=== hazard_ctrl ===
hazard_ctrl/clocks.png
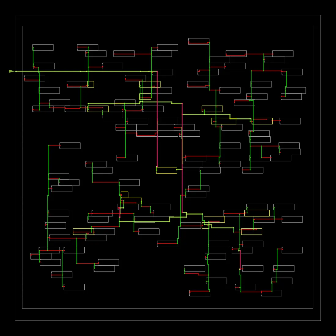

===== src/rtl/hazard_pkg.sv =====
// Shared encodings for the pipeline hazard / stall-flush controller.
package hazard_pkg;

    localparam logic [1:0] MEM2REG_MEM = 2'b01;

    localparam logic [1:0] NPC_NONE = 2'b00;
    localparam logic [1:0] NPC_BR   = 2'b01;
    localparam logic [1:0] NPC_PC4  = 2'b10;
    localparam logic [1:0] NPC_JALR = 2'b11;

    typedef enum logic [1:0] {
        IDLE = 2'd0,
        WAIT = 2'd1,
        FILL = 2'd2
    } miss_state_e;

endpackage


===== src/rtl/hazard_ctrl_sat_counter.sv =====
// Saturating up-counter with synchronous clear that wins over increment.
module sat_counter #(
    parameter int CNT_W = 32
) (
    input  logic             clk,
    input  logic             rst_n,
    input  logic             inc,
    input  logic             clr,
    output logic [CNT_W-1:0] cnt
);

    always_ff @(posedge clk or negedge rst_n) begin
        if (!rst_n)
            cnt <= '0;
        else if (clr)
            cnt <= '0;
        else if (inc && (cnt != {CNT_W{1'b1}}))
            cnt <= cnt + 1'b1;
    end

endmodule


===== src/rtl/hazard_ctrl.sv =====
// Stall/flush controller for the 5-stage pipeline: D-cache miss freeze,
// load-use bubbles, EX redirects and branch-prediction statistics.
module hazard_ctrl
    import hazard_pkg::*;
#(
    parameter int CNT_W        = 32,
    parameter int MISS_TIMEOUT = 255
) (
    input  logic             clk,
    input  logic             rst_n,
    input  logic [4:0]       Rs1D,
    input  logic [4:0]       Rs2D,
    input  logic [1:0]       RegReadD,
    input  logic [4:0]       RdE,
    input  logic [1:0]       MemToRegE,
    input  logic [2:0]       BranchTypeE,
    input  logic             BrTakenE,
    input  logic             BRPredictedE,
    input  logic             JalrE,
    input  logic             JalD,
    input  logic             BRPredictedD,
    input  logic             DCacheMissM,
    input  logic             MemAccessM,
    input  logic             mem_ack,
    input  logic             clear_stats,
    output logic             mem_req,
    output logic             StallF,
    output logic             StallD,
    output logic             StallE,
    output logic             StallM,
    output logic             StallW,
    output logic             FlushD,
    output logic             FlushE,
    output logic             FlushM,
    output logic             FlushW,
    output logic [1:0]       NpcSelE,
    output logic             miss_timeout_err,
    output logic [CNT_W-1:0] branch_cnt,
    output logic [CNT_W-1:0] mispredict_cnt,
    output logic [CNT_W-1:0] stall_cnt
);

    localparam int TW = (MISS_TIMEOUT < 2) ? 1 : $clog2(MISS_TIMEOUT + 1);

    miss_state_e   state, state_nxt;
    logic [TW-1:0] wait_cnt;
    logic          load_use, mis, jal_redirect, idle;

    assign idle = (state == IDLE);

    always_ff @(posedge clk or negedge rst_n) begin
        if (!rst_n)
            state <= IDLE;
        else
            state <= state_nxt;
    end

    always_comb begin
        state_nxt = state;
        case (state)
            IDLE:    if (DCacheMissM && MemAccessM) state_nxt = WAIT;
            WAIT:    if (mem_ack) state_nxt = FILL;
            FILL:    state_nxt = IDLE;
            default: state_nxt = IDLE;
        endcase
    end

    // The error flag is raised on the edge where the WAIT count reaches the limit.
    always_ff @(posedge clk or negedge rst_n) begin
        if (!rst_n) begin
            wait_cnt         <= '0;
            miss_timeout_err <= 1'b0;
        end else if (state == WAIT) begin
            if (wait_cnt != TW'(MISS_TIMEOUT))
                wait_cnt <= wait_cnt + 1'b1;
            if (wait_cnt == TW'(MISS_TIMEOUT - 1))
                miss_timeout_err <= 1'b1;
        end else begin
            wait_cnt <= '0;
        end
    end

    assign load_use = (MemToRegE == MEM2REG_MEM) && (RdE != 5'd0) &&
                      ((RegReadD[1] && (Rs1D == RdE)) || (RegReadD[0] && (Rs2D == RdE)));
    assign mis          = ((BranchTypeE != 3'd0) && (BrTakenE != BRPredictedE)) || JalrE;
    assign jal_redirect = JalD && !BRPredictedD;

    always_comb begin
        mem_req = (state == WAIT);
        {StallF, StallD, StallE, StallM, StallW} = 5'b0;
        {FlushD, FlushE, FlushM, FlushW}         = 4'b0;
        NpcSelE = NPC_NONE;
        if (!rst_n) begin
            {FlushD, FlushE, FlushM, FlushW} = 4'b1111;
        end else if (!idle) begin
            {StallF, StallD, StallE, StallM, StallW} = 5'b11111;
        end else if (mis) begin
            FlushD = 1'b1;
            FlushE = 1'b1;
            if (JalrE)         NpcSelE = NPC_JALR;
            else if (BrTakenE) NpcSelE = NPC_BR;
            else               NpcSelE = NPC_PC4;
        end else if (load_use) begin
            // The stalled jal stays in ID; its redirect happens once the bubble drains.
            StallF = 1'b1;
            StallD = 1'b1;
            FlushE = 1'b1;
        end else if (jal_redirect) begin
            FlushD = 1'b1;
        end
    end

    sat_counter #(.CNT_W(CNT_W)) u_branch_cnt (
        .clk(clk), .rst_n(rst_n),
        .inc((BranchTypeE != 3'd0) && idle && !StallE),
        .clr(clear_stats), .cnt(branch_cnt)
    );

    sat_counter #(.CNT_W(CNT_W)) u_mispredict_cnt (
        .clk(clk), .rst_n(rst_n),
        .inc(mis && idle), .clr(clear_stats), .cnt(mispredict_cnt)
    );

    sat_counter #(.CNT_W(CNT_W)) u_stall_cnt (
        .clk(clk), .rst_n(rst_n),
        .inc(StallF), .clr(clear_stats), .cnt(stall_cnt)
    );

endmodule


===== config.mk =====
export PLATFORM = sky130hd
export DESIGN_NAME = hazard_ctrl
export DESIGN_NICKNAME = d
export VERILOG_FILES = /design/src/rtl/hazard_pkg.sv /design/src/rtl/hazard_ctrl_sat_counter.sv /design/src/rtl/hazard_ctrl.sv
export SDC_FILE = /design/constraint.sdc
export NUM_CORES = 1
export LEC_CHECK = 0
export CORE_MARGIN = 3
export CORE_UTILIZATION = 35
export DETAILED_ROUTE_END_ITERATION = 16
export GPL_TIMING_DRIVEN = 0
export SLEW_MARGIN = 15
export SYNTH_ARGS = -nofsm -noshare
export SYNTH_HDL_FRONTEND = slang
export SYNTH_SLANG_ARGS = --single-unit

===== constraint.sdc =====
create_clock -name clk -period 3.6 [get_ports clk]
set_input_delay 1.08 -clock clk [delete_from_list [all_inputs] [get_ports clk]]
set_output_delay 1.08 -clock clk [all_outputs]
set_load 0.02 [all_outputs]

=== branch_ctrl ===
**src/rtl/pipe_pkg.sv**
```systemverilog
// Shared pipeline definitions: branch FSM encoding, forwarding selects,
// register-number width and the source/producer match helper.
package pipe_pkg;

  localparam int REG_W = 5;

  typedef enum logic [1:0] {
    BR_IDLE    = 2'd0,
    BR_WAIT    = 2'd1,
    BR_RESOLVE = 2'd2
  } br_state_t;

  localparam logic [1:0] FWD_RF  = 2'd0;
  localparam logic [1:0] FWD_MEM = 2'd1;
  localparam logic [1:0] FWD_WB  = 2'd2;

  // A producer stage matches a source only when it writes a non-zero register.
  function automatic logic src_match(input logic             regwrite,
                                     input logic [REG_W-1:0] rd,
                                     input logic [REG_W-1:0] src);
    return regwrite && (rd == src) && (rd != '0);
  endfunction

endpackage

```
**src/rtl/comparator.sv**
```systemverilog
// Equality comparator used to resolve BEQ/BNE in the ID stage.
module comparator #(
  parameter int WIDTH = 32
) (
  input  logic [WIDTH-1:0] a,
  input  logic [WIDTH-1:0] b,
  output logic             equal
);

  assign equal = (a == b);

endmodule

```
**src/rtl/branch_ctrl.sv**
```systemverilog
// ID-stage branch resolution: hazard stall FSM, operand forwarding into the
// equality comparator, PC-select / IF-ID flush and a taken-branch counter.
module branch_ctrl
  import pipe_pkg::*;
#(
  parameter int XLEN  = 32,
  parameter int CNT_W = 16
) (
  input  logic             clk,
  input  logic             rst,
  input  logic             id_valid,
  input  logic             id_beq,
  input  logic             id_bne,
  input  logic [REG_W-1:0] id_rs,
  input  logic [REG_W-1:0] id_rt,
  input  logic [XLEN-1:0]  id_rs_data,
  input  logic [XLEN-1:0]  id_rt_data,
  input  logic             ex_regwrite,
  input  logic             ex_memread,
  input  logic [REG_W-1:0] ex_rd,
  input  logic             mem_regwrite,
  input  logic             mem_memread,
  input  logic [REG_W-1:0] mem_rd,
  input  logic [XLEN-1:0]  mem_alu_result,
  input  logic             wb_regwrite,
  input  logic [REG_W-1:0] wb_rd,
  input  logic [XLEN-1:0]  wb_data,
  input  logic             kill,
  output logic             stall,
  output logic             pc_src,
  output logic             flush_ifid,
  output logic [1:0]       fwd_a,
  output logic [1:0]       fwd_b,
  output logic [CNT_W-1:0] taken_cnt
);

  br_state_t  state_reg, state_next;
  logic [1:0] cnt_reg, cnt_next;
  logic [1:0] need;
  logic       is_branch, resolve, equal, taken;
  logic       a_ex, b_ex, a_mem, b_mem, a_wb, b_wb;
  logic [1:0] sel_a, sel_b;
  logic [XLEN-1:0] op_a, op_b;

  assign is_branch = id_valid && (id_beq || id_bne);

  assign a_ex  = src_match(ex_regwrite,  ex_rd,  id_rs);
  assign b_ex  = src_match(ex_regwrite,  ex_rd,  id_rt);
  assign a_mem = src_match(mem_regwrite, mem_rd, id_rs);
  assign b_mem = src_match(mem_regwrite, mem_rd, id_rt);
  assign a_wb  = src_match(wb_regwrite,  wb_rd,  id_rs);
  assign b_wb  = src_match(wb_regwrite,  wb_rd,  id_rt);

  always_comb begin
    need = 2'd0;
    if ((a_ex || b_ex) && ex_memread)
      need = 2'd2;
    else if (a_ex || b_ex || ((a_mem || b_mem) && mem_memread))
      need = 2'd1;
  end

  always_ff @(posedge clk or posedge rst) begin
    if (rst) begin
      state_reg <= BR_IDLE;
      cnt_reg   <= 2'd0;
    end else begin
      state_reg <= state_next;
      cnt_reg   <= cnt_next;
    end
  end

  // need is sampled only in IDLE; ID is frozen while stalled.
  always_comb begin
    state_next = state_reg;
    cnt_next   = cnt_reg;
    stall      = 1'b0;
    resolve    = 1'b0;
    case (state_reg)
      BR_IDLE: begin
        if (is_branch) begin
          if (need == 2'd0) begin
            resolve = 1'b1;
          end else begin
            stall      = 1'b1;
            cnt_next   = need - 2'd1;
            state_next = (need == 2'd1) ? BR_RESOLVE : BR_WAIT;
          end
        end
      end
      BR_WAIT: begin
        stall    = 1'b1;
        cnt_next = (cnt_reg == 2'd0) ? 2'd0 : cnt_reg - 2'd1;
        if (cnt_next == 2'd0)
          state_next = BR_RESOLVE;
      end
      BR_RESOLVE: begin
        resolve    = is_branch;
        state_next = BR_IDLE;
      end
      default: state_next = BR_IDLE;
    endcase
    if (kill) begin
      state_next = BR_IDLE;
      cnt_next   = 2'd0;
      stall      = 1'b0;
      resolve    = 1'b0;
    end
    if (rst) begin
      stall   = 1'b0;
      resolve = 1'b0;
    end
  end

  // MEM beats WB; a load in MEM has no value to forward yet.
  assign sel_a = !resolve                  ? FWD_RF  :
                 (a_mem && !mem_memread)   ? FWD_MEM :
                 a_wb                      ? FWD_WB  : FWD_RF;
  assign sel_b = !resolve                  ? FWD_RF  :
                 (b_mem && !mem_memread)   ? FWD_MEM :
                 b_wb                      ? FWD_WB  : FWD_RF;

  always_comb begin
    case (sel_a)
      FWD_MEM: op_a = mem_alu_result;
      FWD_WB:  op_a = wb_data;
      default: op_a = id_rs_data;
    endcase
    case (sel_b)
      FWD_MEM: op_b = mem_alu_result;
      FWD_WB:  op_b = wb_data;
      default: op_b = id_rt_data;
    endcase
  end

  comparator #(.WIDTH(XLEN)) u_cmp (
    .a     (op_a),
    .b     (op_b),
    .equal (equal)
  );

  assign taken      = resolve && (id_beq ? equal : !equal);
  assign pc_src     = taken;
  assign flush_ifid = taken;
  assign fwd_a      = sel_a;
  assign fwd_b      = sel_b;

  always_ff @(posedge clk or posedge rst) begin
    if (rst)
      taken_cnt <= '0;
    else if (taken)
      taken_cnt <= taken_cnt + 1'b1;
  end

endmodule

```
**config.mk**
```make
export PLATFORM = sky130hd
export DESIGN_NAME = branch_ctrl
export DESIGN_NICKNAME = d
export VERILOG_FILES = /design/src/rtl/pipe_pkg.sv /design/src/rtl/comparator.sv /design/src/rtl/branch_ctrl.sv
export SDC_FILE = /design/constraint.sdc
export NUM_CORES = 1
export LEC_CHECK = 0
export ABC_AREA = 1
export ABC_CLOCK_PERIOD_IN_PS = 12200
export CORE_ASPECT_RATIO = 1.75
export CORE_UTILIZATION = 30
export DETAILED_ROUTE_END_ITERATION = 8
export PLACE_DENSITY = 0.57
export SLEW_MARGIN = 20
export SYNTH_ARGS = -nofsm -noshare
export SYNTH_HDL_FRONTEND = slang
export SYNTH_SLANG_ARGS = --single-unit
```
**constraint.sdc**
```tcl
create_clock -name clk -period 12.2 [get_ports clk]
set_clock_uncertainty 0.05 [all_clocks]
set_input_delay 3.66 -clock clk [delete_from_list [all_inputs] [get_ports clk]]
set_output_delay 3.66 -clock clk [all_outputs]
set_load 0.02 [all_outputs]
```
=== sec_counter ===
--- config.mk ---
export PLATFORM = sky130hd
export DESIGN_NAME = sec_counter
export DESIGN_NICKNAME = d
export VERILOG_FILES = /design/src/rtl/sec_counter.sv
export SDC_FILE = /design/constraint.sdc
export NUM_CORES = 1
export LEC_CHECK = 0
export CAP_MARGIN = 10
export CORE_AREA = 3 3 40 42
export DETAILED_ROUTE_END_ITERATION = 12
export DIE_AREA = 0 0 43 45
export PLACE_DENSITY = 0.8
export SLEW_MARGIN = 30
export SYNTH_ARGS = -nofsm -noshare
export SYNTH_HDL_FRONTEND = slang
export SYNTH_SLANG_ARGS = --single-unit
export TNS_END_PERCENT = 20
--- constraint.sdc ---
create_clock -name clk -period 2.3 [get_ports clk]
set_input_delay 0.23 -clock clk [delete_from_list [all_inputs] [get_ports clk]]
set_output_delay 0.23 -clock clk [all_outputs]
set_load 0.05 [all_outputs]
--- src/rtl/sec_counter.sv ---
// Seconds stage of a stopwatch: BCD 00..59 count with a run/pause toggle and a minute carry.
// Optional `running` status output is enabled with the macro SEC_RUN_STATUS_EN.
module sec_counter #(
  parameter int unsigned TICK_DIV = 1
) (
  input  logic       clk,
  input  logic       rst_n,
  input  logic       clear,
  input  logic       start_stop,
  output logic [3:0] sec_h,
  output logic [3:0] sec_l,
  output logic       add_min_l
`ifdef SEC_RUN_STATUS_EN
  ,
  output logic       running
`endif
);

  localparam int unsigned PRE_W = (TICK_DIV > 1) ? $clog2(TICK_DIV) : 1;
  localparam logic [PRE_W-1:0] PRE_LAST = PRE_W'(TICK_DIV - 1);

  logic             ss_prev;
  logic             run;
  logic [PRE_W-1:0] pre;
  logic             ss_rise;
  logic             pre_wrap;
  logic             tick;
  logic             at_max;

  // Next BCD value; any out-of-range digit folds back into the legal range.
  function automatic logic [7:0] bcd_next(input logic [3:0] h, input logic [3:0] l);
    logic [7:0] r;
    if (l >= 4'd9) begin
      if (h >= 4'd5) r = 8'h00;
      else           r = {h + 4'd1, 4'd0};
    end else begin
      r = {h, l + 4'd1};
    end
    return r;
  endfunction

  assign ss_rise  = start_stop & ~ss_prev;
  assign pre_wrap = (pre == PRE_LAST);
  // A toggle or clear in the same cycle pre-empts counting, so the tick is suppressed.
  assign tick     = run & pre_wrap & ~ss_rise & ~clear;
  assign at_max   = (sec_h == 4'd5) && (sec_l == 4'd9);
  assign add_min_l = tick & at_max & ~rst_n;

`ifdef SEC_RUN_STATUS_EN
  assign running = run;
`endif

  always_ff @(posedge clk) begin
    if (rst_n) begin
      ss_prev <= 1'b0;
      run     <= 1'b0;
      pre     <= '0;
      sec_h   <= 4'd0;
      sec_l   <= 4'd0;
    end else begin
      ss_prev <= start_stop;
      if (clear) begin
        run   <= 1'b0;
        pre   <= '0;
        sec_h <= 4'd0;
        sec_l <= 4'd0;
      end else if (ss_rise) begin
        run <= ~run;
      end else if (run) begin
        pre <= pre_wrap ? '0 : pre + 1'b1;
        if (pre_wrap) {sec_h, sec_l} <= bcd_next(sec_h, sec_l);
      end
    end
  end

endmodule

branch_ctrl/layer_met1.png
Supply wires on this layer in gray.
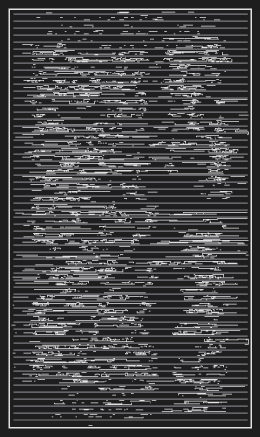
- nets with wire on the layer: 1,040
- share of all routed wire: 39%
- main direction: horizontal
- longest straight run: 33.6 um

==> summary.json, branch_ctrl <==
{
  "status": {
    "outcome": "completed"
  },
  "floorplan": {
    "vertical_extent_of_the_die_um": 162,
    "io_pins": 187
  },
  "critical_path": {
    "worst-r2r-cell-count": 21,
    "worst_setup_path_endpoint": "pc_src"
  },
  "synthesis": {
    "ys_top_cells_by_area": "nand2_1, dfrtp_1, nand3_1, xor2_1, nand4_1",
    "yosys.stat.chipArea_um2": 4400,
    "synth_flop_count": 20,
    "yosys.area.top_type_share_pct": 41.5
  },
  "worst_hold_path": {
    "hp-start": "cnt_reg[0]"
  },
  "sta": {
    "max_slew.worst_pin.slew_ns": 0.788,
    "finalClockPeriodUsage_pct": 94.2,
    "hold-worst-slack_ns": 0.435
  },
  "cts": {
    "number_of_buffers_inserted_for_hold_repair_after_clock_tree_synthesis": 0,
    "clock_latency_ns": 0.26,
    "tritoncts.num_buffers": 3,
    "cts.repair_timing.setup_buffer_count": 0
  },
  "pwr": {
    "clk-power_mw": 0.0761,
    "top_power_group": "combinational logic",
    "power.share.combinational_pct": 48.2
  },
  "final_layout": {
    "area_share_clock_buf_inv_pct": 1.35,
    "n_fill_cell": 1591,
    "nMultiInputCombCells": 760,
    "layout.area.top_class": "logic gates"
  },
  "placed_design": {
    "gp_congestion": 0.851
  },
  "global_route": {
    "via_count_of_the_first_global_routing_pass": 5603,
    "antenna_found_initial": 0
  },
  "route": {
    "antenna_violating_nets_post_route": 0,
    "route.detailed.wl_per_inst_um": 13.5,
    "route.met3.wl_um": 706
  }
}
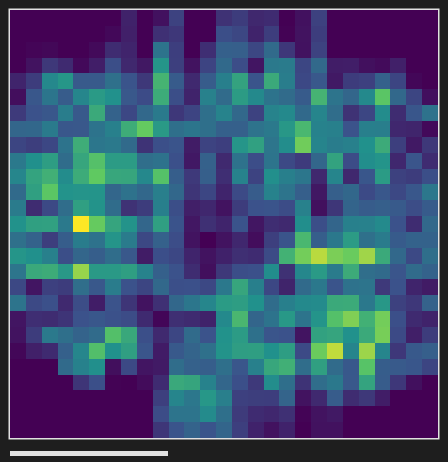
hazard_ctrl/metal_density.png
Scale bar: 50 um. The die is cut into 27 by 27 equal tiles; dark purple is low, yellow is high, scaled to the fullest tile. Values are wire area over tile area, all layers added.
- tiles over half the peak: 15%
- mean over tiles: 0.14
- fullest tile: 0.51

Notes on hazard_ctrl/clocks.png above:
Clock Skew: 0.00678 ns
Clock group: 1.08 mW

==> summary.json, hazard_ctrl <==
{
  "final_layout": {
    "seqAreaFraction_pct": 33.5,
    "final_common_cell": "clkdlybuf4s50_1",
    "layout-area-overhead-vs-synth_pct": 36.4,
    "layout.area.top_class": "logic gates",
    "num-clock-buffers": 10,
    "final_cell_count_no_fill": 1017
  },
  "cts": {
    "htreeDepth": 3,
    "ctsLongestPathBuffers": 2,
    "clock-root-buffer": "clkbuf_16",
    "tritoncts_clock_tree": "built",
    "clock_latency_ns": 0.35
  },
  "placed_design": {
    "hpwlAfterDp_um": 11900
  },
  "critical_path": {
    "critPathMostFrequentCell": "buf_4",
    "timing.critical_path.buf_inv": 4,
    "library_cell_contributing_the_largest_single_delay_on_the_critical_path": "or4_4",
    "timing.rr.start": "state[1]",
    "kind_of_start_point_of_the_critical_path": "input port",
    "cp_data_required_time_ns": 2.52,
    "worst-endpoint-arrival_ns": 2.47
  },
  "synthesis": {
    "synth.yosys.num_cells": 637,
    "post_synth_and_or_nand_nor_area_fraction_pct": 29.0,
    "synth_compound_gate_area_share_pct": 9.20,
    "yosysTopAreaCell": "dfrtp_1"
  },
  "route": {
    "drt_wl_total_um": 16300
  },
  "global_route": {
    "grt_pass1_wl_um": 26700,
    "use_met3_pct": 5.72
  },
  "worst_hold_path": {
    "hold-path-endpoint": "state[0]"
  },
  "status": {
    "outcome": "completed"
  }
}
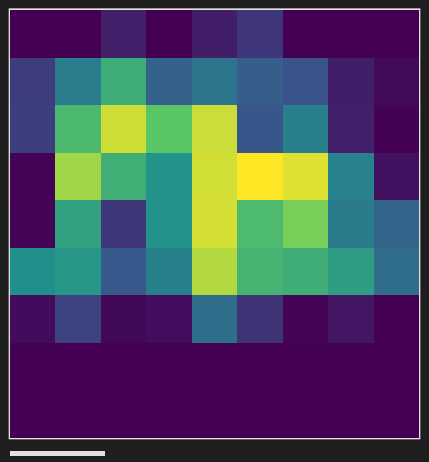
sec_counter/metal_density.png
Scale bar: 10 um. The die is cut into 9 by 9 equal tiles; dark purple is low, yellow is high, scaled to the fullest tile. Values are wire area over tile area, all layers added.
- mean over tiles: 0.093
- emptiest ninth of the die: lower right
- tiles over half the peak: 26%
- fullest tile: 0.33
- nearly empty tiles: 36%
- densest ninth of the die: center

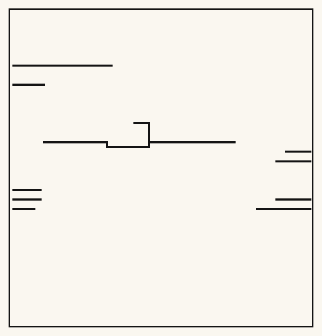
sec_counter/layer_met3.png
- share of all routed wire: 7.5%
- wire length on this layer: 83.2 um
- main direction: horizontal
- longest straight run: 14.0 um
- nets with wire on the layer: 10

==> summary.json, sec_counter <==
{
  "status": {
    "outcome": "completed"
  },
  "critical_path": {
    "worst_r2r_setup_slack_ns": 0.53,
    "crit_type": "reg2out"
  },
  "final_layout": {
    "area_share_clock_buf_inv_pct": 4.78,
    "comb_area_share_pct": 47.3,
    "layout_top_registers": "sec_h (4), sec_l (4)",
    "logic_area_um2": 359,
    "layout.core_utilization_pct": 59.1
  },
  "sta": {
    "slew_headroom_pct": 64.5,
    "setup_violations": 0,
    "finalClockPeriodUsage_pct": 82.2,
    "rsz0062_at_grt": "no",
    "setup_total_negative_slack_ns": 0,
    "maxClockFrequency_ghz": 0.529
  },
  "pwr": {
    "clk-power_mw": 0.161,
    "top_power_group": "registers"
  },
  "synthesis": {
    "syn_area_per_cell_um2": 8.95,
    "yosys.area.top_type_share_pct": 34.9
  },
  "floorplan": {
    "placement_rows": 13,
    "io_pins": 13
  },
  "global_route": {
    "gr-max-usage-layer": "met2",
    "gr-usage-met1_pct": 16.0,
    "grt_max_degree": 10
  },
  "route": {
    "top_layer_used": "met3",
    "post_drt_via_cell_ratio": 5.17
  },
  "cts": {
    "htreeDepth": 1,
    "tritoncts.num_buffers": 3
  },
  "worst_hold_path": {
    "hold-path-endpoint": "sec_l[1]"
  }
}

## Gallery

Met2 routing.
shot_01.png
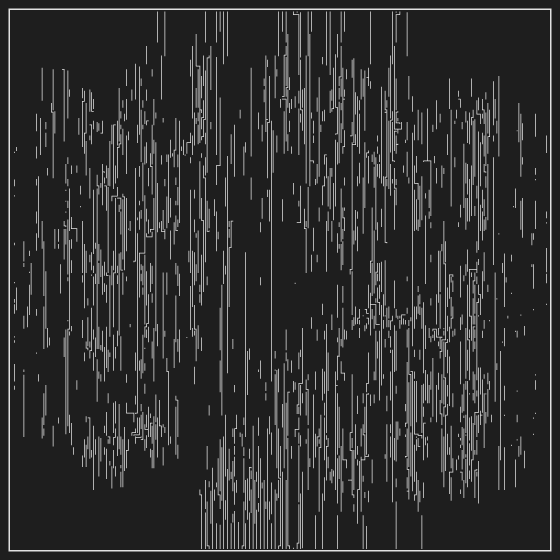
shot_02.png
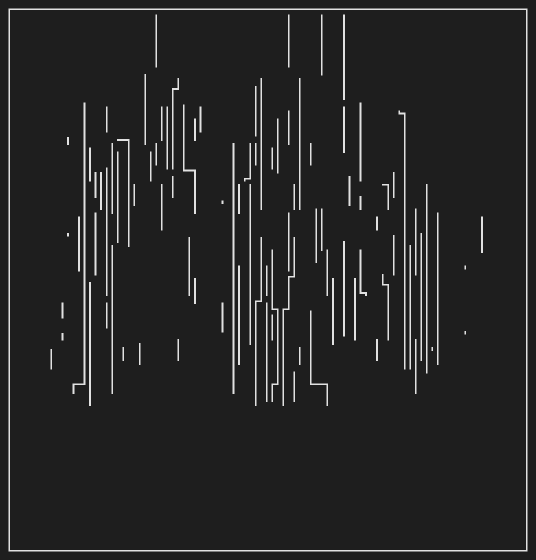
shot_03.png
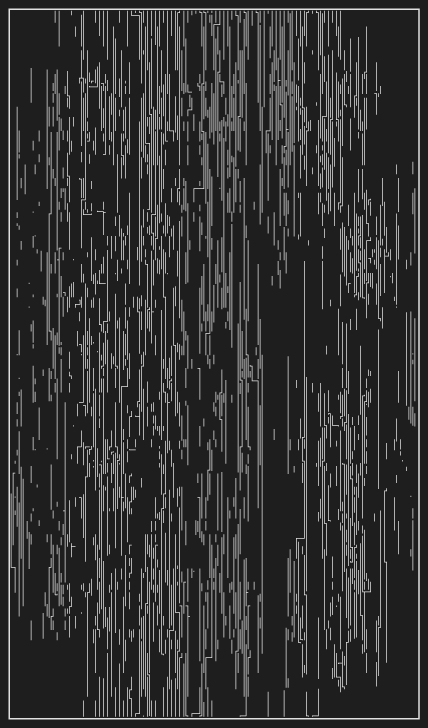
hazard_ctrl: shot_01.png
sec_counter: shot_02.png
branch_ctrl: shot_03.png


=== window_ctrl ===
[config.mk]
export PLATFORM = sky130hd
export DESIGN_NAME = window_ctrl
export DESIGN_NICKNAME = d
export VERILOG_FILES = /design/src/rtl/window_ctrl.sv
export SDC_FILE = /design/constraint.sdc
export NUM_CORES = 1
export LEC_CHECK = 0
export CAP_MARGIN = 20
export CORE_ASPECT_RATIO = 0.7
export CORE_MARGIN = 5
export CORE_UTILIZATION = 25
export CTS_BUF_LIST = sky130_fd_sc_hd__clkbuf_2
export CTS_CLUSTER_SIZE = 8
export DETAILED_ROUTE_END_ITERATION = 8
export HOLD_SLACK_MARGIN = 0.12
export PLACE_DENSITY = 0.65
export SETUP_SLACK_MARGIN = 0.1
export SLEW_MARGIN = 20
export SYNTH_ARGS = -nofsm -noshare
export SYNTH_HDL_FRONTEND = slang
export SYNTH_SLANG_ARGS = --single-unit
[constraint.sdc]
create_clock -name clk -period 2.4 [get_ports clk]
set_clock_uncertainty 0.1 [all_clocks]
set_input_delay 0.36 -clock clk [delete_from_list [all_inputs] [get_ports clk]]
set_output_delay 0.36 -clock clk [all_outputs]
set_load 0.01 [all_outputs]
[src/rtl/window_ctrl.sv]
// Frame sequencer for a 3x3 sliding-window line buffer: paces upstream pixels,
// tracks row/col, and flags windows whose bottom-right pixel has row>=2 and col>=2.
module window_ctrl #(
    parameter int DATA_WIDTH = 32,
    parameter int WIDTH      = 3,
    parameter int HEIGHT     = 3
) (
    input  logic                        clk,
    input  logic                        rst,
    input  logic                        start,
    input  logic [DATA_WIDTH-1:0]       i_data,
    input  logic                        i_valid,
    output logic                        o_ready,
    output logic [DATA_WIDTH-1:0]       o_lb_data,
    output logic                        o_lb_valid,
    output logic                        o_win_valid,
    input  logic                        i_out_ready,
    output logic [$clog2(HEIGHT)-1:0]   o_win_row,
    output logic [$clog2(WIDTH)-1:0]    o_win_col,
    output logic                        o_busy,
    output logic                        o_done
);

    localparam int RW = $clog2(HEIGHT);
    localparam int CW = $clog2(WIDTH);

    localparam logic [RW-1:0] ROW_LAST = RW'(HEIGHT - 1);
    localparam logic [CW-1:0] COL_LAST = CW'(WIDTH - 1);
    localparam logic [RW-1:0] ROW_MIN  = RW'(2);
    localparam logic [CW-1:0] COL_MIN  = CW'(2);

    typedef enum logic [1:0] {
        IDLE,
        RUN,
        DRAIN,
        DONE
    } state_e;

    state_e          state_q, state_d;
    logic [RW-1:0]   row_q, row_d;
    logic [CW-1:0]   col_q, col_d;
    logic            win_valid_q, win_valid_d;
    logic [RW-1:0]   win_row_q, win_row_d;
    logic [CW-1:0]   win_col_q, win_col_d;
    logic            busy_q, busy_d;
    logic            done_q, done_d;

    logic accept;
    logic consume;
    logic last_pix;

    // A held, unconsumed window blocks upstream so the line buffer cannot shift under it.
    assign o_ready     = (state_q == RUN) && (!win_valid_q || i_out_ready);
    assign accept      = i_valid && o_ready;
    assign consume     = win_valid_q && i_out_ready;
    assign last_pix    = (row_q == ROW_LAST) && (col_q == COL_LAST);
    assign o_lb_valid  = accept;
    assign o_lb_data   = i_data;

    assign o_win_valid = win_valid_q;
    assign o_win_row   = win_row_q;
    assign o_win_col   = win_col_q;
    assign o_busy      = busy_q;
    assign o_done      = done_q;

    always_comb begin
        // NOTE: every _d gets its hold value first so no path leaves it unassigned (no latches).
        state_d     = state_q;
        row_d       = row_q;
        col_d       = col_q;
        win_valid_d = win_valid_q;
        win_row_d   = win_row_q;
        win_col_d   = win_col_q;

        unique case (state_q)
            IDLE: begin
                if (start) state_d = RUN;
            end
            RUN: begin
                if (accept) begin
                    win_row_d   = row_q;
                    win_col_d   = col_q;
                    // Gating on col>=2 drops the wrap-around windows; row>=2 hides stale buffer rows.
                    win_valid_d = (row_q >= ROW_MIN) && (col_q >= COL_MIN);
                    if (col_q == COL_LAST) begin
                        col_d = '0;
                        if (!last_pix) row_d = row_q + RW'(1);
                    end else begin
                        col_d = col_q + CW'(1);
                    end
                    if (last_pix) state_d = DRAIN;
                end else if (consume) begin
                    win_valid_d = 1'b0;
                end
            end
            DRAIN: begin
                if (consume) begin
                    win_valid_d = 1'b0;
                    state_d     = DONE;
                end
            end
            DONE: begin
                row_d   = '0;
                col_d   = '0;
                state_d = IDLE;
            end
            default: state_d = IDLE;
        endcase

        busy_d = (state_d == RUN) || (state_d == DRAIN);
        done_d = (state_d == DONE);
    end

    always_ff @(posedge clk or posedge rst) begin
        if (rst) begin
            state_q     <= IDLE;
            row_q       <= '0;
            col_q       <= '0;
            win_valid_q <= 1'b0;
            win_row_q   <= '0;
            win_col_q   <= '0;
            busy_q      <= 1'b0;
            done_q      <= 1'b0;
        end else begin
            // NOTE: non-blocking so every flop samples the pre-edge values of the others.
            state_q     <= state_d;
            row_q       <= row_d;
            col_q       <= col_d;
            win_valid_q <= win_valid_d;
            win_row_q   <= win_row_d;
            win_col_q   <= win_col_d;
            busy_q      <= busy_d;
            done_q      <= done_d;
        end
    end

endmodule

=== npc_ctrl_fsm ===
## src/rtl/npc_ctrl_fsm.sv

```systemverilog
// npc_ctrl_fsm: multi-cycle FETCH/DECODE/EXEC/MEM/WB sequencer for the NPC core,
// with memory handshakes, request timeouts, halt/fault stops and perf counters.
module npc_ctrl_fsm #(
   parameter int OPCODE_W = 7,
   parameter int TIMEOUT  = 255,
   parameter int CNT_W    = 32
) (
   input  logic                clk,
   input  logic                rst,
   input  logic                start,
   input  logic [OPCODE_W-1:0] opcode_i,
   output logic                imem_req_o,
   input  logic                imem_ack_i,
   output logic                dmem_req_o,
   output logic                dmem_we_o,
   input  logic                dmem_ack_i,
   output logic                ir_we_o,
   output logic                re1_o,
   output logic                re2_o,
   output logic                we_reg_o,
   output logic                opsrc_o,
   output logic [2:0]          immsel_o,
   output logic                pc_we_o,
   output logic                halt_o,
   output logic                fault_o,
   output logic [1:0]          fault_code_o,
   output logic [2:0]          state_o,
   output logic [CNT_W-1:0]    cycle_cnt_o,
   output logic [CNT_W-1:0]    instret_o
);
   typedef enum logic [2:0] {IDLE, FETCH, DECODE, EXEC, MEM, WB, HALT, FAULT} state_t;
   typedef struct packed {
      logic       legal;
      logic       re1;
      logic       re2;
      logic [2:0] imm;
      logic       opsrc;
      logic       mem;
      logic       st;
      logic       wb;
   } cls_t;
   localparam int WAIT_W = $clog2(TIMEOUT + 1);
   state_t            r_state, w_next;
   cls_t              r_cls, w_dec, w_cls;
   logic [WAIT_W-1:0] r_wait;
   logic [1:0]        r_code, w_code;
   logic [CNT_W-1:0]  r_cyc, r_ret;
   logic              w_tmo, w_ctl, w_active, w_ebreak;

   always_comb begin
      w_dec = '0;
      case (opcode_i)
         7'b0110011: w_dec = {1'b1, 1'b1, 1'b1, 3'd0, 1'b0, 1'b0, 1'b0, 1'b1};
         7'b0010011: w_dec = {1'b1, 1'b1, 1'b0, 3'd1, 1'b1, 1'b0, 1'b0, 1'b1};
         7'b0000011: w_dec = {1'b1, 1'b1, 1'b0, 3'd1, 1'b1, 1'b1, 1'b0, 1'b1};
         7'b0100011: w_dec = {1'b1, 1'b1, 1'b1, 3'd2, 1'b1, 1'b1, 1'b1, 1'b0};
         7'b1100011: w_dec = {1'b1, 1'b1, 1'b1, 3'd3, 1'b0, 1'b0, 1'b0, 1'b0};
         7'b1101111: w_dec = {1'b1, 1'b0, 1'b0, 3'd5, 1'b1, 1'b0, 1'b0, 1'b1};
         7'b1100111: w_dec = {1'b1, 1'b1, 1'b0, 3'd1, 1'b1, 1'b0, 1'b0, 1'b1};
         7'b0110111,
         7'b0010111: w_dec = {1'b1, 1'b0, 1'b0, 3'd4, 1'b1, 1'b0, 1'b0, 1'b1};
         default:    w_dec = '0;
      endcase
   end

   // DECODE drives controls straight from the opcode; later states replay the latched class
   assign w_cls    = (r_state == DECODE) ? w_dec : r_cls;
   assign w_ctl    = r_state inside {DECODE, EXEC, MEM, WB};
   assign w_active = r_state inside {FETCH, DECODE, EXEC, MEM, WB};
   assign w_tmo    = r_wait == WAIT_W'(TIMEOUT - 1);
   assign w_ebreak = opcode_i == 7'b1110011;

   always_ff @(posedge clk or negedge rst) begin
      if (!rst) r_state <= IDLE;
      else      r_state <= w_next;
   end

   always_comb begin
      w_next = r_state;
      w_code = r_code;
      case (r_state)
         IDLE:   w_next = start ? FETCH : IDLE;
         FETCH: begin
            w_next = imem_ack_i ? DECODE : (w_tmo ? FAULT : FETCH);
            w_code = (!imem_ack_i && w_tmo) ? 2'b01 : r_code;
         end
         DECODE: begin
            w_next = w_ebreak ? HALT : (w_dec.legal ? EXEC : FAULT);
            w_code = (!w_ebreak && !w_dec.legal) ? 2'b10 : r_code;
         end
         EXEC:   w_next = r_cls.mem ? MEM : WB;
         MEM: begin
            w_next = dmem_ack_i ? WB : (w_tmo ? FAULT : MEM);
            w_code = (!dmem_ack_i && w_tmo) ? 2'b11 : r_code;
         end
         WB:     w_next = FETCH;
         default: w_next = r_state;
      endcase
   end

   // the wait counter restarts whenever the state changes, i.e. on entry to FETCH or MEM
   always_ff @(posedge clk or negedge rst) begin
      if (!rst) begin
         r_cls  <= '0;
         r_code <= '0;
         r_wait <= '0;
         r_cyc  <= '0;
         r_ret  <= '0;
      end else begin
         r_cls  <= w_cls;
         r_code <= w_code;
         r_wait <= (w_next == r_state && r_state inside {FETCH, MEM}) ? r_wait + WAIT_W'(1) : '0;
         r_cyc  <= r_cyc + CNT_W'(w_active);
         r_ret  <= r_ret + CNT_W'(r_state == WB);
      end
   end

   always_comb begin
      imem_req_o   = r_state == FETCH;
      ir_we_o      = r_state == FETCH && imem_ack_i;
      dmem_req_o   = r_state == MEM;
      dmem_we_o    = r_state == MEM && r_cls.st;
      re1_o        = w_ctl && w_cls.re1;
      re2_o        = w_ctl && w_cls.re2;
      immsel_o     = w_ctl ? w_cls.imm : 3'd0;
      opsrc_o      = w_ctl && w_cls.opsrc;
      we_reg_o     = r_state == WB && r_cls.wb;
      pc_we_o      = r_state == WB;
      halt_o       = r_state == HALT;
      fault_o      = r_state == FAULT;
      fault_code_o = r_code;
      state_o      = r_state;
      cycle_cnt_o  = r_cyc;
      instret_o    = r_ret;
   end
endmodule

```

## config.mk

```make
export PLATFORM = sky130hd
export DESIGN_NAME = npc_ctrl_fsm
export DESIGN_NICKNAME = d
export VERILOG_FILES = /design/src/rtl/npc_ctrl_fsm.sv
export SDC_FILE = /design/constraint.sdc
export NUM_CORES = 1
export LEC_CHECK = 0
export CAP_MARGIN = 20
export CORE_AREA = 2 2 110 112
export CTS_BUF_LIST = sky130_fd_sc_hd__clkbuf_16
export CTS_CLUSTER_SIZE = 16
export DETAILED_ROUTE_END_ITERATION = 16
export DIE_AREA = 0 0 112 114
export PLACE_DENSITY_LB_ADDON = 0.2
export SYNTH_ARGS = -nofsm -noshare
export SYNTH_HDL_FRONTEND = slang
export SYNTH_SLANG_ARGS = --single-unit
```

## constraint.sdc

```tcl
create_clock -name clk -period 5.41 [get_ports clk]
set_input_delay 0.541 -clock clk [delete_from_list [all_inputs] [get_ports clk]]
set_output_delay 0.541 -clock clk [all_outputs]
set_load 0.02 [all_outputs]
```

window_ctrl/layer_met2.png
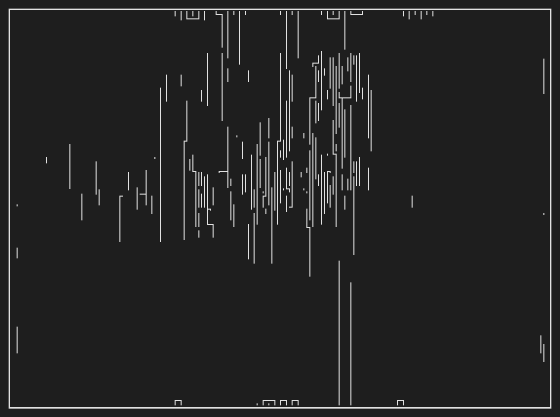
- wire length on this layer: 773 um
- share of all routed wire: 44%
- nets with wire on the layer: 103
- longest straight run: 24.1 um
- main direction: vertical

==> summary.json, window_ctrl <==
{
  "status": {
    "outcome": "completed"
  },
  "final_layout": {
    "layout-drive-gt1-share_pct": 20.5
  },
  "cts": {
    "cts.repair_timing.setup_buffer_count": 1,
    "tritoncts_clock_tree": "built",
    "tritoncts.num_buffers": 3
  },
  "synthesis": {
    "postSynthCellCount": 100,
    "yosys.stat.chipArea_um2": 982
  },
  "critical_path": {
    "worst_r2r_setup_slack_ns": 0.48,
    "crit_cells": 4,
    "crit_type": "reg2out"
  },
  "pwr": {
    "power.share.combinational_pct": 4.2,
    "p_int_mw": 0.264
  },
  "sta": {
    "finalClockPeriodUsage_pct": 91.7,
    "finalHoldViolations": 0
  },
  "floorplan": {
    "io_pins": 78
  },
  "run": {
    "stage_log_warnings": 30
  },
  "placed_design": {
    "placement_stage_worst_setup_slack_ns": 0.163
  }
}
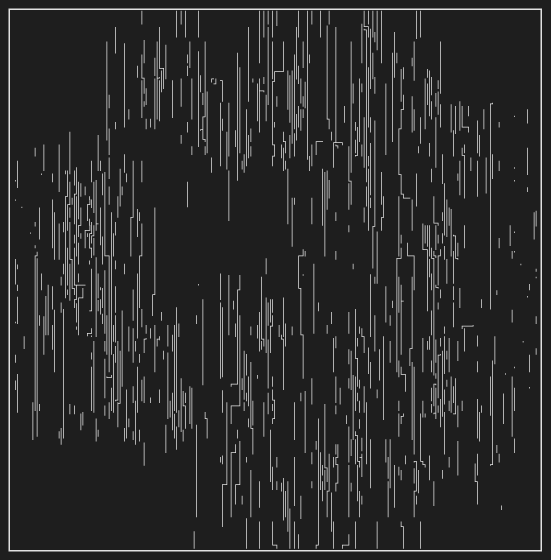
npc_ctrl_fsm/layer_met2.png
- nets with wire on the layer: 439
- main direction: vertical

==> summary.json, npc_ctrl_fsm <==
{
  "pwr": {
    "power_drawn_by_the_combinational_cells_mw": 0.611,
    "p_int_mw": 1.46,
    "top_power_group": "registers",
    "power_per_cell_area_nw_per_um2": 381
  },
  "floorplan": {
    "die_area_um2": 12800
  },
  "sta": {
    "finalClockPeriodUsage_pct": 64.5,
    "setup_total_negative_slack_ns": 0,
    "maxClockFrequency_ghz": 0.287,
    "finalHoldViolations": 0,
    "hold-worst-slack_ns": 0.0741
  },
  "critical_path": {
    "cp-end-kind": "output port",
    "library_cell_contributing_the_largest_single_delay_on_the_critical_path": "or3b_1",
    "crit_cells": 5,
    "timing.rr.start": "state_o[0]"
  },
  "synthesis": {
    "fp_nets": 421,
    "yosysUniqueCellTypes": 59,
    "netlist_top_cells_count": "dfrtp_1, xnor2_1, nand2_1",
    "synthTopLogicFamily": "simple AND/OR/NAND/NOR gates",
    "flop_cell": "dfrtp_1",
    "ys_top_cells_by_area": "dfrtp_1, xnor2_1, xor2_1, nand3_1, nand2_1"
  },
  "final_layout": {
    "n_fill_cell": 1128
  },
  "route": {
    "number_of_vias_after_detailed_routing": 3281,
    "drt_iter0_markers": 179
  },
  "global_route": {
    "gr-usage-met1_pct": 22.3
  },
  "status": {
    "outcome": "completed"
  },
  "placed_design": {
    "dp_cells": 629
  },
  "cts": {
    "tritoncts_clock_tree": "built"
  }
}

==> layout pictures side by side <==
M3 wires.
picture 1
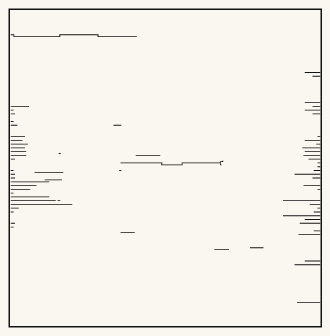
picture 2
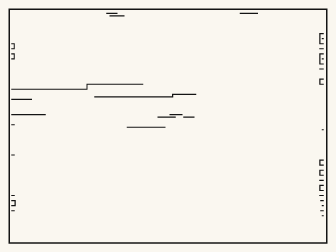
npc_ctrl_fsm: picture 1
window_ctrl: picture 2


=== axis_wdata ===
axis_wdata/layer_met4.png
Scale bar: 50 um. Supply wires on this layer in gray. Cells faint in the background.
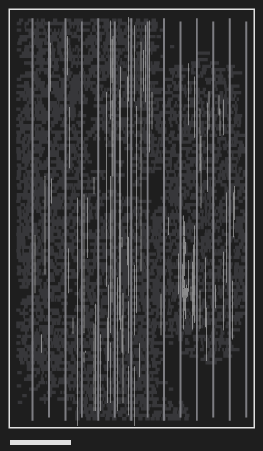

## config.mk

```make
export PLATFORM = sky130hd
export DESIGN_NAME = axis_wdata
export DESIGN_NICKNAME = d
export VERILOG_FILES = /design/src/rtl/axis_wdata.sv
export SDC_FILE = /design/constraint.sdc
export NUM_CORES = 1
export LEC_CHECK = 0
export CELL_PAD_IN_SITES_DETAIL_PLACEMENT = 0
export CELL_PAD_IN_SITES_GLOBAL_PLACEMENT = 1
export CORE_ASPECT_RATIO = 1.75
export CORE_MARGIN = 5
export CORE_UTILIZATION = 45
export DETAILED_ROUTE_END_ITERATION = 16
export HOLD_SLACK_MARGIN = 0.1
export MAX_ROUTING_LAYER = met4
export PLACE_DENSITY = 0.9
export SLEW_MARGIN = 5
export SYNTH_ARGS = -nofsm -noshare
export SYNTH_HDL_FRONTEND = slang
export SYNTH_SLANG_ARGS = --single-unit
```

## constraint.sdc

```tcl
create_clock -name clk -period 8.18 [get_ports clk]
set_input_delay 2.045 -clock clk [delete_from_list [all_inputs] [get_ports clk]]
set_output_delay 2.045 -clock clk [all_outputs]
set_load 0.02 [all_outputs]
```

## src/rtl/axis_wdata.sv

```systemverilog
// -----------------------------------------------------------------------------
// axis_wdata
//
// Packs a stream of DATA_WIDTH elements into AXI write-data beats of
// AXI_DATA_WIDTH bits (WIDTH_RATIO elements per beat, little-endian lanes).
// A transfer is started by a configuration word giving the element count.
// The final beat may be partial; its unused lanes are zero. axi_wlast marks
// the end of every full burst of 2^AXI_LEN_WIDTH beats and the final beat.
//
// Ports
//   clk, rst                      clock, synchronous active-high reset
//   cfg_length/cfg_valid/cfg_ready  transfer element count handshake
//   data/data_valid/data_ready      input element stream
//   axi_wdata/axi_wstrb/axi_wlast/axi_wvalid/axi_wready  AXI W channel
//
// Build option
//   AXIS_WDATA_STRB_EN  when defined, axi_wstrb of a final partial beat only
//                       enables the bytes of filled lanes; otherwise axi_wstrb
//                       is all ones on every beat (padding lanes are written).
// -----------------------------------------------------------------------------
module axis_wdata #(
    parameter int CONFIG_DWIDTH  = 32,
    parameter int DATA_WIDTH     = 32,
    parameter int AXI_DATA_WIDTH = 256,
    parameter int WIDTH_RATIO    = 8,
    parameter int CONVERT_SHIFT  = 3,
    parameter int AXI_LEN_WIDTH  = 8
) (
    input  logic                        clk,
    input  logic                        rst,
    input  logic [CONFIG_DWIDTH-1:0]    cfg_length,
    input  logic                        cfg_valid,
    output logic                        cfg_ready,
    input  logic [DATA_WIDTH-1:0]       data,
    input  logic                        data_valid,
    output logic                        data_ready,
    input  logic                        axi_wready,
    output logic [AXI_DATA_WIDTH-1:0]   axi_wdata,
    output logic [AXI_DATA_WIDTH/8-1:0] axi_wstrb,
    output logic                        axi_wlast,
    output logic                        axi_wvalid
);

    localparam int STRB_W         = AXI_DATA_WIDTH / 8;
    localparam int LANE_W         = CONVERT_SHIFT;
    localparam int BYTES_PER_LANE = DATA_WIDTH / 8;

    localparam logic [3:0] IDLE   = 4'b0001;
    localparam logic [3:0] ACTIVE = 4'b0010;
    localparam logic [3:0] FLUSH  = 4'b0100;
    localparam logic [3:0] DONE   = 4'b1000;

    localparam logic [CONFIG_DWIDTH-1:0] CFG_ZERO  = {CONFIG_DWIDTH{1'b0}};
    localparam logic [CONFIG_DWIDTH-1:0] CFG_ONE   = CONFIG_DWIDTH'(1);
    localparam logic [LANE_W-1:0]        LANE_ZERO = {LANE_W{1'b0}};
    localparam logic [LANE_W-1:0]        LANE_ONE  = LANE_W'(1);
    localparam logic [LANE_W-1:0]        LANE_LAST = LANE_W'(WIDTH_RATIO - 1);
    localparam logic [AXI_LEN_WIDTH-1:0] BURST_ONE = AXI_LEN_WIDTH'(1);
    localparam logic [AXI_LEN_WIDTH-1:0] BURST_END = {AXI_LEN_WIDTH{1'b1}};

    // Control state
    logic [3:0]                state_r;
    logic [CONFIG_DWIDTH-1:0]  elem_total_r;
    logic [CONFIG_DWIDTH-1:0]  beat_total_r;
    logic [CONFIG_DWIDTH-1:0]  elem_cnt_r;
    logic [CONFIG_DWIDTH-1:0]  beat_cnt_r;
    logic [AXI_LEN_WIDTH-1:0]  burst_cnt_r;
    logic [LANE_W-1:0]         lane_r;
    logic [AXI_DATA_WIDTH-1:0] pack_r;

    // Output beat holding register
    logic [AXI_DATA_WIDTH-1:0] axi_wdata_r;
    logic [STRB_W-1:0]         axi_wstrb_r;
    logic                      axi_wlast_r;
    logic                      axi_wvalid_r;

    // Combinational helpers
    logic                      accept_s;
    logic                      pop_s;
    logic                      last_elem_s;
    logic                      beat_full_s;
    logic                      load_s;
    logic                      last_beat_s;
    logic                      cfg_take_s;
    logic [AXI_DATA_WIDTH-1:0] next_pack_s;
    logic [STRB_W-1:0]         beat_strb_s;
    logic [CONFIG_DWIDTH-1:0]  beat_total_s;

`ifdef AXIS_WDATA_STRB_EN
    // Byte enables covering lanes 0..last_lane of a beat.
    function automatic logic [STRB_W-1:0] lane_strb(input logic [LANE_W-1:0] last_lane);
        logic [STRB_W-1:0] strb;
        strb = {STRB_W{1'b0}};
        for (int b = 0; b < STRB_W; b++) begin
            strb[b] = (LANE_W'(b / BYTES_PER_LANE) <= last_lane);
        end
        return strb;
    endfunction

    // Full beats always end on the last lane, so this is all ones except for
    // a final partial beat.
    assign beat_strb_s = lane_strb(lane_r);
`else
    assign beat_strb_s = {STRB_W{1'b1}};
`endif

    // Beat count rounded up without widening the configuration word.
    assign beat_total_s = (cfg_length >> CONVERT_SHIFT)
                        + {{(CONFIG_DWIDTH-1){1'b0}}, |cfg_length[CONVERT_SHIFT-1:0]};

    assign cfg_ready  = (state_r == IDLE);
    // Must follow axi_wready in the same cycle so a draining beat can be
    // replaced without a bubble; the output slot is then free next cycle.
    assign data_ready = (state_r == ACTIVE) && (!axi_wvalid_r || axi_wready);

    assign axi_wdata  = axi_wdata_r;
    assign axi_wstrb  = axi_wstrb_r;
    assign axi_wlast  = axi_wlast_r;
    assign axi_wvalid = axi_wvalid_r;

    // Handshake decode and insertion of the incoming element into its lane.
    always_comb begin
        cfg_take_s  = (state_r == IDLE) && cfg_valid;
        accept_s    = data_valid && data_ready;
        pop_s       = axi_wvalid_r && axi_wready;
        last_elem_s = ((elem_cnt_r + CFG_ONE) == elem_total_r);
        beat_full_s = (lane_r == LANE_LAST);
        load_s      = accept_s && (beat_full_s || last_elem_s);
        last_beat_s = ((beat_cnt_r + CFG_ONE) == beat_total_r);
        next_pack_s = pack_r;
        next_pack_s[int'(lane_r) * DATA_WIDTH +: DATA_WIDTH] = data;
    end

    // Transfer FSM, element counting and beat assembly.
    always_ff @(posedge clk) begin
        if (rst) begin
            state_r      <= IDLE;
            elem_total_r <= CFG_ZERO;
            beat_total_r <= CFG_ZERO;
            elem_cnt_r   <= CFG_ZERO;
            lane_r       <= LANE_ZERO;
            pack_r       <= {AXI_DATA_WIDTH{1'b0}};
        end else begin
            case (state_r)
                IDLE: begin
                    if (cfg_valid) begin
                        elem_total_r <= cfg_length;
                        beat_total_r <= beat_total_s;
                        elem_cnt_r   <= CFG_ZERO;
                        lane_r       <= LANE_ZERO;
                        pack_r       <= {AXI_DATA_WIDTH{1'b0}};
                        state_r      <= (cfg_length == CFG_ZERO) ? DONE : ACTIVE;
                    end else begin
                        state_r <= IDLE;
                    end
                end
                ACTIVE: begin
                    if (accept_s) begin
                        elem_cnt_r <= elem_cnt_r + CFG_ONE;
                        if (beat_full_s || last_elem_s) begin
                            // Beat handed to the output register; start clean
                            // so padding lanes of a partial beat read zero.
                            lane_r <= LANE_ZERO;
                            pack_r <= {AXI_DATA_WIDTH{1'b0}};
                        end else begin
                            lane_r <= lane_r + LANE_ONE;
                            pack_r <= next_pack_s;
                        end
                        state_r <= last_elem_s ? FLUSH : ACTIVE;
                    end else begin
                        state_r <= ACTIVE;
                    end
                end
                FLUSH: begin
                    // Only the final beat can be pending here.
                    state_r <= pop_s ? DONE : FLUSH;
                end
                DONE: begin
                    state_r <= IDLE;
                end
                default: begin
                    state_r <= IDLE;
                end
            endcase
        end
    end

    // Output beat register, beat counter and burst position.
    always_ff @(posedge clk) begin
        if (rst) begin
            axi_wdata_r  <= {AXI_DATA_WIDTH{1'b0}};
            axi_wstrb_r  <= {STRB_W{1'b0}};
            axi_wlast_r  <= 1'b0;
            axi_wvalid_r <= 1'b0;
            beat_cnt_r   <= CFG_ZERO;
            burst_cnt_r  <= {AXI_LEN_WIDTH{1'b0}};
        end else if (cfg_take_s) begin
            beat_cnt_r  <= CFG_ZERO;
            burst_cnt_r <= {AXI_LEN_WIDTH{1'b0}};
        end else if (load_s) begin
            // Loading wins over a same-cycle pop: the old beat leaves as the
            // new one arrives.
            axi_wdata_r  <= next_pack_s;
            axi_wstrb_r  <= beat_strb_s;
            axi_wlast_r  <= (burst_cnt_r == BURST_END) || last_beat_s;
            axi_wvalid_r <= 1'b1;
            beat_cnt_r   <= beat_cnt_r + CFG_ONE;
            burst_cnt_r  <= burst_cnt_r + BURST_ONE;
        end else if (pop_s) begin
            axi_wvalid_r <= 1'b0;
        end else begin
            axi_wvalid_r <= axi_wvalid_r;
        end
    end

endmodule
```

=== mc_seq_decoder ===
===== config.mk =====
export PLATFORM = sky130hd
export DESIGN_NAME = mc_seq_decoder
export DESIGN_NICKNAME = d
export VERILOG_FILES = /design/src/rtl/mc_seq_decoder.sv
export SDC_FILE = /design/constraint.sdc
export NUM_CORES = 1
export LEC_CHECK = 0
export CORE_ASPECT_RATIO = 2
export CORE_UTILIZATION = 37
export CTS_CLUSTER_SIZE = 24
export DETAILED_ROUTE_END_ITERATION = 12
export HOLD_SLACK_MARGIN = 0.02
export MAX_ROUTING_LAYER = met4
export PLACE_DENSITY = 0.75
export SYNTH_ARGS = -nofsm -noshare
export SYNTH_HDL_FRONTEND = slang
export SYNTH_SLANG_ARGS = --single-unit

===== constraint.sdc =====
create_clock -name clk -period 3.44 [get_ports clk]
set_input_delay 0.86 -clock clk [delete_from_list [all_inputs] [get_ports clk]]
set_output_delay 0.86 -clock clk [all_outputs]
set_load 0.02 [all_outputs]

===== src/rtl/mc_seq_decoder.sv =====
// ---------------------------------------------------------------------------
// mc_seq_decoder
//
// Microcode sequencer plus registered decoder for the mc8051 core. It takes
// an entry address for each opcode, reads a synchronous microcode ROM and
// steps through chained multi-cycle microwords. A word whose multi bit
// (bit 53) is set continues the chain. Each word is presented downstream as
// a registered control word with a valid/ready handshake.
//
// Ports
//   clk, reset_n          clock; synchronous active-low reset
//   i_op_valid/o_op_ready entry handshake (ready only while idle)
//   i_uaddr               microcode entry address
//   o_rom_en/o_rom_addr   registered ROM read strobe and address
//   i_rom_data            ROM data, valid one cycle after o_rom_en is sampled
//   o_ctl_valid/i_ctl_ready  control word handshake
//   o_mc_q                registered microword
//   o_alu_mode, o_jp_judg_mode, o_pc_reload_mode_sel, o_is_multi_cycles
//                         field slices of o_mc_q
//   o_step                index of the current word within the opcode
//   o_last                current valid word is the final one
//   i_flush               abort the running sequence
//   o_seq_err             one-cycle pulse when a chain overruns MAX_STEPS
// ---------------------------------------------------------------------------
module mc_seq_decoder #(
  parameter int MCODE_WIDTH = 54,
  parameter int UADDR_WIDTH = 9,
  parameter int MAX_STEPS   = 8,
  localparam int STEP_W     = $clog2(MAX_STEPS)
) (
  input  logic                   clk,
  input  logic                   reset_n,
  input  logic                   i_op_valid,
  output logic                   o_op_ready,
  input  logic [UADDR_WIDTH-1:0] i_uaddr,
  output logic                   o_rom_en,
  output logic [UADDR_WIDTH-1:0] o_rom_addr,
  input  logic [MCODE_WIDTH-1:0] i_rom_data,
  output logic                   o_ctl_valid,
  input  logic                   i_ctl_ready,
  output logic [MCODE_WIDTH-1:0] o_mc_q,
  output logic [4:0]             o_alu_mode,
  output logic [3:0]             o_jp_judg_mode,
  output logic [2:0]             o_pc_reload_mode_sel,
  output logic                   o_is_multi_cycles,
  output logic [STEP_W-1:0]      o_step,
  output logic                   o_last,
  input  logic                   i_flush,
  output logic                   o_seq_err
);

  localparam int MULTI_BIT = 53;
  localparam logic [STEP_W-1:0] STEP_MAX = STEP_W'(MAX_STEPS - 1);

  typedef enum logic [1:0] {
    ST_IDLE  = 2'd0,
    ST_FETCH = 2'd1,
    ST_HOLD  = 2'd2
  } state_t;

  state_t                 state_reg,     state_next;
  logic                   rom_en_reg,    rom_en_next;
  logic [UADDR_WIDTH-1:0] rom_addr_reg,  rom_addr_next;
  logic [STEP_W-1:0]      step_reg,      step_next;
  logic [MCODE_WIDTH-1:0] mc_q_reg,      mc_q_next;
  logic                   ctl_valid_reg, ctl_valid_next;
  logic                   seq_err_reg,   seq_err_next;

  logic word_multi;
  logic step_at_max;

  assign word_multi  = mc_q_reg[MULTI_BIT];
  assign step_at_max = (step_reg == STEP_MAX);

  // -------------------------------------------------------------------------
  // Next-state / datapath logic
  // -------------------------------------------------------------------------
  always_comb begin
    state_next     = state_reg;
    rom_en_next    = rom_en_reg;
    rom_addr_next  = rom_addr_reg;
    step_next      = step_reg;
    mc_q_next      = mc_q_reg;
    ctl_valid_next = ctl_valid_reg;
    seq_err_next   = 1'b0;

    if (i_flush) begin
      // Abort wins over everything except reset. In IDLE there is nothing
      // to abort, and an entry request in the same cycle is ignored.
      if (state_reg != ST_IDLE) begin
        ctl_valid_next = 1'b0;
        rom_en_next    = 1'b0;
        step_next      = '0;
        state_next     = ST_IDLE;
      end
    end else begin
      case (state_reg)
        ST_IDLE: begin
          if (i_op_valid) begin
            rom_addr_next = i_uaddr;
            rom_en_next   = 1'b1;
            step_next     = '0;
            state_next    = ST_FETCH;
          end
        end

        ST_FETCH: begin
          // FETCH spans two cycles: in the first the ROM samples the strobe,
          // in the second its output is valid and gets captured. The strobe
          // itself tells the two phases apart.
          if (rom_en_reg) begin
            rom_en_next = 1'b0;
          end else begin
            mc_q_next      = i_rom_data;
            ctl_valid_next = 1'b1;
            state_next     = ST_HOLD;
          end
        end

        ST_HOLD: begin
          if (ctl_valid_reg && i_ctl_ready) begin
            ctl_valid_next = 1'b0;
            if (word_multi && !step_at_max) begin
              // Address increment wraps naturally at the address width.
              rom_addr_next = rom_addr_reg + UADDR_WIDTH'(1);
              rom_en_next   = 1'b1;
              step_next     = step_reg + STEP_W'(1);
              state_next    = ST_FETCH;
            end else begin
              // A chain that still asks for more words at the last allowed
              // step is malformed microcode.
              seq_err_next = word_multi;
              state_next   = ST_IDLE;
            end
          end
        end

        default: begin
          state_next = ST_IDLE;
        end
      endcase
    end
  end

  // -------------------------------------------------------------------------
  // State registers
  // -------------------------------------------------------------------------
  always_ff @(posedge clk) begin
    if (!reset_n) begin
      state_reg     <= ST_IDLE;
      rom_en_reg    <= 1'b0;
      rom_addr_reg  <= '0;
      step_reg      <= '0;
      mc_q_reg      <= '0;
      ctl_valid_reg <= 1'b0;
      seq_err_reg   <= 1'b0;
    end else begin
      state_reg     <= state_next;
      rom_en_reg    <= rom_en_next;
      rom_addr_reg  <= rom_addr_next;
      step_reg      <= step_next;
      mc_q_reg      <= mc_q_next;
      ctl_valid_reg <= ctl_valid_next;
      seq_err_reg   <= seq_err_next;
    end
  end

  // -------------------------------------------------------------------------
  // Outputs
  // -------------------------------------------------------------------------
  assign o_op_ready           = (state_reg == ST_IDLE);
  assign o_rom_en             = rom_en_reg;
  assign o_rom_addr           = rom_addr_reg;
  assign o_ctl_valid          = ctl_valid_reg;
  assign o_mc_q               = mc_q_reg;
  assign o_step               = step_reg;
  assign o_seq_err            = seq_err_reg;

  assign o_alu_mode           = mc_q_reg[30:26];
  assign o_jp_judg_mode       = mc_q_reg[43:40];
  assign o_pc_reload_mode_sel = mc_q_reg[46:44];
  assign o_is_multi_cycles    = mc_q_reg[MULTI_BIT];

  // Qualified by valid so that a stale or reset word never reads as "last".
  assign o_last = ctl_valid_reg & (~word_multi | step_at_max);

endmodule


=== cp_remove_flat ===
**config.mk**
```make
export PLATFORM = sky130hd
export DESIGN_NAME = cp_remove_flat
export DESIGN_NICKNAME = d
export VERILOG_FILES = /design/src/rtl/ofdm_rx_pkg.sv /design/src/rtl/cp_remove_if.sv /design/src/rtl/sym_counter.sv /design/src/rtl/cp_remove.sv /design/src/flat_wrapper.sv
export SDC_FILE = /design/constraint.sdc
export NUM_CORES = 1
export LEC_CHECK = 0
export ABC_AREA = 1
export ABC_CLOCK_PERIOD_IN_PS = 1350
export CORE_UTILIZATION = 30
export DETAILED_ROUTE_END_ITERATION = 10
export GPL_ROUTABILITY_DRIVEN = 0
export PLACE_DENSITY_LB_ADDON = 0.05
export SETUP_SLACK_MARGIN = 0.2
export SLEW_MARGIN = 15
export SYNTH_ARGS = -nofsm -noshare
export SYNTH_HDL_FRONTEND = slang
export SYNTH_SLANG_ARGS = --single-unit
```
**constraint.sdc**
```tcl
create_clock -name clk -period 1.35 [get_ports clk]
set_clock_uncertainty 0.1 [all_clocks]
set_input_delay 0.2025 -clock clk [delete_from_list [all_inputs] [get_ports clk]]
set_output_delay 0.2025 -clock clk [all_outputs]
set_load 0.01 [all_outputs]
```
**src/rtl/ofdm_rx_pkg.sv**
```systemverilog
// ----------------------------------------------------------------------------
// ofdm_rx_pkg
// Shared definitions for the OFDM receive chain:
//   - cp_state_e : cyclic-prefix removal FSM states (IDLE, CP, DATA)
//   - DEF_*      : default frame geometry and sample width
//   - max_int / idx_width : constant helpers for sizing counters and ports
// ----------------------------------------------------------------------------
package ofdm_rx_pkg;

  typedef enum logic [1:0] {
    ST_IDLE = 2'd0,
    ST_CP   = 2'd1,
    ST_DATA = 2'd2
  } cp_state_e;

  localparam int DEF_FFT_LEN = 64;
  localparam int DEF_CP_LEN  = 16;
  localparam int DEF_SYM_NUM = 8;
  localparam int DEF_DW      = 16;

  function automatic int max_int(input int a, input int b);
    return (a > b) ? a : b;
  endfunction

  // Width of an index over n items; never narrower than one bit.
  function automatic int idx_width(input int n);
    return (n > 1) ? $clog2(n) : 1;
  endfunction

endpackage

```
**src/rtl/cp_remove_if.sv**
```systemverilog
// ----------------------------------------------------------------------------
// cp_remove_if
// Sample-stream bundle around the cyclic-prefix remover.
//   i_valid/i_sync/i_re/i_im : time-synchronised input stream
//   o_valid/o_re/o_im        : useful samples (o_valid also enables the
//                              downstream per-symbol sample counter)
//   o_sop/o_eop/o_sym_idx    : symbol framing of the output stream
//   o_frame_done/o_busy/o_err: frame status
// Modports: master = stream source / sink side, slave = cp_remove.
// ----------------------------------------------------------------------------
interface cp_remove_if #(
  parameter int DW      = ofdm_rx_pkg::DEF_DW,
  parameter int SYM_NUM = ofdm_rx_pkg::DEF_SYM_NUM
);
  import ofdm_rx_pkg::*;

  localparam int IDX_W = idx_width(SYM_NUM);

  logic             i_valid;
  logic             i_sync;
  logic [DW-1:0]    i_re;
  logic [DW-1:0]    i_im;
  logic             o_valid;
  logic [DW-1:0]    o_re;
  logic [DW-1:0]    o_im;
  logic             o_sop;
  logic             o_eop;
  logic [IDX_W-1:0] o_sym_idx;
  logic             o_frame_done;
  logic             o_busy;
  logic             o_err;

  modport master (
    output i_valid, i_sync, i_re, i_im,
    input  o_valid, o_re, o_im, o_sop, o_eop, o_sym_idx,
    input  o_frame_done, o_busy, o_err
  );

  modport slave (
    input  i_valid, i_sync, i_re, i_im,
    output o_valid, o_re, o_im, o_sop, o_eop, o_sym_idx,
    output o_frame_done, o_busy, o_err
  );

endinterface

```
**src/rtl/sym_counter.sv**
```systemverilog
// ----------------------------------------------------------------------------
// sym_counter
// Enabled up-counter with a run-time terminal value.
//   clk, rst_n : clock, asynchronous active-low reset
//   en         : count one event
//   clr        : restart the count; with en also high the current event is
//                the first one, so the count becomes 1 instead of 0
//   load_val   : terminal value; an enabled event at this value wraps to 0
//   cnt        : current count (registered)
//   last       : cnt equals the terminal value
// ----------------------------------------------------------------------------
module sym_counter #(
  parameter int W = 4
) (
  input  logic         clk,
  input  logic         rst_n,
  input  logic         en,
  input  logic         clr,
  input  logic [W-1:0] load_val,
  output logic [W-1:0] cnt,
  output logic         last
);

  logic [W-1:0] cnt_q;
  logic [W-1:0] cnt_d;
  logic         last_s;

  assign last_s = (cnt_q == load_val);

  // Next count: clear has priority, the terminal value wraps to zero.
  always_comb begin
    cnt_d = cnt_q;
    if (clr) begin
      if (en) begin
        cnt_d = W'(1'b1);
      end else begin
        cnt_d = '0;
      end
    end else if (en) begin
      if (last_s) begin
        cnt_d = '0;
      end else begin
        cnt_d = cnt_q + W'(1'b1);
      end
    end else begin
      cnt_d = cnt_q;
    end
  end

  // Count register.
  always_ff @(posedge clk or negedge rst_n) begin
    if (!rst_n) begin
      cnt_q <= '0;
    end else begin
      cnt_q <= cnt_d;
    end
  end

  assign cnt  = cnt_q;
  assign last = last_s;

endmodule

```
**src/rtl/cp_remove.sv**
```systemverilog
// ----------------------------------------------------------------------------
// cp_remove
// Drops the cyclic prefix of every OFDM symbol and forwards FFT_LEN useful
// samples per symbol with sop/eop framing and the symbol index. One-cycle
// latency from input sample to every output.
//   clk, rst_n : clock, asynchronous active-low reset
//   bus        : cp_remove_if.slave (input stream in, useful stream out)
// A valid sync sample always starts a new frame as CP sample 0 of symbol 0;
// if a frame was still in progress it is abandoned and o_err pulses.
// ----------------------------------------------------------------------------
module cp_remove
  import ofdm_rx_pkg::*;
#(
  parameter int FFT_LEN = DEF_FFT_LEN,
  parameter int CP_LEN  = DEF_CP_LEN,
  parameter int SYM_NUM = DEF_SYM_NUM,
  parameter int DW      = DEF_DW
) (
  input  logic        clk,
  input  logic        rst_n,
  cp_remove_if.slave  bus
);

  localparam int CNT_W = $clog2(max_int(CP_LEN, FFT_LEN));
  localparam int IDX_W = idx_width(SYM_NUM);

  localparam logic [CNT_W-1:0] CP_TERM  = CNT_W'(CP_LEN - 1);
  localparam logic [CNT_W-1:0] FFT_TERM = CNT_W'(FFT_LEN - 1);
  localparam logic [IDX_W-1:0] SYM_TERM = IDX_W'(SYM_NUM - 1);

  cp_state_e        state_q;
  logic             busy_q;
  logic             valid_q;
  logic [DW-1:0]    re_q;
  logic [DW-1:0]    im_q;
  logic             sop_q;
  logic             eop_q;
  logic [IDX_W-1:0] idx_q;
  logic             done_q;
  logic             err_q;

  logic             start_s;
  logic             restart_s;
  logic             fwd_s;
  logic             eop_s;
  logic             sop_s;
  logic             done_s;
  logic             samp_en_s;
  logic             samp_clr_s;
  logic [CNT_W-1:0] samp_term_s;
  logic [CNT_W-1:0] samp_cnt_s;
  logic             samp_last_s;
  logic             sym_en_s;
  logic             sym_clr_s;
  logic [IDX_W-1:0] sym_cnt_s;
  logic             sym_last_s;

  // Control decode from the current state and the incoming sample.
  always_comb begin
    start_s     = bus.i_valid & bus.i_sync;
    restart_s   = start_s & (state_q != ST_IDLE);
    // A sync sample in DATA is a restart, never a forwarded sample.
    fwd_s       = bus.i_valid & ~bus.i_sync & (state_q == ST_DATA);
    eop_s       = fwd_s & samp_last_s;
    sop_s       = fwd_s & (samp_cnt_s == '0);
    done_s      = eop_s & sym_last_s;
    // Sync takes sample count to 1 through clr+en; otherwise count valid
    // samples only while a frame is active.
    samp_clr_s  = start_s;
    samp_en_s   = start_s | (bus.i_valid & (state_q != ST_IDLE));
    sym_clr_s   = start_s;
    sym_en_s    = eop_s;
    case (state_q)
      ST_CP:   samp_term_s = CP_TERM;
      ST_DATA: samp_term_s = FFT_TERM;
      default: samp_term_s = FFT_TERM;
    endcase
  end

  sym_counter #(.W(CNT_W)) u_samp_cnt (
    .clk      (clk),
    .rst_n    (rst_n),
    .en       (samp_en_s),
    .clr      (samp_clr_s),
    .load_val (samp_term_s),
    .cnt      (samp_cnt_s),
    .last     (samp_last_s)
  );

  sym_counter #(.W(IDX_W)) u_sym_cnt (
    .clk      (clk),
    .rst_n    (rst_n),
    .en       (sym_en_s),
    .clr      (sym_clr_s),
    .load_val (SYM_TERM),
    .cnt      (sym_cnt_s),
    .last     (sym_last_s)
  );

  // FSM and registered outputs.
  always_ff @(posedge clk or negedge rst_n) begin
    if (!rst_n) begin
      state_q <= ST_IDLE;
      busy_q  <= 1'b0;
      valid_q <= 1'b0;
      re_q    <= '0;
      im_q    <= '0;
      sop_q   <= 1'b0;
      eop_q   <= 1'b0;
      idx_q   <= '0;
      done_q  <= 1'b0;
      err_q   <= 1'b0;
    end else begin
      valid_q <= fwd_s;
      sop_q   <= sop_s;
      eop_q   <= eop_s;
      done_q  <= done_s;
      err_q   <= restart_s;
      // Data and index hold their last forwarded values between samples.
      if (fwd_s) begin
        re_q  <= bus.i_re;
        im_q  <= bus.i_im;
        idx_q <= sym_cnt_s;
      end
      case (state_q)
        ST_IDLE: begin
          if (start_s) begin
            state_q <= ST_CP;
            busy_q  <= 1'b1;
          end
        end
        ST_CP: begin
          if (start_s) begin
            state_q <= ST_CP;
            busy_q  <= 1'b1;
          end else if (bus.i_valid & samp_last_s) begin
            state_q <= ST_DATA;
            busy_q  <= 1'b1;
          end
        end
        ST_DATA: begin
          if (start_s) begin
            state_q <= ST_CP;
            busy_q  <= 1'b1;
          end else if (eop_s) begin
            if (sym_last_s) begin
              state_q <= ST_IDLE;
              busy_q  <= 1'b0;
            end else begin
              state_q <= ST_CP;
              busy_q  <= 1'b1;
            end
          end
        end
        default: begin
          state_q <= ST_IDLE;
          busy_q  <= 1'b0;
        end
      endcase
    end
  end

  assign bus.o_valid      = valid_q;
  assign bus.o_re         = re_q;
  assign bus.o_im         = im_q;
  assign bus.o_sop        = sop_q;
  assign bus.o_eop        = eop_q;
  assign bus.o_sym_idx    = idx_q;
  assign bus.o_frame_done = done_q;
  assign bus.o_busy       = busy_q;
  assign bus.o_err        = err_q;

endmodule

```
**src/flat_wrapper.sv**
```systemverilog
// flat-port wrapper written by rule: the top's interface ports become plain ports
module cp_remove_flat import ofdm_rx_pkg::*;
#(
  parameter int FFT_LEN = DEF_FFT_LEN,
  parameter int CP_LEN  = DEF_CP_LEN,
  parameter int SYM_NUM = DEF_SYM_NUM,
  parameter int DW      = DEF_DW
)
  (clk, rst_n, bus_i_valid, bus_i_sync, bus_i_re, bus_i_im, bus_o_valid, bus_o_re, bus_o_im, bus_o_sop, bus_o_eop, bus_o_sym_idx, bus_o_frame_done, bus_o_busy, bus_o_err);
  cp_remove_if #(.DW(DW), .SYM_NUM(SYM_NUM)) bus_i ();
  input  logic clk;
  input  logic rst_n;
  input wire logic [$bits(bus_i.i_valid)-1:0] bus_i_valid;
  input wire logic [$bits(bus_i.i_sync)-1:0] bus_i_sync;
  input wire logic [$bits(bus_i.i_re)-1:0] bus_i_re;
  input wire logic [$bits(bus_i.i_im)-1:0] bus_i_im;
  output wire logic [$bits(bus_i.o_valid)-1:0] bus_o_valid;
  output wire logic [$bits(bus_i.o_re)-1:0] bus_o_re;
  output wire logic [$bits(bus_i.o_im)-1:0] bus_o_im;
  output wire logic [$bits(bus_i.o_sop)-1:0] bus_o_sop;
  output wire logic [$bits(bus_i.o_eop)-1:0] bus_o_eop;
  output wire logic [$bits(bus_i.o_sym_idx)-1:0] bus_o_sym_idx;
  output wire logic [$bits(bus_i.o_frame_done)-1:0] bus_o_frame_done;
  output wire logic [$bits(bus_i.o_busy)-1:0] bus_o_busy;
  output wire logic [$bits(bus_i.o_err)-1:0] bus_o_err;
  assign bus_i.i_valid = bus_i_valid;
  assign bus_i.i_sync = bus_i_sync;
  assign bus_i.i_re = bus_i_re;
  assign bus_i.i_im = bus_i_im;
  assign bus_o_valid = bus_i.o_valid;
  assign bus_o_re = bus_i.o_re;
  assign bus_o_im = bus_i.o_im;
  assign bus_o_sop = bus_i.o_sop;
  assign bus_o_eop = bus_i.o_eop;
  assign bus_o_sym_idx = bus_i.o_sym_idx;
  assign bus_o_frame_done = bus_i.o_frame_done;
  assign bus_o_busy = bus_i.o_busy;
  assign bus_o_err = bus_i.o_err;
  cp_remove #(.FFT_LEN(FFT_LEN), .CP_LEN(CP_LEN), .SYM_NUM(SYM_NUM), .DW(DW)) u_core (.clk(clk), .rst_n(rst_n), .bus(bus_i));
endmodule
```
cp_remove_flat/layer_met3.png
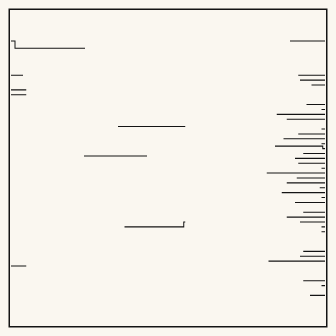
- longest straight run: 19.3 um
- main direction: horizontal

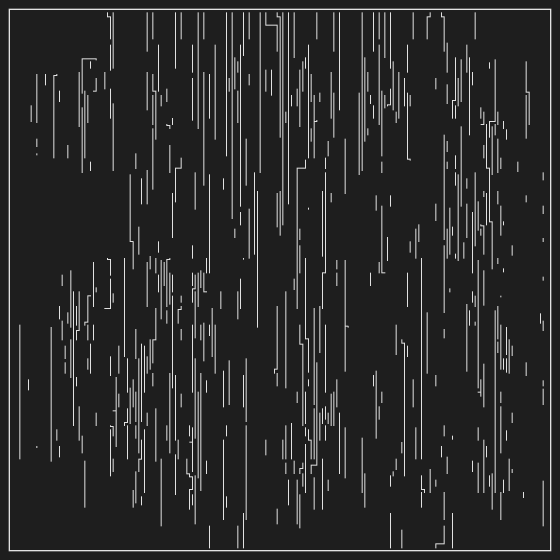
cp_remove_flat/layer_met2.png
- wire length on this layer: 2,620 um
- share of all routed wire: 47%
- nets with wire on the layer: 324
- longest straight run: 34.5 um
- main direction: vertical

==> summary.json, cp_remove_flat <==
{
  "pwr": {
    "top_power_group": "combinational logic",
    "clk-power_mw": 0.925
  },
  "status": {
    "outcome": "finished, violations left",
    "failed_checks": "setup timing"
  },
  "synthesis": {
    "flop_cell": "dfrtp_1",
    "ys_top_cells_by_area": "dfrtp_1, nand2_1, nand3_1, inv_1, ha_1",
    "postSynthCellCount": 259,
    "fp_nets": 299
  },
  "sta": {
    "layout_setup_ws_ns": -0.0917,
    "setup_violations": 48
  },
  "critical_path": {
    "critPathMostFrequentCell": "buf_6"
  },
  "final_layout": {
    "nMultiInputCombCells": 183,
    "non_clock_buffer_count": 124,
    "final_cell_count_no_fill": 479
  },
  "placed_design": {
    "placement.io_buffers": 76
  },
  "global_route": {
    "gr-max-usage-layer": "met2"
  }
}
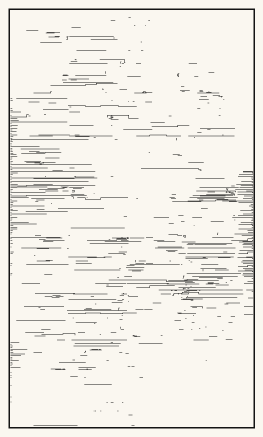
axis_wdata/layer_met3.png
- longest straight run: 71.5 um
- wire length on this layer: 6,130 um
- main direction: horizontal
- share of all routed wire: 6.5%
- nets with wire on the layer: 405

## Picture notes: axis_wdata/layer_met4.png
- nets with wire on the layer: 59
- longest straight run: 217 um
- main direction: vertical
- wire length on this layer: 4,940 um
- share of all routed wire: 5.2%

==> summary.json, axis_wdata <==
{
  "status": {
    "outcome": "completed"
  },
  "placed_design": {
    "placement.io_buffers": 360
  },
  "critical_path": {
    "critical_path.startpoint": "axi_wready",
    "worst-r2r-cell-count": 11
  },
  "floorplan": {
    "floorplan.die.width_um": 201
  },
  "route": {
    "drtPass1Iterations": 5,
    "top_layer_used": "met4"
  },
  "cts": {
    "ctsLongestPathBuffers": 3,
    "htreeDepth": 2
  },
  "pwr": {
    "power_drawn_by_the_combinational_cells_mw": 0.455,
    "power.share.combinational_pct": 6.9,
    "power_per_cell_area_nw_per_um2": 193
  },
  "synthesis": {
    "synth_sequential_area_ratio_pct": 45.7
  },
  "sta": {
    "setup_violations": 0,
    "maxClockFrequency_ghz": 0.173
  },
  "worst_hold_path": {
    "whs_path_depth": 2
  },
  "global_route": {
    "grt_resource_usage_total_pct": 26.8
  }
}
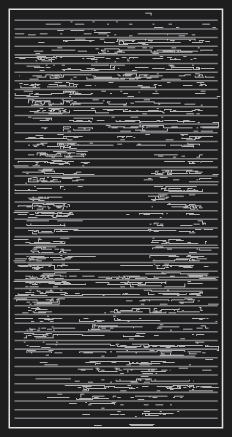
mc_seq_decoder/layer_met1.png
Supply wires on this layer in gray.
- nets with wire on the layer: 502
- main direction: horizontal
- wire length on this layer: 3,250 um
- longest straight run: 24.4 um
- share of all routed wire: 37%

==> summary.json, mc_seq_decoder <==
{
  "pwr": {
    "share_clk_of_total_power_pct": 41.9,
    "power.share.combinational_pct": 15.6,
    "power_per_cell_area_nw_per_um2": 425
  },
  "run": {
    "stage_log_warnings": 30
  },
  "route": {
    "route.detailed.wl_per_inst_um": 13.9,
    "drt_iter0_markers": 183
  },
  "critical_path": {
    "worstPathCellList": "ha_1 > ha_1 > nand2b_1 > and2_1 > clkdlybuf4s50_1",
    "worst-r2r-cell-count": 6,
    "crit_cells": 5,
    "timing.rr.start": "state_reg[0]"
  },
  "global_route": {
    "gr-max-usage-layer": "met2",
    "grt_resource_usage_total_pct": 20.8,
    "antenna_found_initial": 0,
    "grt_max_degree": 55
  },
  "cts": {
    "clock_latency_ns": 0.32,
    "cts.repair_timing.setup_buffer_count": 0
  },
  "final_layout": {
    "nMultiInputCombCells": 280,
    "finish.net_count": 600,
    "comb_area_share_pct": 29.8,
    "non_clock_buffer_count": 157,
    "layout_top_cells": "clkdlybuf4s50_1, nand2_1, dfxtp_1, a21oi_1"
  },
  "synthesis": {
    "ys_top_cells_by_area": "dfxtp_1, nand2_1, a21oi_1, ha_1, buf_4",
    "post_synth_and_or_nand_nor_area_fraction_pct": 23.2,
    "synth.yosys.num_cells": 393,
    "fp_nets": 469
  },
  "status": {
    "outcome": "completed"
  },
  "sta": {
    "setup_violations": 0
  },
  "placed_design": {
    "placement_stage_worst_setup_slack_ns": 0.639
  },
  "floorplan": {
    "tapcell.inserted": 96
  }
}

=== debounce_tick_flat ===
File: config.mk
export PLATFORM = sky130hd
export DESIGN_NAME = debounce_tick_flat
export DESIGN_NICKNAME = d
export VERILOG_FILES = /design/src/rtl/debounce_tick_if.sv /design/src/rtl/debounce_tick.sv /design/src/flat_wrapper.sv
export SDC_FILE = /design/constraint.sdc
export NUM_CORES = 1
export LEC_CHECK = 0
export ABC_CLOCK_PERIOD_IN_PS = 3140
export CAP_MARGIN = 20
export CORE_MARGIN = 1.5
export CORE_UTILIZATION = 34
export DETAILED_ROUTE_END_ITERATION = 7
export SLEW_MARGIN = 20
export SYNTH_ARGS = -nofsm -noshare
export SYNTH_HDL_FRONTEND = slang
export SYNTH_SLANG_ARGS = --single-unit
File: constraint.sdc
create_clock -name clk -period 3.14 [get_ports clk]
set_clock_uncertainty 0.2 [all_clocks]
set_input_delay 0.314 -clock clk [delete_from_list [all_inputs] [get_ports clk]]
set_output_delay 0.314 -clock clk [all_outputs]
set_load 0.05 [all_outputs]
File: src/rtl/debounce_tick_if.sv
// Button conditioner signal bundle: raw switch in, clean level and strobes out.
interface debounce_tick_if;
    logic sw;
    logic db_level;
    logic rise_tick;
    logic fall_tick;

    modport master (
        output sw,
        input  db_level,
        input  rise_tick,
        input  fall_tick
    );

    modport slave (
        input  sw,
        output db_level,
        output rise_tick,
        output fall_tick
    );
endinterface

File: src/rtl/debounce_tick.sv
// Debounces one raw switch into a registered level plus one-cycle edge ticks.
// Optional auto-repeat of rise_tick while held: DEBOUNCE_TICK_AUTOREPEAT_EN.
module debounce_tick #(
    parameter int DB_CYCLES     = 1000000,
    parameter int CNT_W         = 20,
    parameter int REPEAT_CYCLES = 25000000
) (
    input  logic           clk,
    input  logic           reset,
    debounce_tick_if.slave bus
);
    localparam logic [1:0] ZERO  = 2'd0;
    localparam logic [1:0] WAIT1 = 2'd1;
    localparam logic [1:0] ONE   = 2'd2;
    localparam logic [1:0] WAIT0 = 2'd3;

    localparam logic [CNT_W-1:0] CNT_LOAD = CNT_W'(DB_CYCLES - 1);

    logic             sync0_q, sync0_d;
    logic             sync1_q, sync1_d;
    logic [1:0]       state_q, state_d;
    logic [CNT_W-1:0] cnt_q, cnt_d;
    logic             level_q, level_d;
    logic             rise_q, rise_d;
    logic             fall_q, fall_d;

`ifdef DEBOUNCE_TICK_AUTOREPEAT_EN
    localparam logic [24:0] REP_LAST = 25'(REPEAT_CYCLES - 1);
    logic [24:0] rep_q, rep_d;
`endif

    always_comb begin
        sync0_d = bus.sw;
        sync1_d = sync0_q;
        state_d = state_q;
        cnt_d   = cnt_q;
        level_d = level_q;
        rise_d  = 1'b0;
        fall_d  = 1'b0;
        case (state_q)
            ZERO: begin
                if (sync1_q) begin
                    state_d = WAIT1;
                    cnt_d   = CNT_LOAD;
                end
            end
            WAIT1: begin
                if (!sync1_q) begin
                    state_d = ZERO;
                end else if (cnt_q != '0) begin
                    cnt_d = cnt_q - 1'b1;
                end else begin
                    state_d = ONE;
                    level_d = 1'b1;
                    rise_d  = 1'b1;
                end
            end
            ONE: begin
                if (!sync1_q) begin
                    state_d = WAIT0;
                    cnt_d   = CNT_LOAD;
                end
            end
            default: begin
                if (sync1_q) begin
                    state_d = ONE;
                end else if (cnt_q != '0) begin
                    cnt_d = cnt_q - 1'b1;
                end else begin
                    state_d = ZERO;
                    level_d = 1'b0;
                    fall_d  = 1'b1;
                end
            end
        endcase
    end

`ifdef DEBOUNCE_TICK_AUTOREPEAT_EN
    // Runs only while resting in ONE; any exit or re-entry restarts it.
    always_comb begin
        rep_d = '0;
        if (state_q == ONE && sync1_q) begin
            if (rep_q != REP_LAST) begin
                rep_d = rep_q + 25'd1;
            end
        end
    end

    always_ff @(posedge clk or posedge reset) begin
        if (reset) begin
            rep_q <= '0;
        end else begin
            rep_q <= rep_d;
        end
    end

    wire rep_fire = (state_q == ONE) && sync1_q && (rep_q == REP_LAST);
`else
    wire rep_fire = 1'b0;
`endif

    always_ff @(posedge clk or posedge reset) begin
        if (reset) begin
            sync0_q <= 1'b0;
            sync1_q <= 1'b0;
            state_q <= ZERO;
            cnt_q   <= '0;
            level_q <= 1'b0;
            rise_q  <= 1'b0;
            fall_q  <= 1'b0;
        end else begin
            sync0_q <= sync0_d;
            sync1_q <= sync1_d;
            state_q <= state_d;
            cnt_q   <= cnt_d;
            level_q <= level_d;
            rise_q  <= rise_d | rep_fire;
            fall_q  <= fall_d;
        end
    end

    assign bus.db_level  = level_q;
    assign bus.rise_tick = rise_q;
    assign bus.fall_tick = fall_q;
endmodule
File: src/flat_wrapper.sv
// flat-port wrapper written by rule: the top's interface ports become plain ports
module debounce_tick_flat 
#(
    parameter int DB_CYCLES     = 1000000,
    parameter int CNT_W         = 20,
    parameter int REPEAT_CYCLES = 25000000
)
  (clk, reset, bus_sw, bus_db_level, bus_rise_tick, bus_fall_tick);
  debounce_tick_if bus_i ();
  input  logic clk;
  input  logic reset;
  input wire logic [$bits(bus_i.sw)-1:0] bus_sw;
  output wire logic [$bits(bus_i.db_level)-1:0] bus_db_level;
  output wire logic [$bits(bus_i.rise_tick)-1:0] bus_rise_tick;
  output wire logic [$bits(bus_i.fall_tick)-1:0] bus_fall_tick;
  assign bus_i.sw = bus_sw;
  assign bus_db_level = bus_i.db_level;
  assign bus_rise_tick = bus_i.rise_tick;
  assign bus_fall_tick = bus_i.fall_tick;
  debounce_tick #(.DB_CYCLES(DB_CYCLES), .CNT_W(CNT_W), .REPEAT_CYCLES(REPEAT_CYCLES)) u_core (.clk(clk), .reset(reset), .bus(bus_i));
endmodule
=== ps2_ascii_decoder ===
===== src/rtl/ps2_pkg.sv =====
// Shared PS/2 set-2 decoding definitions: FSM state type and prefix/modifier codes.
package ps2_pkg;

    typedef enum logic [1:0] {
        ST_IDLE    = 2'd0,
        ST_BRK     = 2'd1,
        ST_EXT     = 2'd2,
        ST_EXT_BRK = 2'd3
    } ps2_state_e;

    localparam logic [7:0] BRK_CODE = 8'hF0;
    localparam logic [7:0] EXT_CODE = 8'hE0;
    localparam logic [7:0] LSHIFT   = 8'h12;
    localparam logic [7:0] RSHIFT   = 8'h59;
    localparam logic [7:0] CAPS     = 8'h58;

    // True for either Shift scancode.
    function automatic logic is_shift_code(input logic [7:0] code);
        return (code == LSHIFT) || (code == RSHIFT);
    endfunction

endpackage


===== src/rtl/ps2_keymap.sv =====
// Combinational set-2 scancode to ASCII map for letters, digits, space and enter.
module ps2_keymap (
    input  logic [7:0] code,
    input  logic       shift,
    input  logic       caps,
    output logic [7:0] ascii,
    output logic       hit
);

    logic       is_letter;
    logic       is_digit;
    logic [4:0] letter_idx;
    logic [3:0] digit_idx;

    // Shifted glyphs of the top-row digits, indexed by digit value.
    function automatic logic [7:0] shifted_digit(input logic [3:0] d);
        case (d)
            4'd0:    return 8'h29; // )
            4'd1:    return 8'h21; // !
            4'd2:    return 8'h40; // @
            4'd3:    return 8'h23; // #
            4'd4:    return 8'h24; // $
            4'd5:    return 8'h25; // %
            4'd6:    return 8'h5E; // ^
            4'd7:    return 8'h26; // &
            4'd8:    return 8'h2A; // *
            default: return 8'h28; // (
        endcase
    endfunction

    // Classify the code and resolve the final character from the modifier state.
    always_comb begin
        is_letter  = 1'b0;
        is_digit   = 1'b0;
        letter_idx = 5'd0;
        digit_idx  = 4'd0;
        ascii      = 8'h00;
        hit        = 1'b1;
        case (code)
            8'h1C: begin is_letter = 1'b1; letter_idx = 5'd0;  end
            8'h32: begin is_letter = 1'b1; letter_idx = 5'd1;  end
            8'h21: begin is_letter = 1'b1; letter_idx = 5'd2;  end
            8'h23: begin is_letter = 1'b1; letter_idx = 5'd3;  end
            8'h24: begin is_letter = 1'b1; letter_idx = 5'd4;  end
            8'h2B: begin is_letter = 1'b1; letter_idx = 5'd5;  end
            8'h34: begin is_letter = 1'b1; letter_idx = 5'd6;  end
            8'h33: begin is_letter = 1'b1; letter_idx = 5'd7;  end
            8'h43: begin is_letter = 1'b1; letter_idx = 5'd8;  end
            8'h3B: begin is_letter = 1'b1; letter_idx = 5'd9;  end
            8'h42: begin is_letter = 1'b1; letter_idx = 5'd10; end
            8'h4B: begin is_letter = 1'b1; letter_idx = 5'd11; end
            8'h3A: begin is_letter = 1'b1; letter_idx = 5'd12; end
            8'h31: begin is_letter = 1'b1; letter_idx = 5'd13; end
            8'h44: begin is_letter = 1'b1; letter_idx = 5'd14; end
            8'h4D: begin is_letter = 1'b1; letter_idx = 5'd15; end
            8'h15: begin is_letter = 1'b1; letter_idx = 5'd16; end
            8'h2D: begin is_letter = 1'b1; letter_idx = 5'd17; end
            8'h1B: begin is_letter = 1'b1; letter_idx = 5'd18; end
            8'h2C: begin is_letter = 1'b1; letter_idx = 5'd19; end
            8'h3C: begin is_letter = 1'b1; letter_idx = 5'd20; end
            8'h2A: begin is_letter = 1'b1; letter_idx = 5'd21; end
            8'h1D: begin is_letter = 1'b1; letter_idx = 5'd22; end
            8'h22: begin is_letter = 1'b1; letter_idx = 5'd23; end
            8'h35: begin is_letter = 1'b1; letter_idx = 5'd24; end
            8'h1A: begin is_letter = 1'b1; letter_idx = 5'd25; end
            8'h45: begin is_digit = 1'b1; digit_idx = 4'd0; end
            8'h16: begin is_digit = 1'b1; digit_idx = 4'd1; end
            8'h1E: begin is_digit = 1'b1; digit_idx = 4'd2; end
            8'h26: begin is_digit = 1'b1; digit_idx = 4'd3; end
            8'h25: begin is_digit = 1'b1; digit_idx = 4'd4; end
            8'h2E: begin is_digit = 1'b1; digit_idx = 4'd5; end
            8'h36: begin is_digit = 1'b1; digit_idx = 4'd6; end
            8'h3D: begin is_digit = 1'b1; digit_idx = 4'd7; end
            8'h3E: begin is_digit = 1'b1; digit_idx = 4'd8; end
            8'h46: begin is_digit = 1'b1; digit_idx = 4'd9; end
            8'h29:   ascii = 8'h20;
            8'h5A:   ascii = 8'h0D;
            default: hit   = 1'b0;
        endcase

        // Caps only folds letter case; digits follow Shift alone.
        if (is_letter) begin
            ascii = ((shift ^ caps) ? 8'h41 : 8'h61) + {3'b000, letter_idx};
        end else if (is_digit) begin
            ascii = shift ? shifted_digit(digit_idx) : (8'h30 + {4'b0000, digit_idx});
        end
    end

endmodule


===== src/rtl/ps2_ascii_decoder.sv =====
// PS/2 set-2 scancode stream to ASCII decoder with modifier tracking,
// typematic repeat suppression and an emitted-character counter.
module ps2_ascii_decoder
    import ps2_pkg::*;
#(
    parameter int CNT_W         = 8,
    parameter int REPEAT_FILTER = 1,
    parameter int CAPS_EN       = 1
) (
    input  logic             clk,
    input  logic             clrn,
    input  logic [7:0]       scan_data,
    input  logic             scan_valid,
    output logic [7:0]       ascii,
    output logic             ascii_valid,
    output logic             key_down,
    output logic [CNT_W-1:0] key_count,
    output logic             shift,
    output logic             caps
);

    ps2_state_e state;
    logic [7:0] last_code;
    logic       lshift_held;
    logic       rshift_held;
    logic       caps_held;
    logic [7:0] map_ascii;
    logic       map_hit;
    logic       is_repeat;
    logic       caps_code;

    ps2_keymap u_keymap (
        .code  (scan_data),
        .shift (shift),
        .caps  (caps),
        .ascii (map_ascii),
        .hit   (map_hit)
    );

    // Shift is the union of both held flags; repeat detection compares against the held key.
    always_comb begin
        shift     = lshift_held | rshift_held;
        is_repeat = (REPEAT_FILTER != 0) && key_down && (scan_data == last_code);
        caps_code = (CAPS_EN != 0) && (scan_data == CAPS);
    end

    // Prefix FSM plus all registered outputs; only strobed bytes move anything.
    always_ff @(posedge clk or negedge clrn) begin
        if (!clrn) begin
            state       <= ST_IDLE;
            ascii       <= 8'h00;
            ascii_valid <= 1'b0;
            key_down    <= 1'b0;
            key_count   <= '0;
            last_code   <= 8'h00;
            lshift_held <= 1'b0;
            rshift_held <= 1'b0;
            caps_held   <= 1'b0;
            caps        <= 1'b0;
        end else begin
            ascii_valid <= 1'b0;
            if (scan_valid) begin
                case (state)
                    ST_IDLE: begin
                        if (scan_data == BRK_CODE) begin
                            state <= ST_BRK;
                        end else if (scan_data == EXT_CODE) begin
                            state <= ST_EXT;
                        end else if (is_shift_code(scan_data)) begin
                            if (scan_data == LSHIFT) lshift_held <= 1'b1;
                            else                     rshift_held <= 1'b1;
                        end else if (caps_code) begin
                            // Typematic repeats of Caps Lock must not re-toggle.
                            if (!caps_held) caps <= ~caps;
                            caps_held <= 1'b1;
                        end else if (map_hit && !is_repeat) begin
                            ascii       <= map_ascii;
                            ascii_valid <= 1'b1;
                            key_count   <= key_count + CNT_W'(1);
                            key_down    <= 1'b1;
                            last_code   <= scan_data;
                        end
                    end
                    ST_BRK: begin
                        state <= ST_IDLE;
                        if (scan_data == LSHIFT) lshift_held <= 1'b0;
                        if (scan_data == RSHIFT) rshift_held <= 1'b0;
                        if (caps_code)           caps_held   <= 1'b0;
                        // Only releasing the most recent key ends the held state.
                        if (scan_data == last_code) begin
                            key_down  <= 1'b0;
                            last_code <= 8'h00;
                        end
                    end
                    ST_EXT: begin
                        state <= (scan_data == BRK_CODE) ? ST_EXT_BRK : ST_IDLE;
                    end
                    default: begin
                        state <= ST_IDLE;
                    end
                endcase
            end
        end
    end

endmodule


===== config.mk =====
export PLATFORM = sky130hd
export DESIGN_NAME = ps2_ascii_decoder
export DESIGN_NICKNAME = d
export VERILOG_FILES = /design/src/rtl/ps2_pkg.sv /design/src/rtl/ps2_keymap.sv /design/src/rtl/ps2_ascii_decoder.sv
export SDC_FILE = /design/constraint.sdc
export NUM_CORES = 1
export LEC_CHECK = 0
export CAP_MARGIN = 10
export CORE_UTILIZATION = 25
export DETAILED_ROUTE_END_ITERATION = 12
export PLACE_DENSITY = 0.53
export SLEW_MARGIN = 10
export SYNTH_ARGS = -nofsm -noshare
export SYNTH_HDL_FRONTEND = slang
export SYNTH_SLANG_ARGS = --single-unit

===== constraint.sdc =====
create_clock -name clk -period 2.4 [get_ports clk]
set_input_delay 0.6 -clock clk [delete_from_list [all_inputs] [get_ports clk]]
set_output_delay 0.6 -clock clk [all_outputs]
set_load 0.01 [all_outputs]

=== icache_mshr_arb_flat ===
[src/rtl/toy_pack.sv]
// rtl/toy_pack.sv - shared I-cache MSHR payload types and default sizing
package toy_pack;

  localparam int MSHR_ENTRY_NUM       = 4;
  localparam int TXREQ_CREDIT_MAX_DEF = 4;

  typedef struct packed {
    logic [7:0] set_idx;
    logic [1:0] way;
  } dataram_rd_pld_t;

  typedef struct packed {
    logic [25:0] line_addr;
  } pc_req_t;

endpackage

[src/rtl/icache_mshr_arb_if.sv]
// rtl/icache_mshr_arb_if.sv - MSHR entry array <-> arbiter request/grant bundle
interface icache_mshr_arb_if
  import toy_pack::*;
#(
  parameter int N = toy_pack::MSHR_ENTRY_NUM
) ();

  logic [N-1:0]    v_alloc_vld;
  logic            alloc_req;
  logic            alloc_rdy;
  logic [N-1:0]    alloc_oh;

  logic [N-1:0]    v_dataram_rd_vld;
  dataram_rd_pld_t v_dataram_rd_pld [N];
  logic [N-1:0]    v_dataram_rd_rdy;
  logic            dataram_rd_vld;
  logic            dataram_rd_rdy;
  dataram_rd_pld_t dataram_rd_pld;

  logic [N-1:0]    v_txreq_vld;
  pc_req_t         v_txreq_pld [N];
  logic [N-1:0]    v_txreq_rdy;
  logic            txreq_vld;
  logic            txreq_rdy;
  pc_req_t         txreq_pld;

  logic            linefill_done;
  logic            credit_err;

  modport slave (
    input  v_alloc_vld, alloc_req, v_dataram_rd_vld, v_dataram_rd_pld, dataram_rd_rdy,
           v_txreq_vld, v_txreq_pld, txreq_rdy, linefill_done,
    output alloc_rdy, alloc_oh, v_dataram_rd_rdy, dataram_rd_vld, dataram_rd_pld,
           v_txreq_rdy, txreq_vld, txreq_pld, credit_err
  );

  modport master (
    output v_alloc_vld, alloc_req, v_dataram_rd_vld, v_dataram_rd_pld, dataram_rd_rdy,
           v_txreq_vld, v_txreq_pld, txreq_rdy, linefill_done,
    input  alloc_rdy, alloc_oh, v_dataram_rd_rdy, dataram_rd_vld, dataram_rd_pld,
           v_txreq_rdy, txreq_vld, txreq_pld, credit_err
  );

endinterface

[src/rtl/icache_rr_arb_reg.sv]
// rtl/icache_rr_arb_reg.sv - round-robin N:1 arbiter feeding a one-entry output register
module icache_rr_arb_reg #(
  parameter int  N = 4,
  parameter type T = logic [7:0]
) (
  input  logic         clk,
  input  logic         rst,
  input  logic [N-1:0] req_vld_i,
  input  T             req_pld_i [N],
  input  logic         gnt_en_i,
  output logic [N-1:0] req_rdy_o,
  output logic         out_vld_o,
  input  logic         out_rdy_i,
  output T             out_pld_o
);

  localparam int PW = (N > 1) ? $clog2(N) : 1;
  localparam logic [PW:0]   NW  = (PW+1)'(N);
  localparam logic [PW-1:0] NM1 = PW'(N - 1);

  logic [PW-1:0] ptr_q, ptr_d, sel;
  logic [PW:0]   sum;
  logic          vld_q, vld_d, found, gnt;
  T              pld_q, pld_d;

  // first requester at or after ptr_q, scanning with wrap
  always_comb begin
    sel   = '0;
    found = 1'b0;
    sum   = '0;
    for (int k = 0; k < N; k++) begin
      sum = {1'b0, ptr_q} + (PW+1)'(k);
      if (sum >= NW) sum = sum - NW;
      if (!found && req_vld_i[sum[PW-1:0]]) begin
        found = 1'b1;
        sel   = sum[PW-1:0];
      end
    end
  end

  assign gnt = found && gnt_en_i && (!vld_q || out_rdy_i);

  always_comb begin
    req_rdy_o = '0;
    ptr_d     = ptr_q;
    vld_d     = vld_q;
    pld_d     = pld_q;
    if (gnt) begin
      req_rdy_o[sel] = 1'b1;
      vld_d          = 1'b1;
      pld_d          = req_pld_i[sel];
      ptr_d          = (sel == NM1) ? '0 : sel + PW'(1);
    end else if (out_rdy_i) begin
      vld_d = 1'b0;
    end
  end

  always_ff @(posedge clk or posedge rst) begin
    if (rst) begin
      ptr_q <= '0;
      vld_q <= 1'b0;
      pld_q <= '0;
    end else begin
      ptr_q <= ptr_d;
      vld_q <= vld_d;
      pld_q <= pld_d;
    end
  end

  assign out_vld_o = vld_q;
  assign out_pld_o = pld_q;

endmodule

[src/rtl/icache_mshr_arb.sv]
// rtl/icache_mshr_arb.sv - MSHR alloc encoder plus data-RAM/linefill arbiters
// Optional linefill credit throttling: ICACHE_MSHR_TXREQ_CREDIT_EN
module icache_mshr_arb
  import toy_pack::*;
#(
  parameter int MSHR_ENTRY_NUM   = toy_pack::MSHR_ENTRY_NUM,
  parameter int TXREQ_CREDIT_MAX = TXREQ_CREDIT_MAX_DEF
) (
  input  logic              clk,
  input  logic              rst,
  icache_mshr_arb_if.slave  bus
);

  localparam logic [MSHR_ENTRY_NUM-1:0] ONE = MSHR_ENTRY_NUM'(1);

  logic txreq_gnt_en;

  // isolate lowest set bit: lowest-index free entry
  assign bus.alloc_rdy = |bus.v_alloc_vld;
  assign bus.alloc_oh  = bus.alloc_req ? (bus.v_alloc_vld & ~(bus.v_alloc_vld - ONE)) : '0;

  icache_rr_arb_reg #(.N(MSHR_ENTRY_NUM), .T(dataram_rd_pld_t)) u_dataram_arb (
    .clk       (clk),
    .rst       (rst),
    .req_vld_i (bus.v_dataram_rd_vld),
    .req_pld_i (bus.v_dataram_rd_pld),
    .gnt_en_i  (1'b1),
    .req_rdy_o (bus.v_dataram_rd_rdy),
    .out_vld_o (bus.dataram_rd_vld),
    .out_rdy_i (bus.dataram_rd_rdy),
    .out_pld_o (bus.dataram_rd_pld)
  );

  icache_rr_arb_reg #(.N(MSHR_ENTRY_NUM), .T(pc_req_t)) u_txreq_arb (
    .clk       (clk),
    .rst       (rst),
    .req_vld_i (bus.v_txreq_vld),
    .req_pld_i (bus.v_txreq_pld),
    .gnt_en_i  (txreq_gnt_en),
    .req_rdy_o (bus.v_txreq_rdy),
    .out_vld_o (bus.txreq_vld),
    .out_rdy_i (bus.txreq_rdy),
    .out_pld_o (bus.txreq_pld)
  );

`ifdef ICACHE_MSHR_TXREQ_CREDIT_EN
  localparam int CW = $clog2(TXREQ_CREDIT_MAX + 1);
  localparam logic [CW-1:0] CMAX = CW'(TXREQ_CREDIT_MAX);

  logic [CW-1:0] credit_q, credit_d;
  logic          err_q, err_d;
  logic          txreq_fire;

  assign txreq_fire   = |bus.v_txreq_rdy;
  assign txreq_gnt_en = (credit_q != '0);

  // a return at full credit means the downstream over-acknowledged
  always_comb begin
    credit_d = credit_q;
    err_d    = err_q;
    if (txreq_fire && !bus.linefill_done) begin
      credit_d = credit_q - CW'(1);
    end else if (!txreq_fire && bus.linefill_done) begin
      if (credit_q == CMAX) err_d = 1'b1;
      else                  credit_d = credit_q + CW'(1);
    end
  end

  always_ff @(posedge clk or posedge rst) begin
    if (rst) begin
      credit_q <= CMAX;
      err_q    <= 1'b0;
    end else begin
      credit_q <= credit_d;
      err_q    <= err_d;
    end
  end

  assign bus.credit_err = err_q;
`else
  logic unused_credit;

  assign txreq_gnt_en   = 1'b1;
  assign bus.credit_err = 1'b0;
  assign unused_credit  = bus.linefill_done ^ (TXREQ_CREDIT_MAX > 0);
`endif

endmodule

[src/flat_wrapper.sv]
// flat-port wrapper written by rule: the top's interface ports become plain ports
module icache_mshr_arb_flat import toy_pack::*;
#(
  parameter int MSHR_ENTRY_NUM   = toy_pack::MSHR_ENTRY_NUM,
  parameter int TXREQ_CREDIT_MAX = TXREQ_CREDIT_MAX_DEF
)
  (clk, rst, bus_v_alloc_vld, bus_alloc_req, bus_v_dataram_rd_vld, bus_v_dataram_rd_pld, bus_dataram_rd_rdy, bus_v_txreq_vld, bus_v_txreq_pld, bus_txreq_rdy, bus_linefill_done, bus_alloc_rdy, bus_alloc_oh, bus_v_dataram_rd_rdy, bus_dataram_rd_vld, bus_dataram_rd_pld, bus_v_txreq_rdy, bus_txreq_vld, bus_txreq_pld, bus_credit_err);
  icache_mshr_arb_if #(.N((4))) bus_i ();
  input  logic clk;
  input  logic rst;
  input wire logic [$bits(bus_i.v_alloc_vld)-1:0] bus_v_alloc_vld;
  input wire logic [$bits(bus_i.alloc_req)-1:0] bus_alloc_req;
  input wire logic [$bits(bus_i.v_dataram_rd_vld)-1:0] bus_v_dataram_rd_vld;
  input wire logic [$bits(bus_i.v_dataram_rd_pld)-1:0] bus_v_dataram_rd_pld;
  input wire logic [$bits(bus_i.dataram_rd_rdy)-1:0] bus_dataram_rd_rdy;
  input wire logic [$bits(bus_i.v_txreq_vld)-1:0] bus_v_txreq_vld;
  input wire logic [$bits(bus_i.v_txreq_pld)-1:0] bus_v_txreq_pld;
  input wire logic [$bits(bus_i.txreq_rdy)-1:0] bus_txreq_rdy;
  input wire logic [$bits(bus_i.linefill_done)-1:0] bus_linefill_done;
  output wire logic [$bits(bus_i.alloc_rdy)-1:0] bus_alloc_rdy;
  output wire logic [$bits(bus_i.alloc_oh)-1:0] bus_alloc_oh;
  output wire logic [$bits(bus_i.v_dataram_rd_rdy)-1:0] bus_v_dataram_rd_rdy;
  output wire logic [$bits(bus_i.dataram_rd_vld)-1:0] bus_dataram_rd_vld;
  output wire logic [$bits(bus_i.dataram_rd_pld)-1:0] bus_dataram_rd_pld;
  output wire logic [$bits(bus_i.v_txreq_rdy)-1:0] bus_v_txreq_rdy;
  output wire logic [$bits(bus_i.txreq_vld)-1:0] bus_txreq_vld;
  output wire logic [$bits(bus_i.txreq_pld)-1:0] bus_txreq_pld;
  output wire logic [$bits(bus_i.credit_err)-1:0] bus_credit_err;
  assign bus_i.v_alloc_vld = bus_v_alloc_vld;
  assign bus_i.alloc_req = bus_alloc_req;
  assign bus_i.v_dataram_rd_vld = bus_v_dataram_rd_vld;
  assign bus_i.v_dataram_rd_pld = {>>{bus_v_dataram_rd_pld}};
  assign bus_i.dataram_rd_rdy = bus_dataram_rd_rdy;
  assign bus_i.v_txreq_vld = bus_v_txreq_vld;
  assign bus_i.v_txreq_pld = {>>{bus_v_txreq_pld}};
  assign bus_i.txreq_rdy = bus_txreq_rdy;
  assign bus_i.linefill_done = bus_linefill_done;
  assign bus_alloc_rdy = bus_i.alloc_rdy;
  assign bus_alloc_oh = bus_i.alloc_oh;
  assign bus_v_dataram_rd_rdy = bus_i.v_dataram_rd_rdy;
  assign bus_dataram_rd_vld = bus_i.dataram_rd_vld;
  assign bus_dataram_rd_pld = bus_i.dataram_rd_pld;
  assign bus_v_txreq_rdy = bus_i.v_txreq_rdy;
  assign bus_txreq_vld = bus_i.txreq_vld;
  assign bus_txreq_pld = bus_i.txreq_pld;
  assign bus_credit_err = bus_i.credit_err;
  icache_mshr_arb #(.MSHR_ENTRY_NUM(MSHR_ENTRY_NUM), .TXREQ_CREDIT_MAX(TXREQ_CREDIT_MAX)) u_core (.clk(clk), .rst(rst), .bus(bus_i));
endmodule
[config.mk]
export PLATFORM = sky130hd
export DESIGN_NAME = icache_mshr_arb_flat
export DESIGN_NICKNAME = d
export VERILOG_FILES = /design/src/rtl/toy_pack.sv /design/src/rtl/icache_mshr_arb_if.sv /design/src/rtl/icache_rr_arb_reg.sv /design/src/rtl/icache_mshr_arb.sv /design/src/flat_wrapper.sv
export SDC_FILE = /design/constraint.sdc
export NUM_CORES = 1
export LEC_CHECK = 0
export CAP_MARGIN = 40
export CORE_MARGIN = 1.5
export CORE_UTILIZATION = 35
export DETAILED_ROUTE_END_ITERATION = 16
export PLACE_DENSITY = 0.82
export SLEW_MARGIN = 20
export SYNTH_ARGS = -nofsm -noshare
export SYNTH_HDL_FRONTEND = slang
export SYNTH_SLANG_ARGS = --single-unit
export TNS_END_PERCENT = 30
[constraint.sdc]
create_clock -name clk -period 2.4 [get_ports clk]
set_input_delay 0.48 -clock clk [delete_from_list [all_inputs] [get_ports clk]]
set_output_delay 0.48 -clock clk [all_outputs]
set_load 0.02 [all_outputs]
icache_mshr_arb_flat/layer_met4.png
Scale bar: 20 um. Supply wires on this layer in gray. Cells faint in the background.
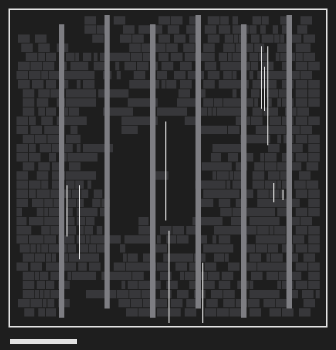
- share of all routed wire: 1.8%
- longest straight run: 29.2 um
- main direction: vertical
- nets with wire on the layer: 10
- wire length on this layer: 180 um

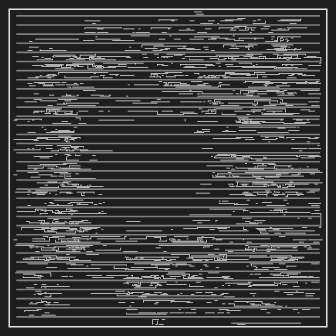
icache_mshr_arb_flat/layer_met1.png
Supply wires on this layer in gray.
- nets with wire on the layer: 575
- main direction: horizontal
- share of all routed wire: 39%
- wire length on this layer: 3,940 um
- longest straight run: 24.4 um

==> summary.json, icache_mshr_arb_flat <==
{
  "status": {
    "outcome": "completed"
  },
  "placed_design": {
    "gp_congestion": 0.822
  },
  "final_layout": {
    "bufAreaShareNonClock_pct": 43.7,
    "design.seq.count": 42,
    "nMultiInputCombCells": 215,
    "layout-drive-gt1-share_pct": 12.8,
    "inv_count": 8
  },
  "cts": {
    "clock-root-buffer": "clkbuf_8",
    "postCtsResizedCells": 44
  },
  "sta": {
    "max_slew.worst_pin.slew_ns": 0.695
  },
  "critical_path": {
    "worst_r2r_setup_slack_ns": 0.17,
    "crit_type": "in2out",
    "library_cell_contributing_the_largest_single_delay_on_the_critical_path": "clkdlybuf4s50_1",
    "critical_path.startpoint": "bus_v_alloc_vld[0]",
    "timing.rr.start": "u_core.u_txreq_arb.ptr_q[1]",
    "cp-end-kind": "output port"
  },
  "route": {
    "drt_wl_total_um": 10000,
    "drtPass1Iterations": 4,
    "routedLengthMet1_um": 3940
  },
  "synthesis": {
    "enable_flop_cells": 0,
    "synthTopLogicFamily": "multiplexers",
    "netlist_top_cells_count": "mux2i_1, dfrtp_1, nand2_1"
  },
  "global_route": {
    "gr-usage-met1_pct": 26.1
  },
  "run": {
    "stage_log_warnings": 28
  }
}
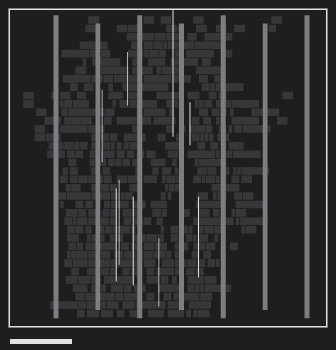
ps2_ascii_decoder/layer_met4.png
Scale bar: 20 um. Supply wires on this layer in gray. Cells faint in the background.
- main direction: vertical
- share of all routed wire: 2.6%

==> summary.json, ps2_ascii_decoder <==
{
  "critical_path": {
    "worst_r2r_setup_slack_ns": 0.45
  },
  "status": {
    "outcome": "finished, violations left",
    "failed_checks": "setup timing"
  },
  "pwr": {
    "p_sw_share_pct": 33.3,
    "top_power_group": "combinational logic",
    "design_power_total_mw": 1.97
  },
  "cts": {
    "tritoncts.num_buffers": 5,
    "cts.sink_count": 32,
    "clock_latency_ns": 0.28
  },
  "final_layout": {
    "seqAreaFraction_pct": 18.8
  },
  "synthesis": {
    "yosysUniqueCellTypes": 68,
    "flop_cell": "dfrtp_1"
  },
  "sta": {
    "setup_violations": 23,
    "layout_setup_ws_ns": -0.0756
  },
  "route": {
    "routedLengthMet1_um": 3920
  },
  "global_route": {
    "grt.met2_usage_pct": 27.3
  }
}
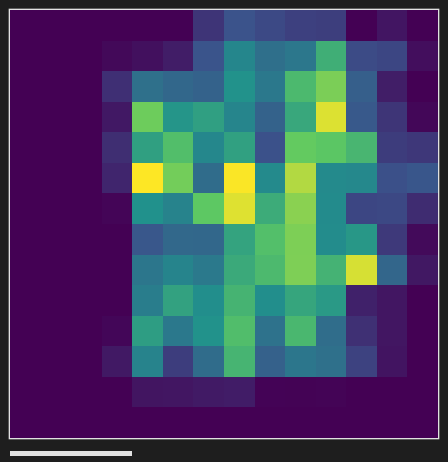
debounce_tick_flat/metal_density.png
Scale bar: 20 um. The die is cut into 14 by 14 equal tiles; dark purple is low, yellow is high, scaled to the fullest tile. Values are wire area over tile area, all layers added.
- densest ninth of the die: center
- nearly empty tiles: 38%
- mean over tiles: 0.11
- fullest tile: 0.43
- emptiest ninth of the die: lower left

==> summary.json, debounce_tick_flat <==
{
  "critical_path": {
    "path_delay_family": "simple AND/OR/NAND/NOR gates",
    "worst_path_largest_cell_delay_ns": 0.52,
    "path_max_fanout": 6
  },
  "final_layout": {
    "nMultiInputCombCells": 127,
    "layout-area-overhead-vs-synth_pct": 10.5,
    "largest_register_ff_count": 20,
    "layout-drive-gt1-share_pct": 10.3,
    "finish.net_count": 184
  },
  "pwr": {
    "p_int_mw": 0.640
  },
  "route": {
    "top_layer_used": "met4",
    "antenna_violating_nets_post_route": 0,
    "route.detailed.wl_per_inst_um": 15.1
  },
  "floorplan": {
    "placement_rows": 24
  },
  "sta": {
    "hold-worst-slack_ns": 0.120,
    "setup_total_negative_slack_ns": 0,
    "max_slew.worst_pin.slew_ns": 0.518
  },
  "synthesis": {
    "ys_top_cells_by_area": "dfrtp_1, o21ai_0, ha_1, a21oi_1, nand3_1",
    "fp_nets": 176
  },
  "cts": {
    "htreeDepth": 1
  },
  "status": {
    "outcome": "completed"
  },
  "placed_design": {
    "dp_cells": 222
  },
  "worst_hold_path": {
    "min-delay-path-class": "in2async"
  }
}

==> notes/layouts.md <==
Pictures saved along the way, in no particular order.

Met2 routing.
image #1
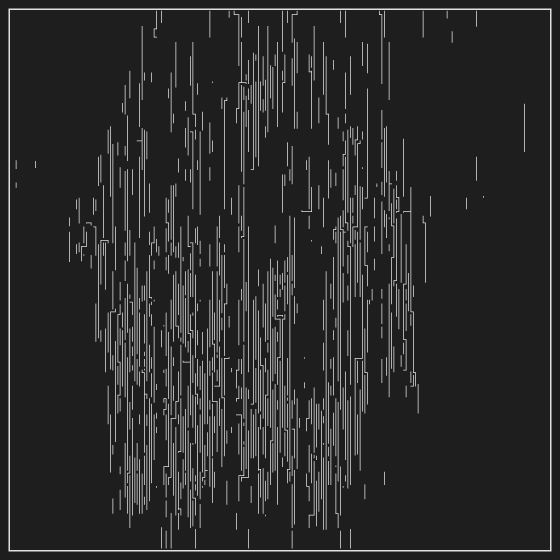
image #2
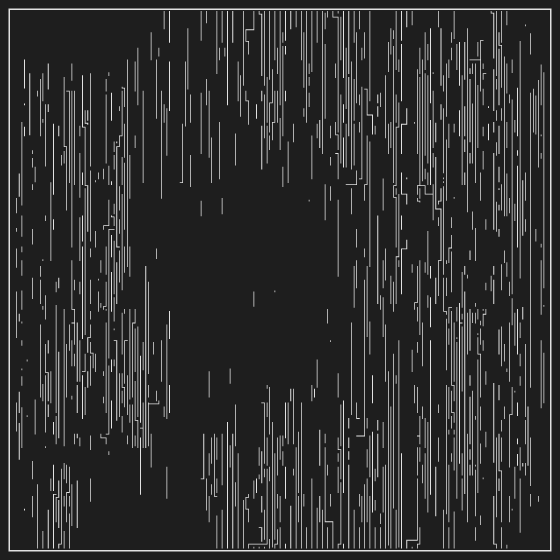
image #3
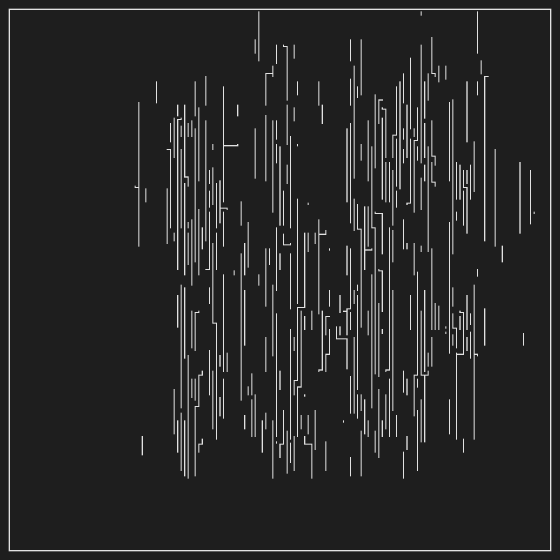
| picture | from |
|---|---|
| image #2 | icache_mshr_arb_flat |
| image #3 | debounce_tick_flat |
| image #1 | ps2_ascii_decoder |



## Gallery

Met1 routing.
Supply wires on this layer in gray.
Plate I
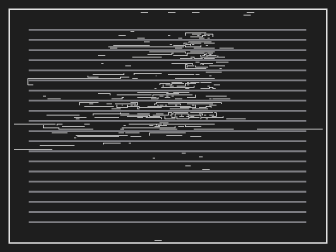
Plate II
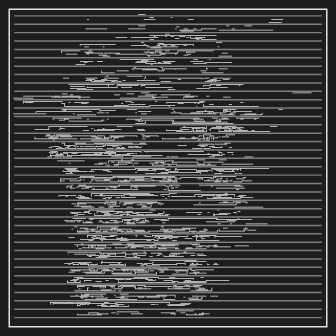
Plate III
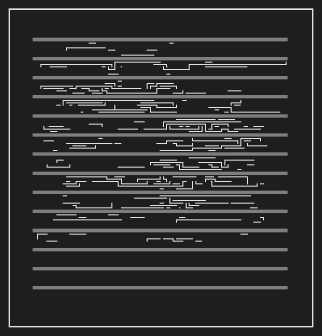
Plate IV
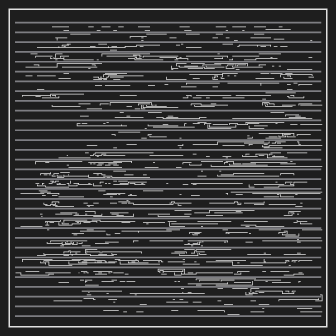
Plate V
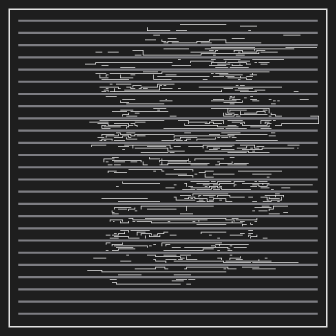
Plate VI
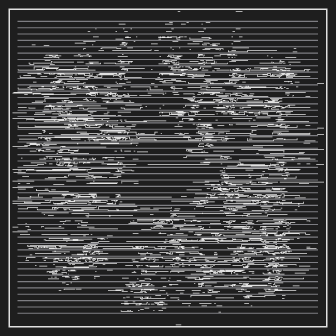
For ps2_ascii_decoder, see Plate II.
For hazard_ctrl, see Plate VI.
For cp_remove_flat, see Plate IV.
For debounce_tick_flat, see Plate V.
For sec_counter, see Plate III.
For window_ctrl, see Plate I.

Key to Plate I:
- nets with wire on the layer: 96
- longest straight run: 24.8 um
- share of all routed wire: 47%
- main direction: horizontal
- wire length on this layer: 816 um


==> screenshots <==
Wiring heat map.
panel A
Scale bar: 20 um. The die is cut into 22 by 23 equal tiles; dark purple is low, yellow is high, scaled to the fullest tile. Values are wire area over tile area, all layers added.
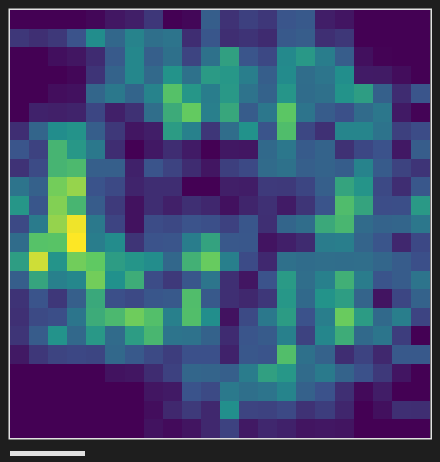
panel B
Scale bar: 20 um. The die is cut into 18 by 18 equal tiles; dark purple is low, yellow is high, scaled to the fullest tile. Values are wire area over tile area, all layers added.
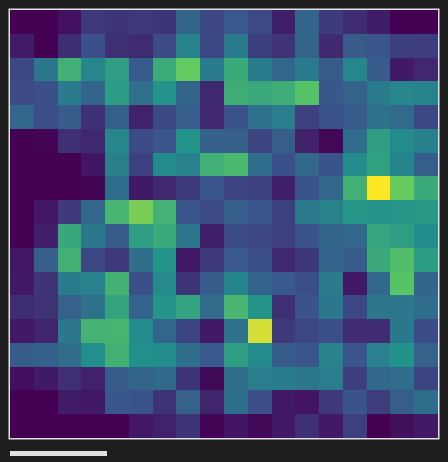
panel C
Scale bar: 20 um. The die is cut into 17 by 12 equal tiles; dark purple is low, yellow is high, scaled to the fullest tile. Values are wire area over tile area, all layers added.
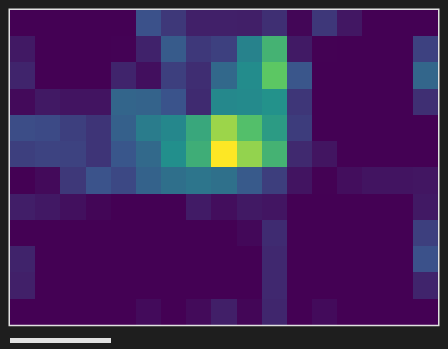
Of these, largest die: panel A
Of these, smallest die: panel C
| from | picture |
|---|---|
| cp_remove_flat | panel B |
| window_ctrl | panel C |
| npc_ctrl_fsm | panel A |

Power figures rest on the tool's default switching activity, not on a simulated workload.
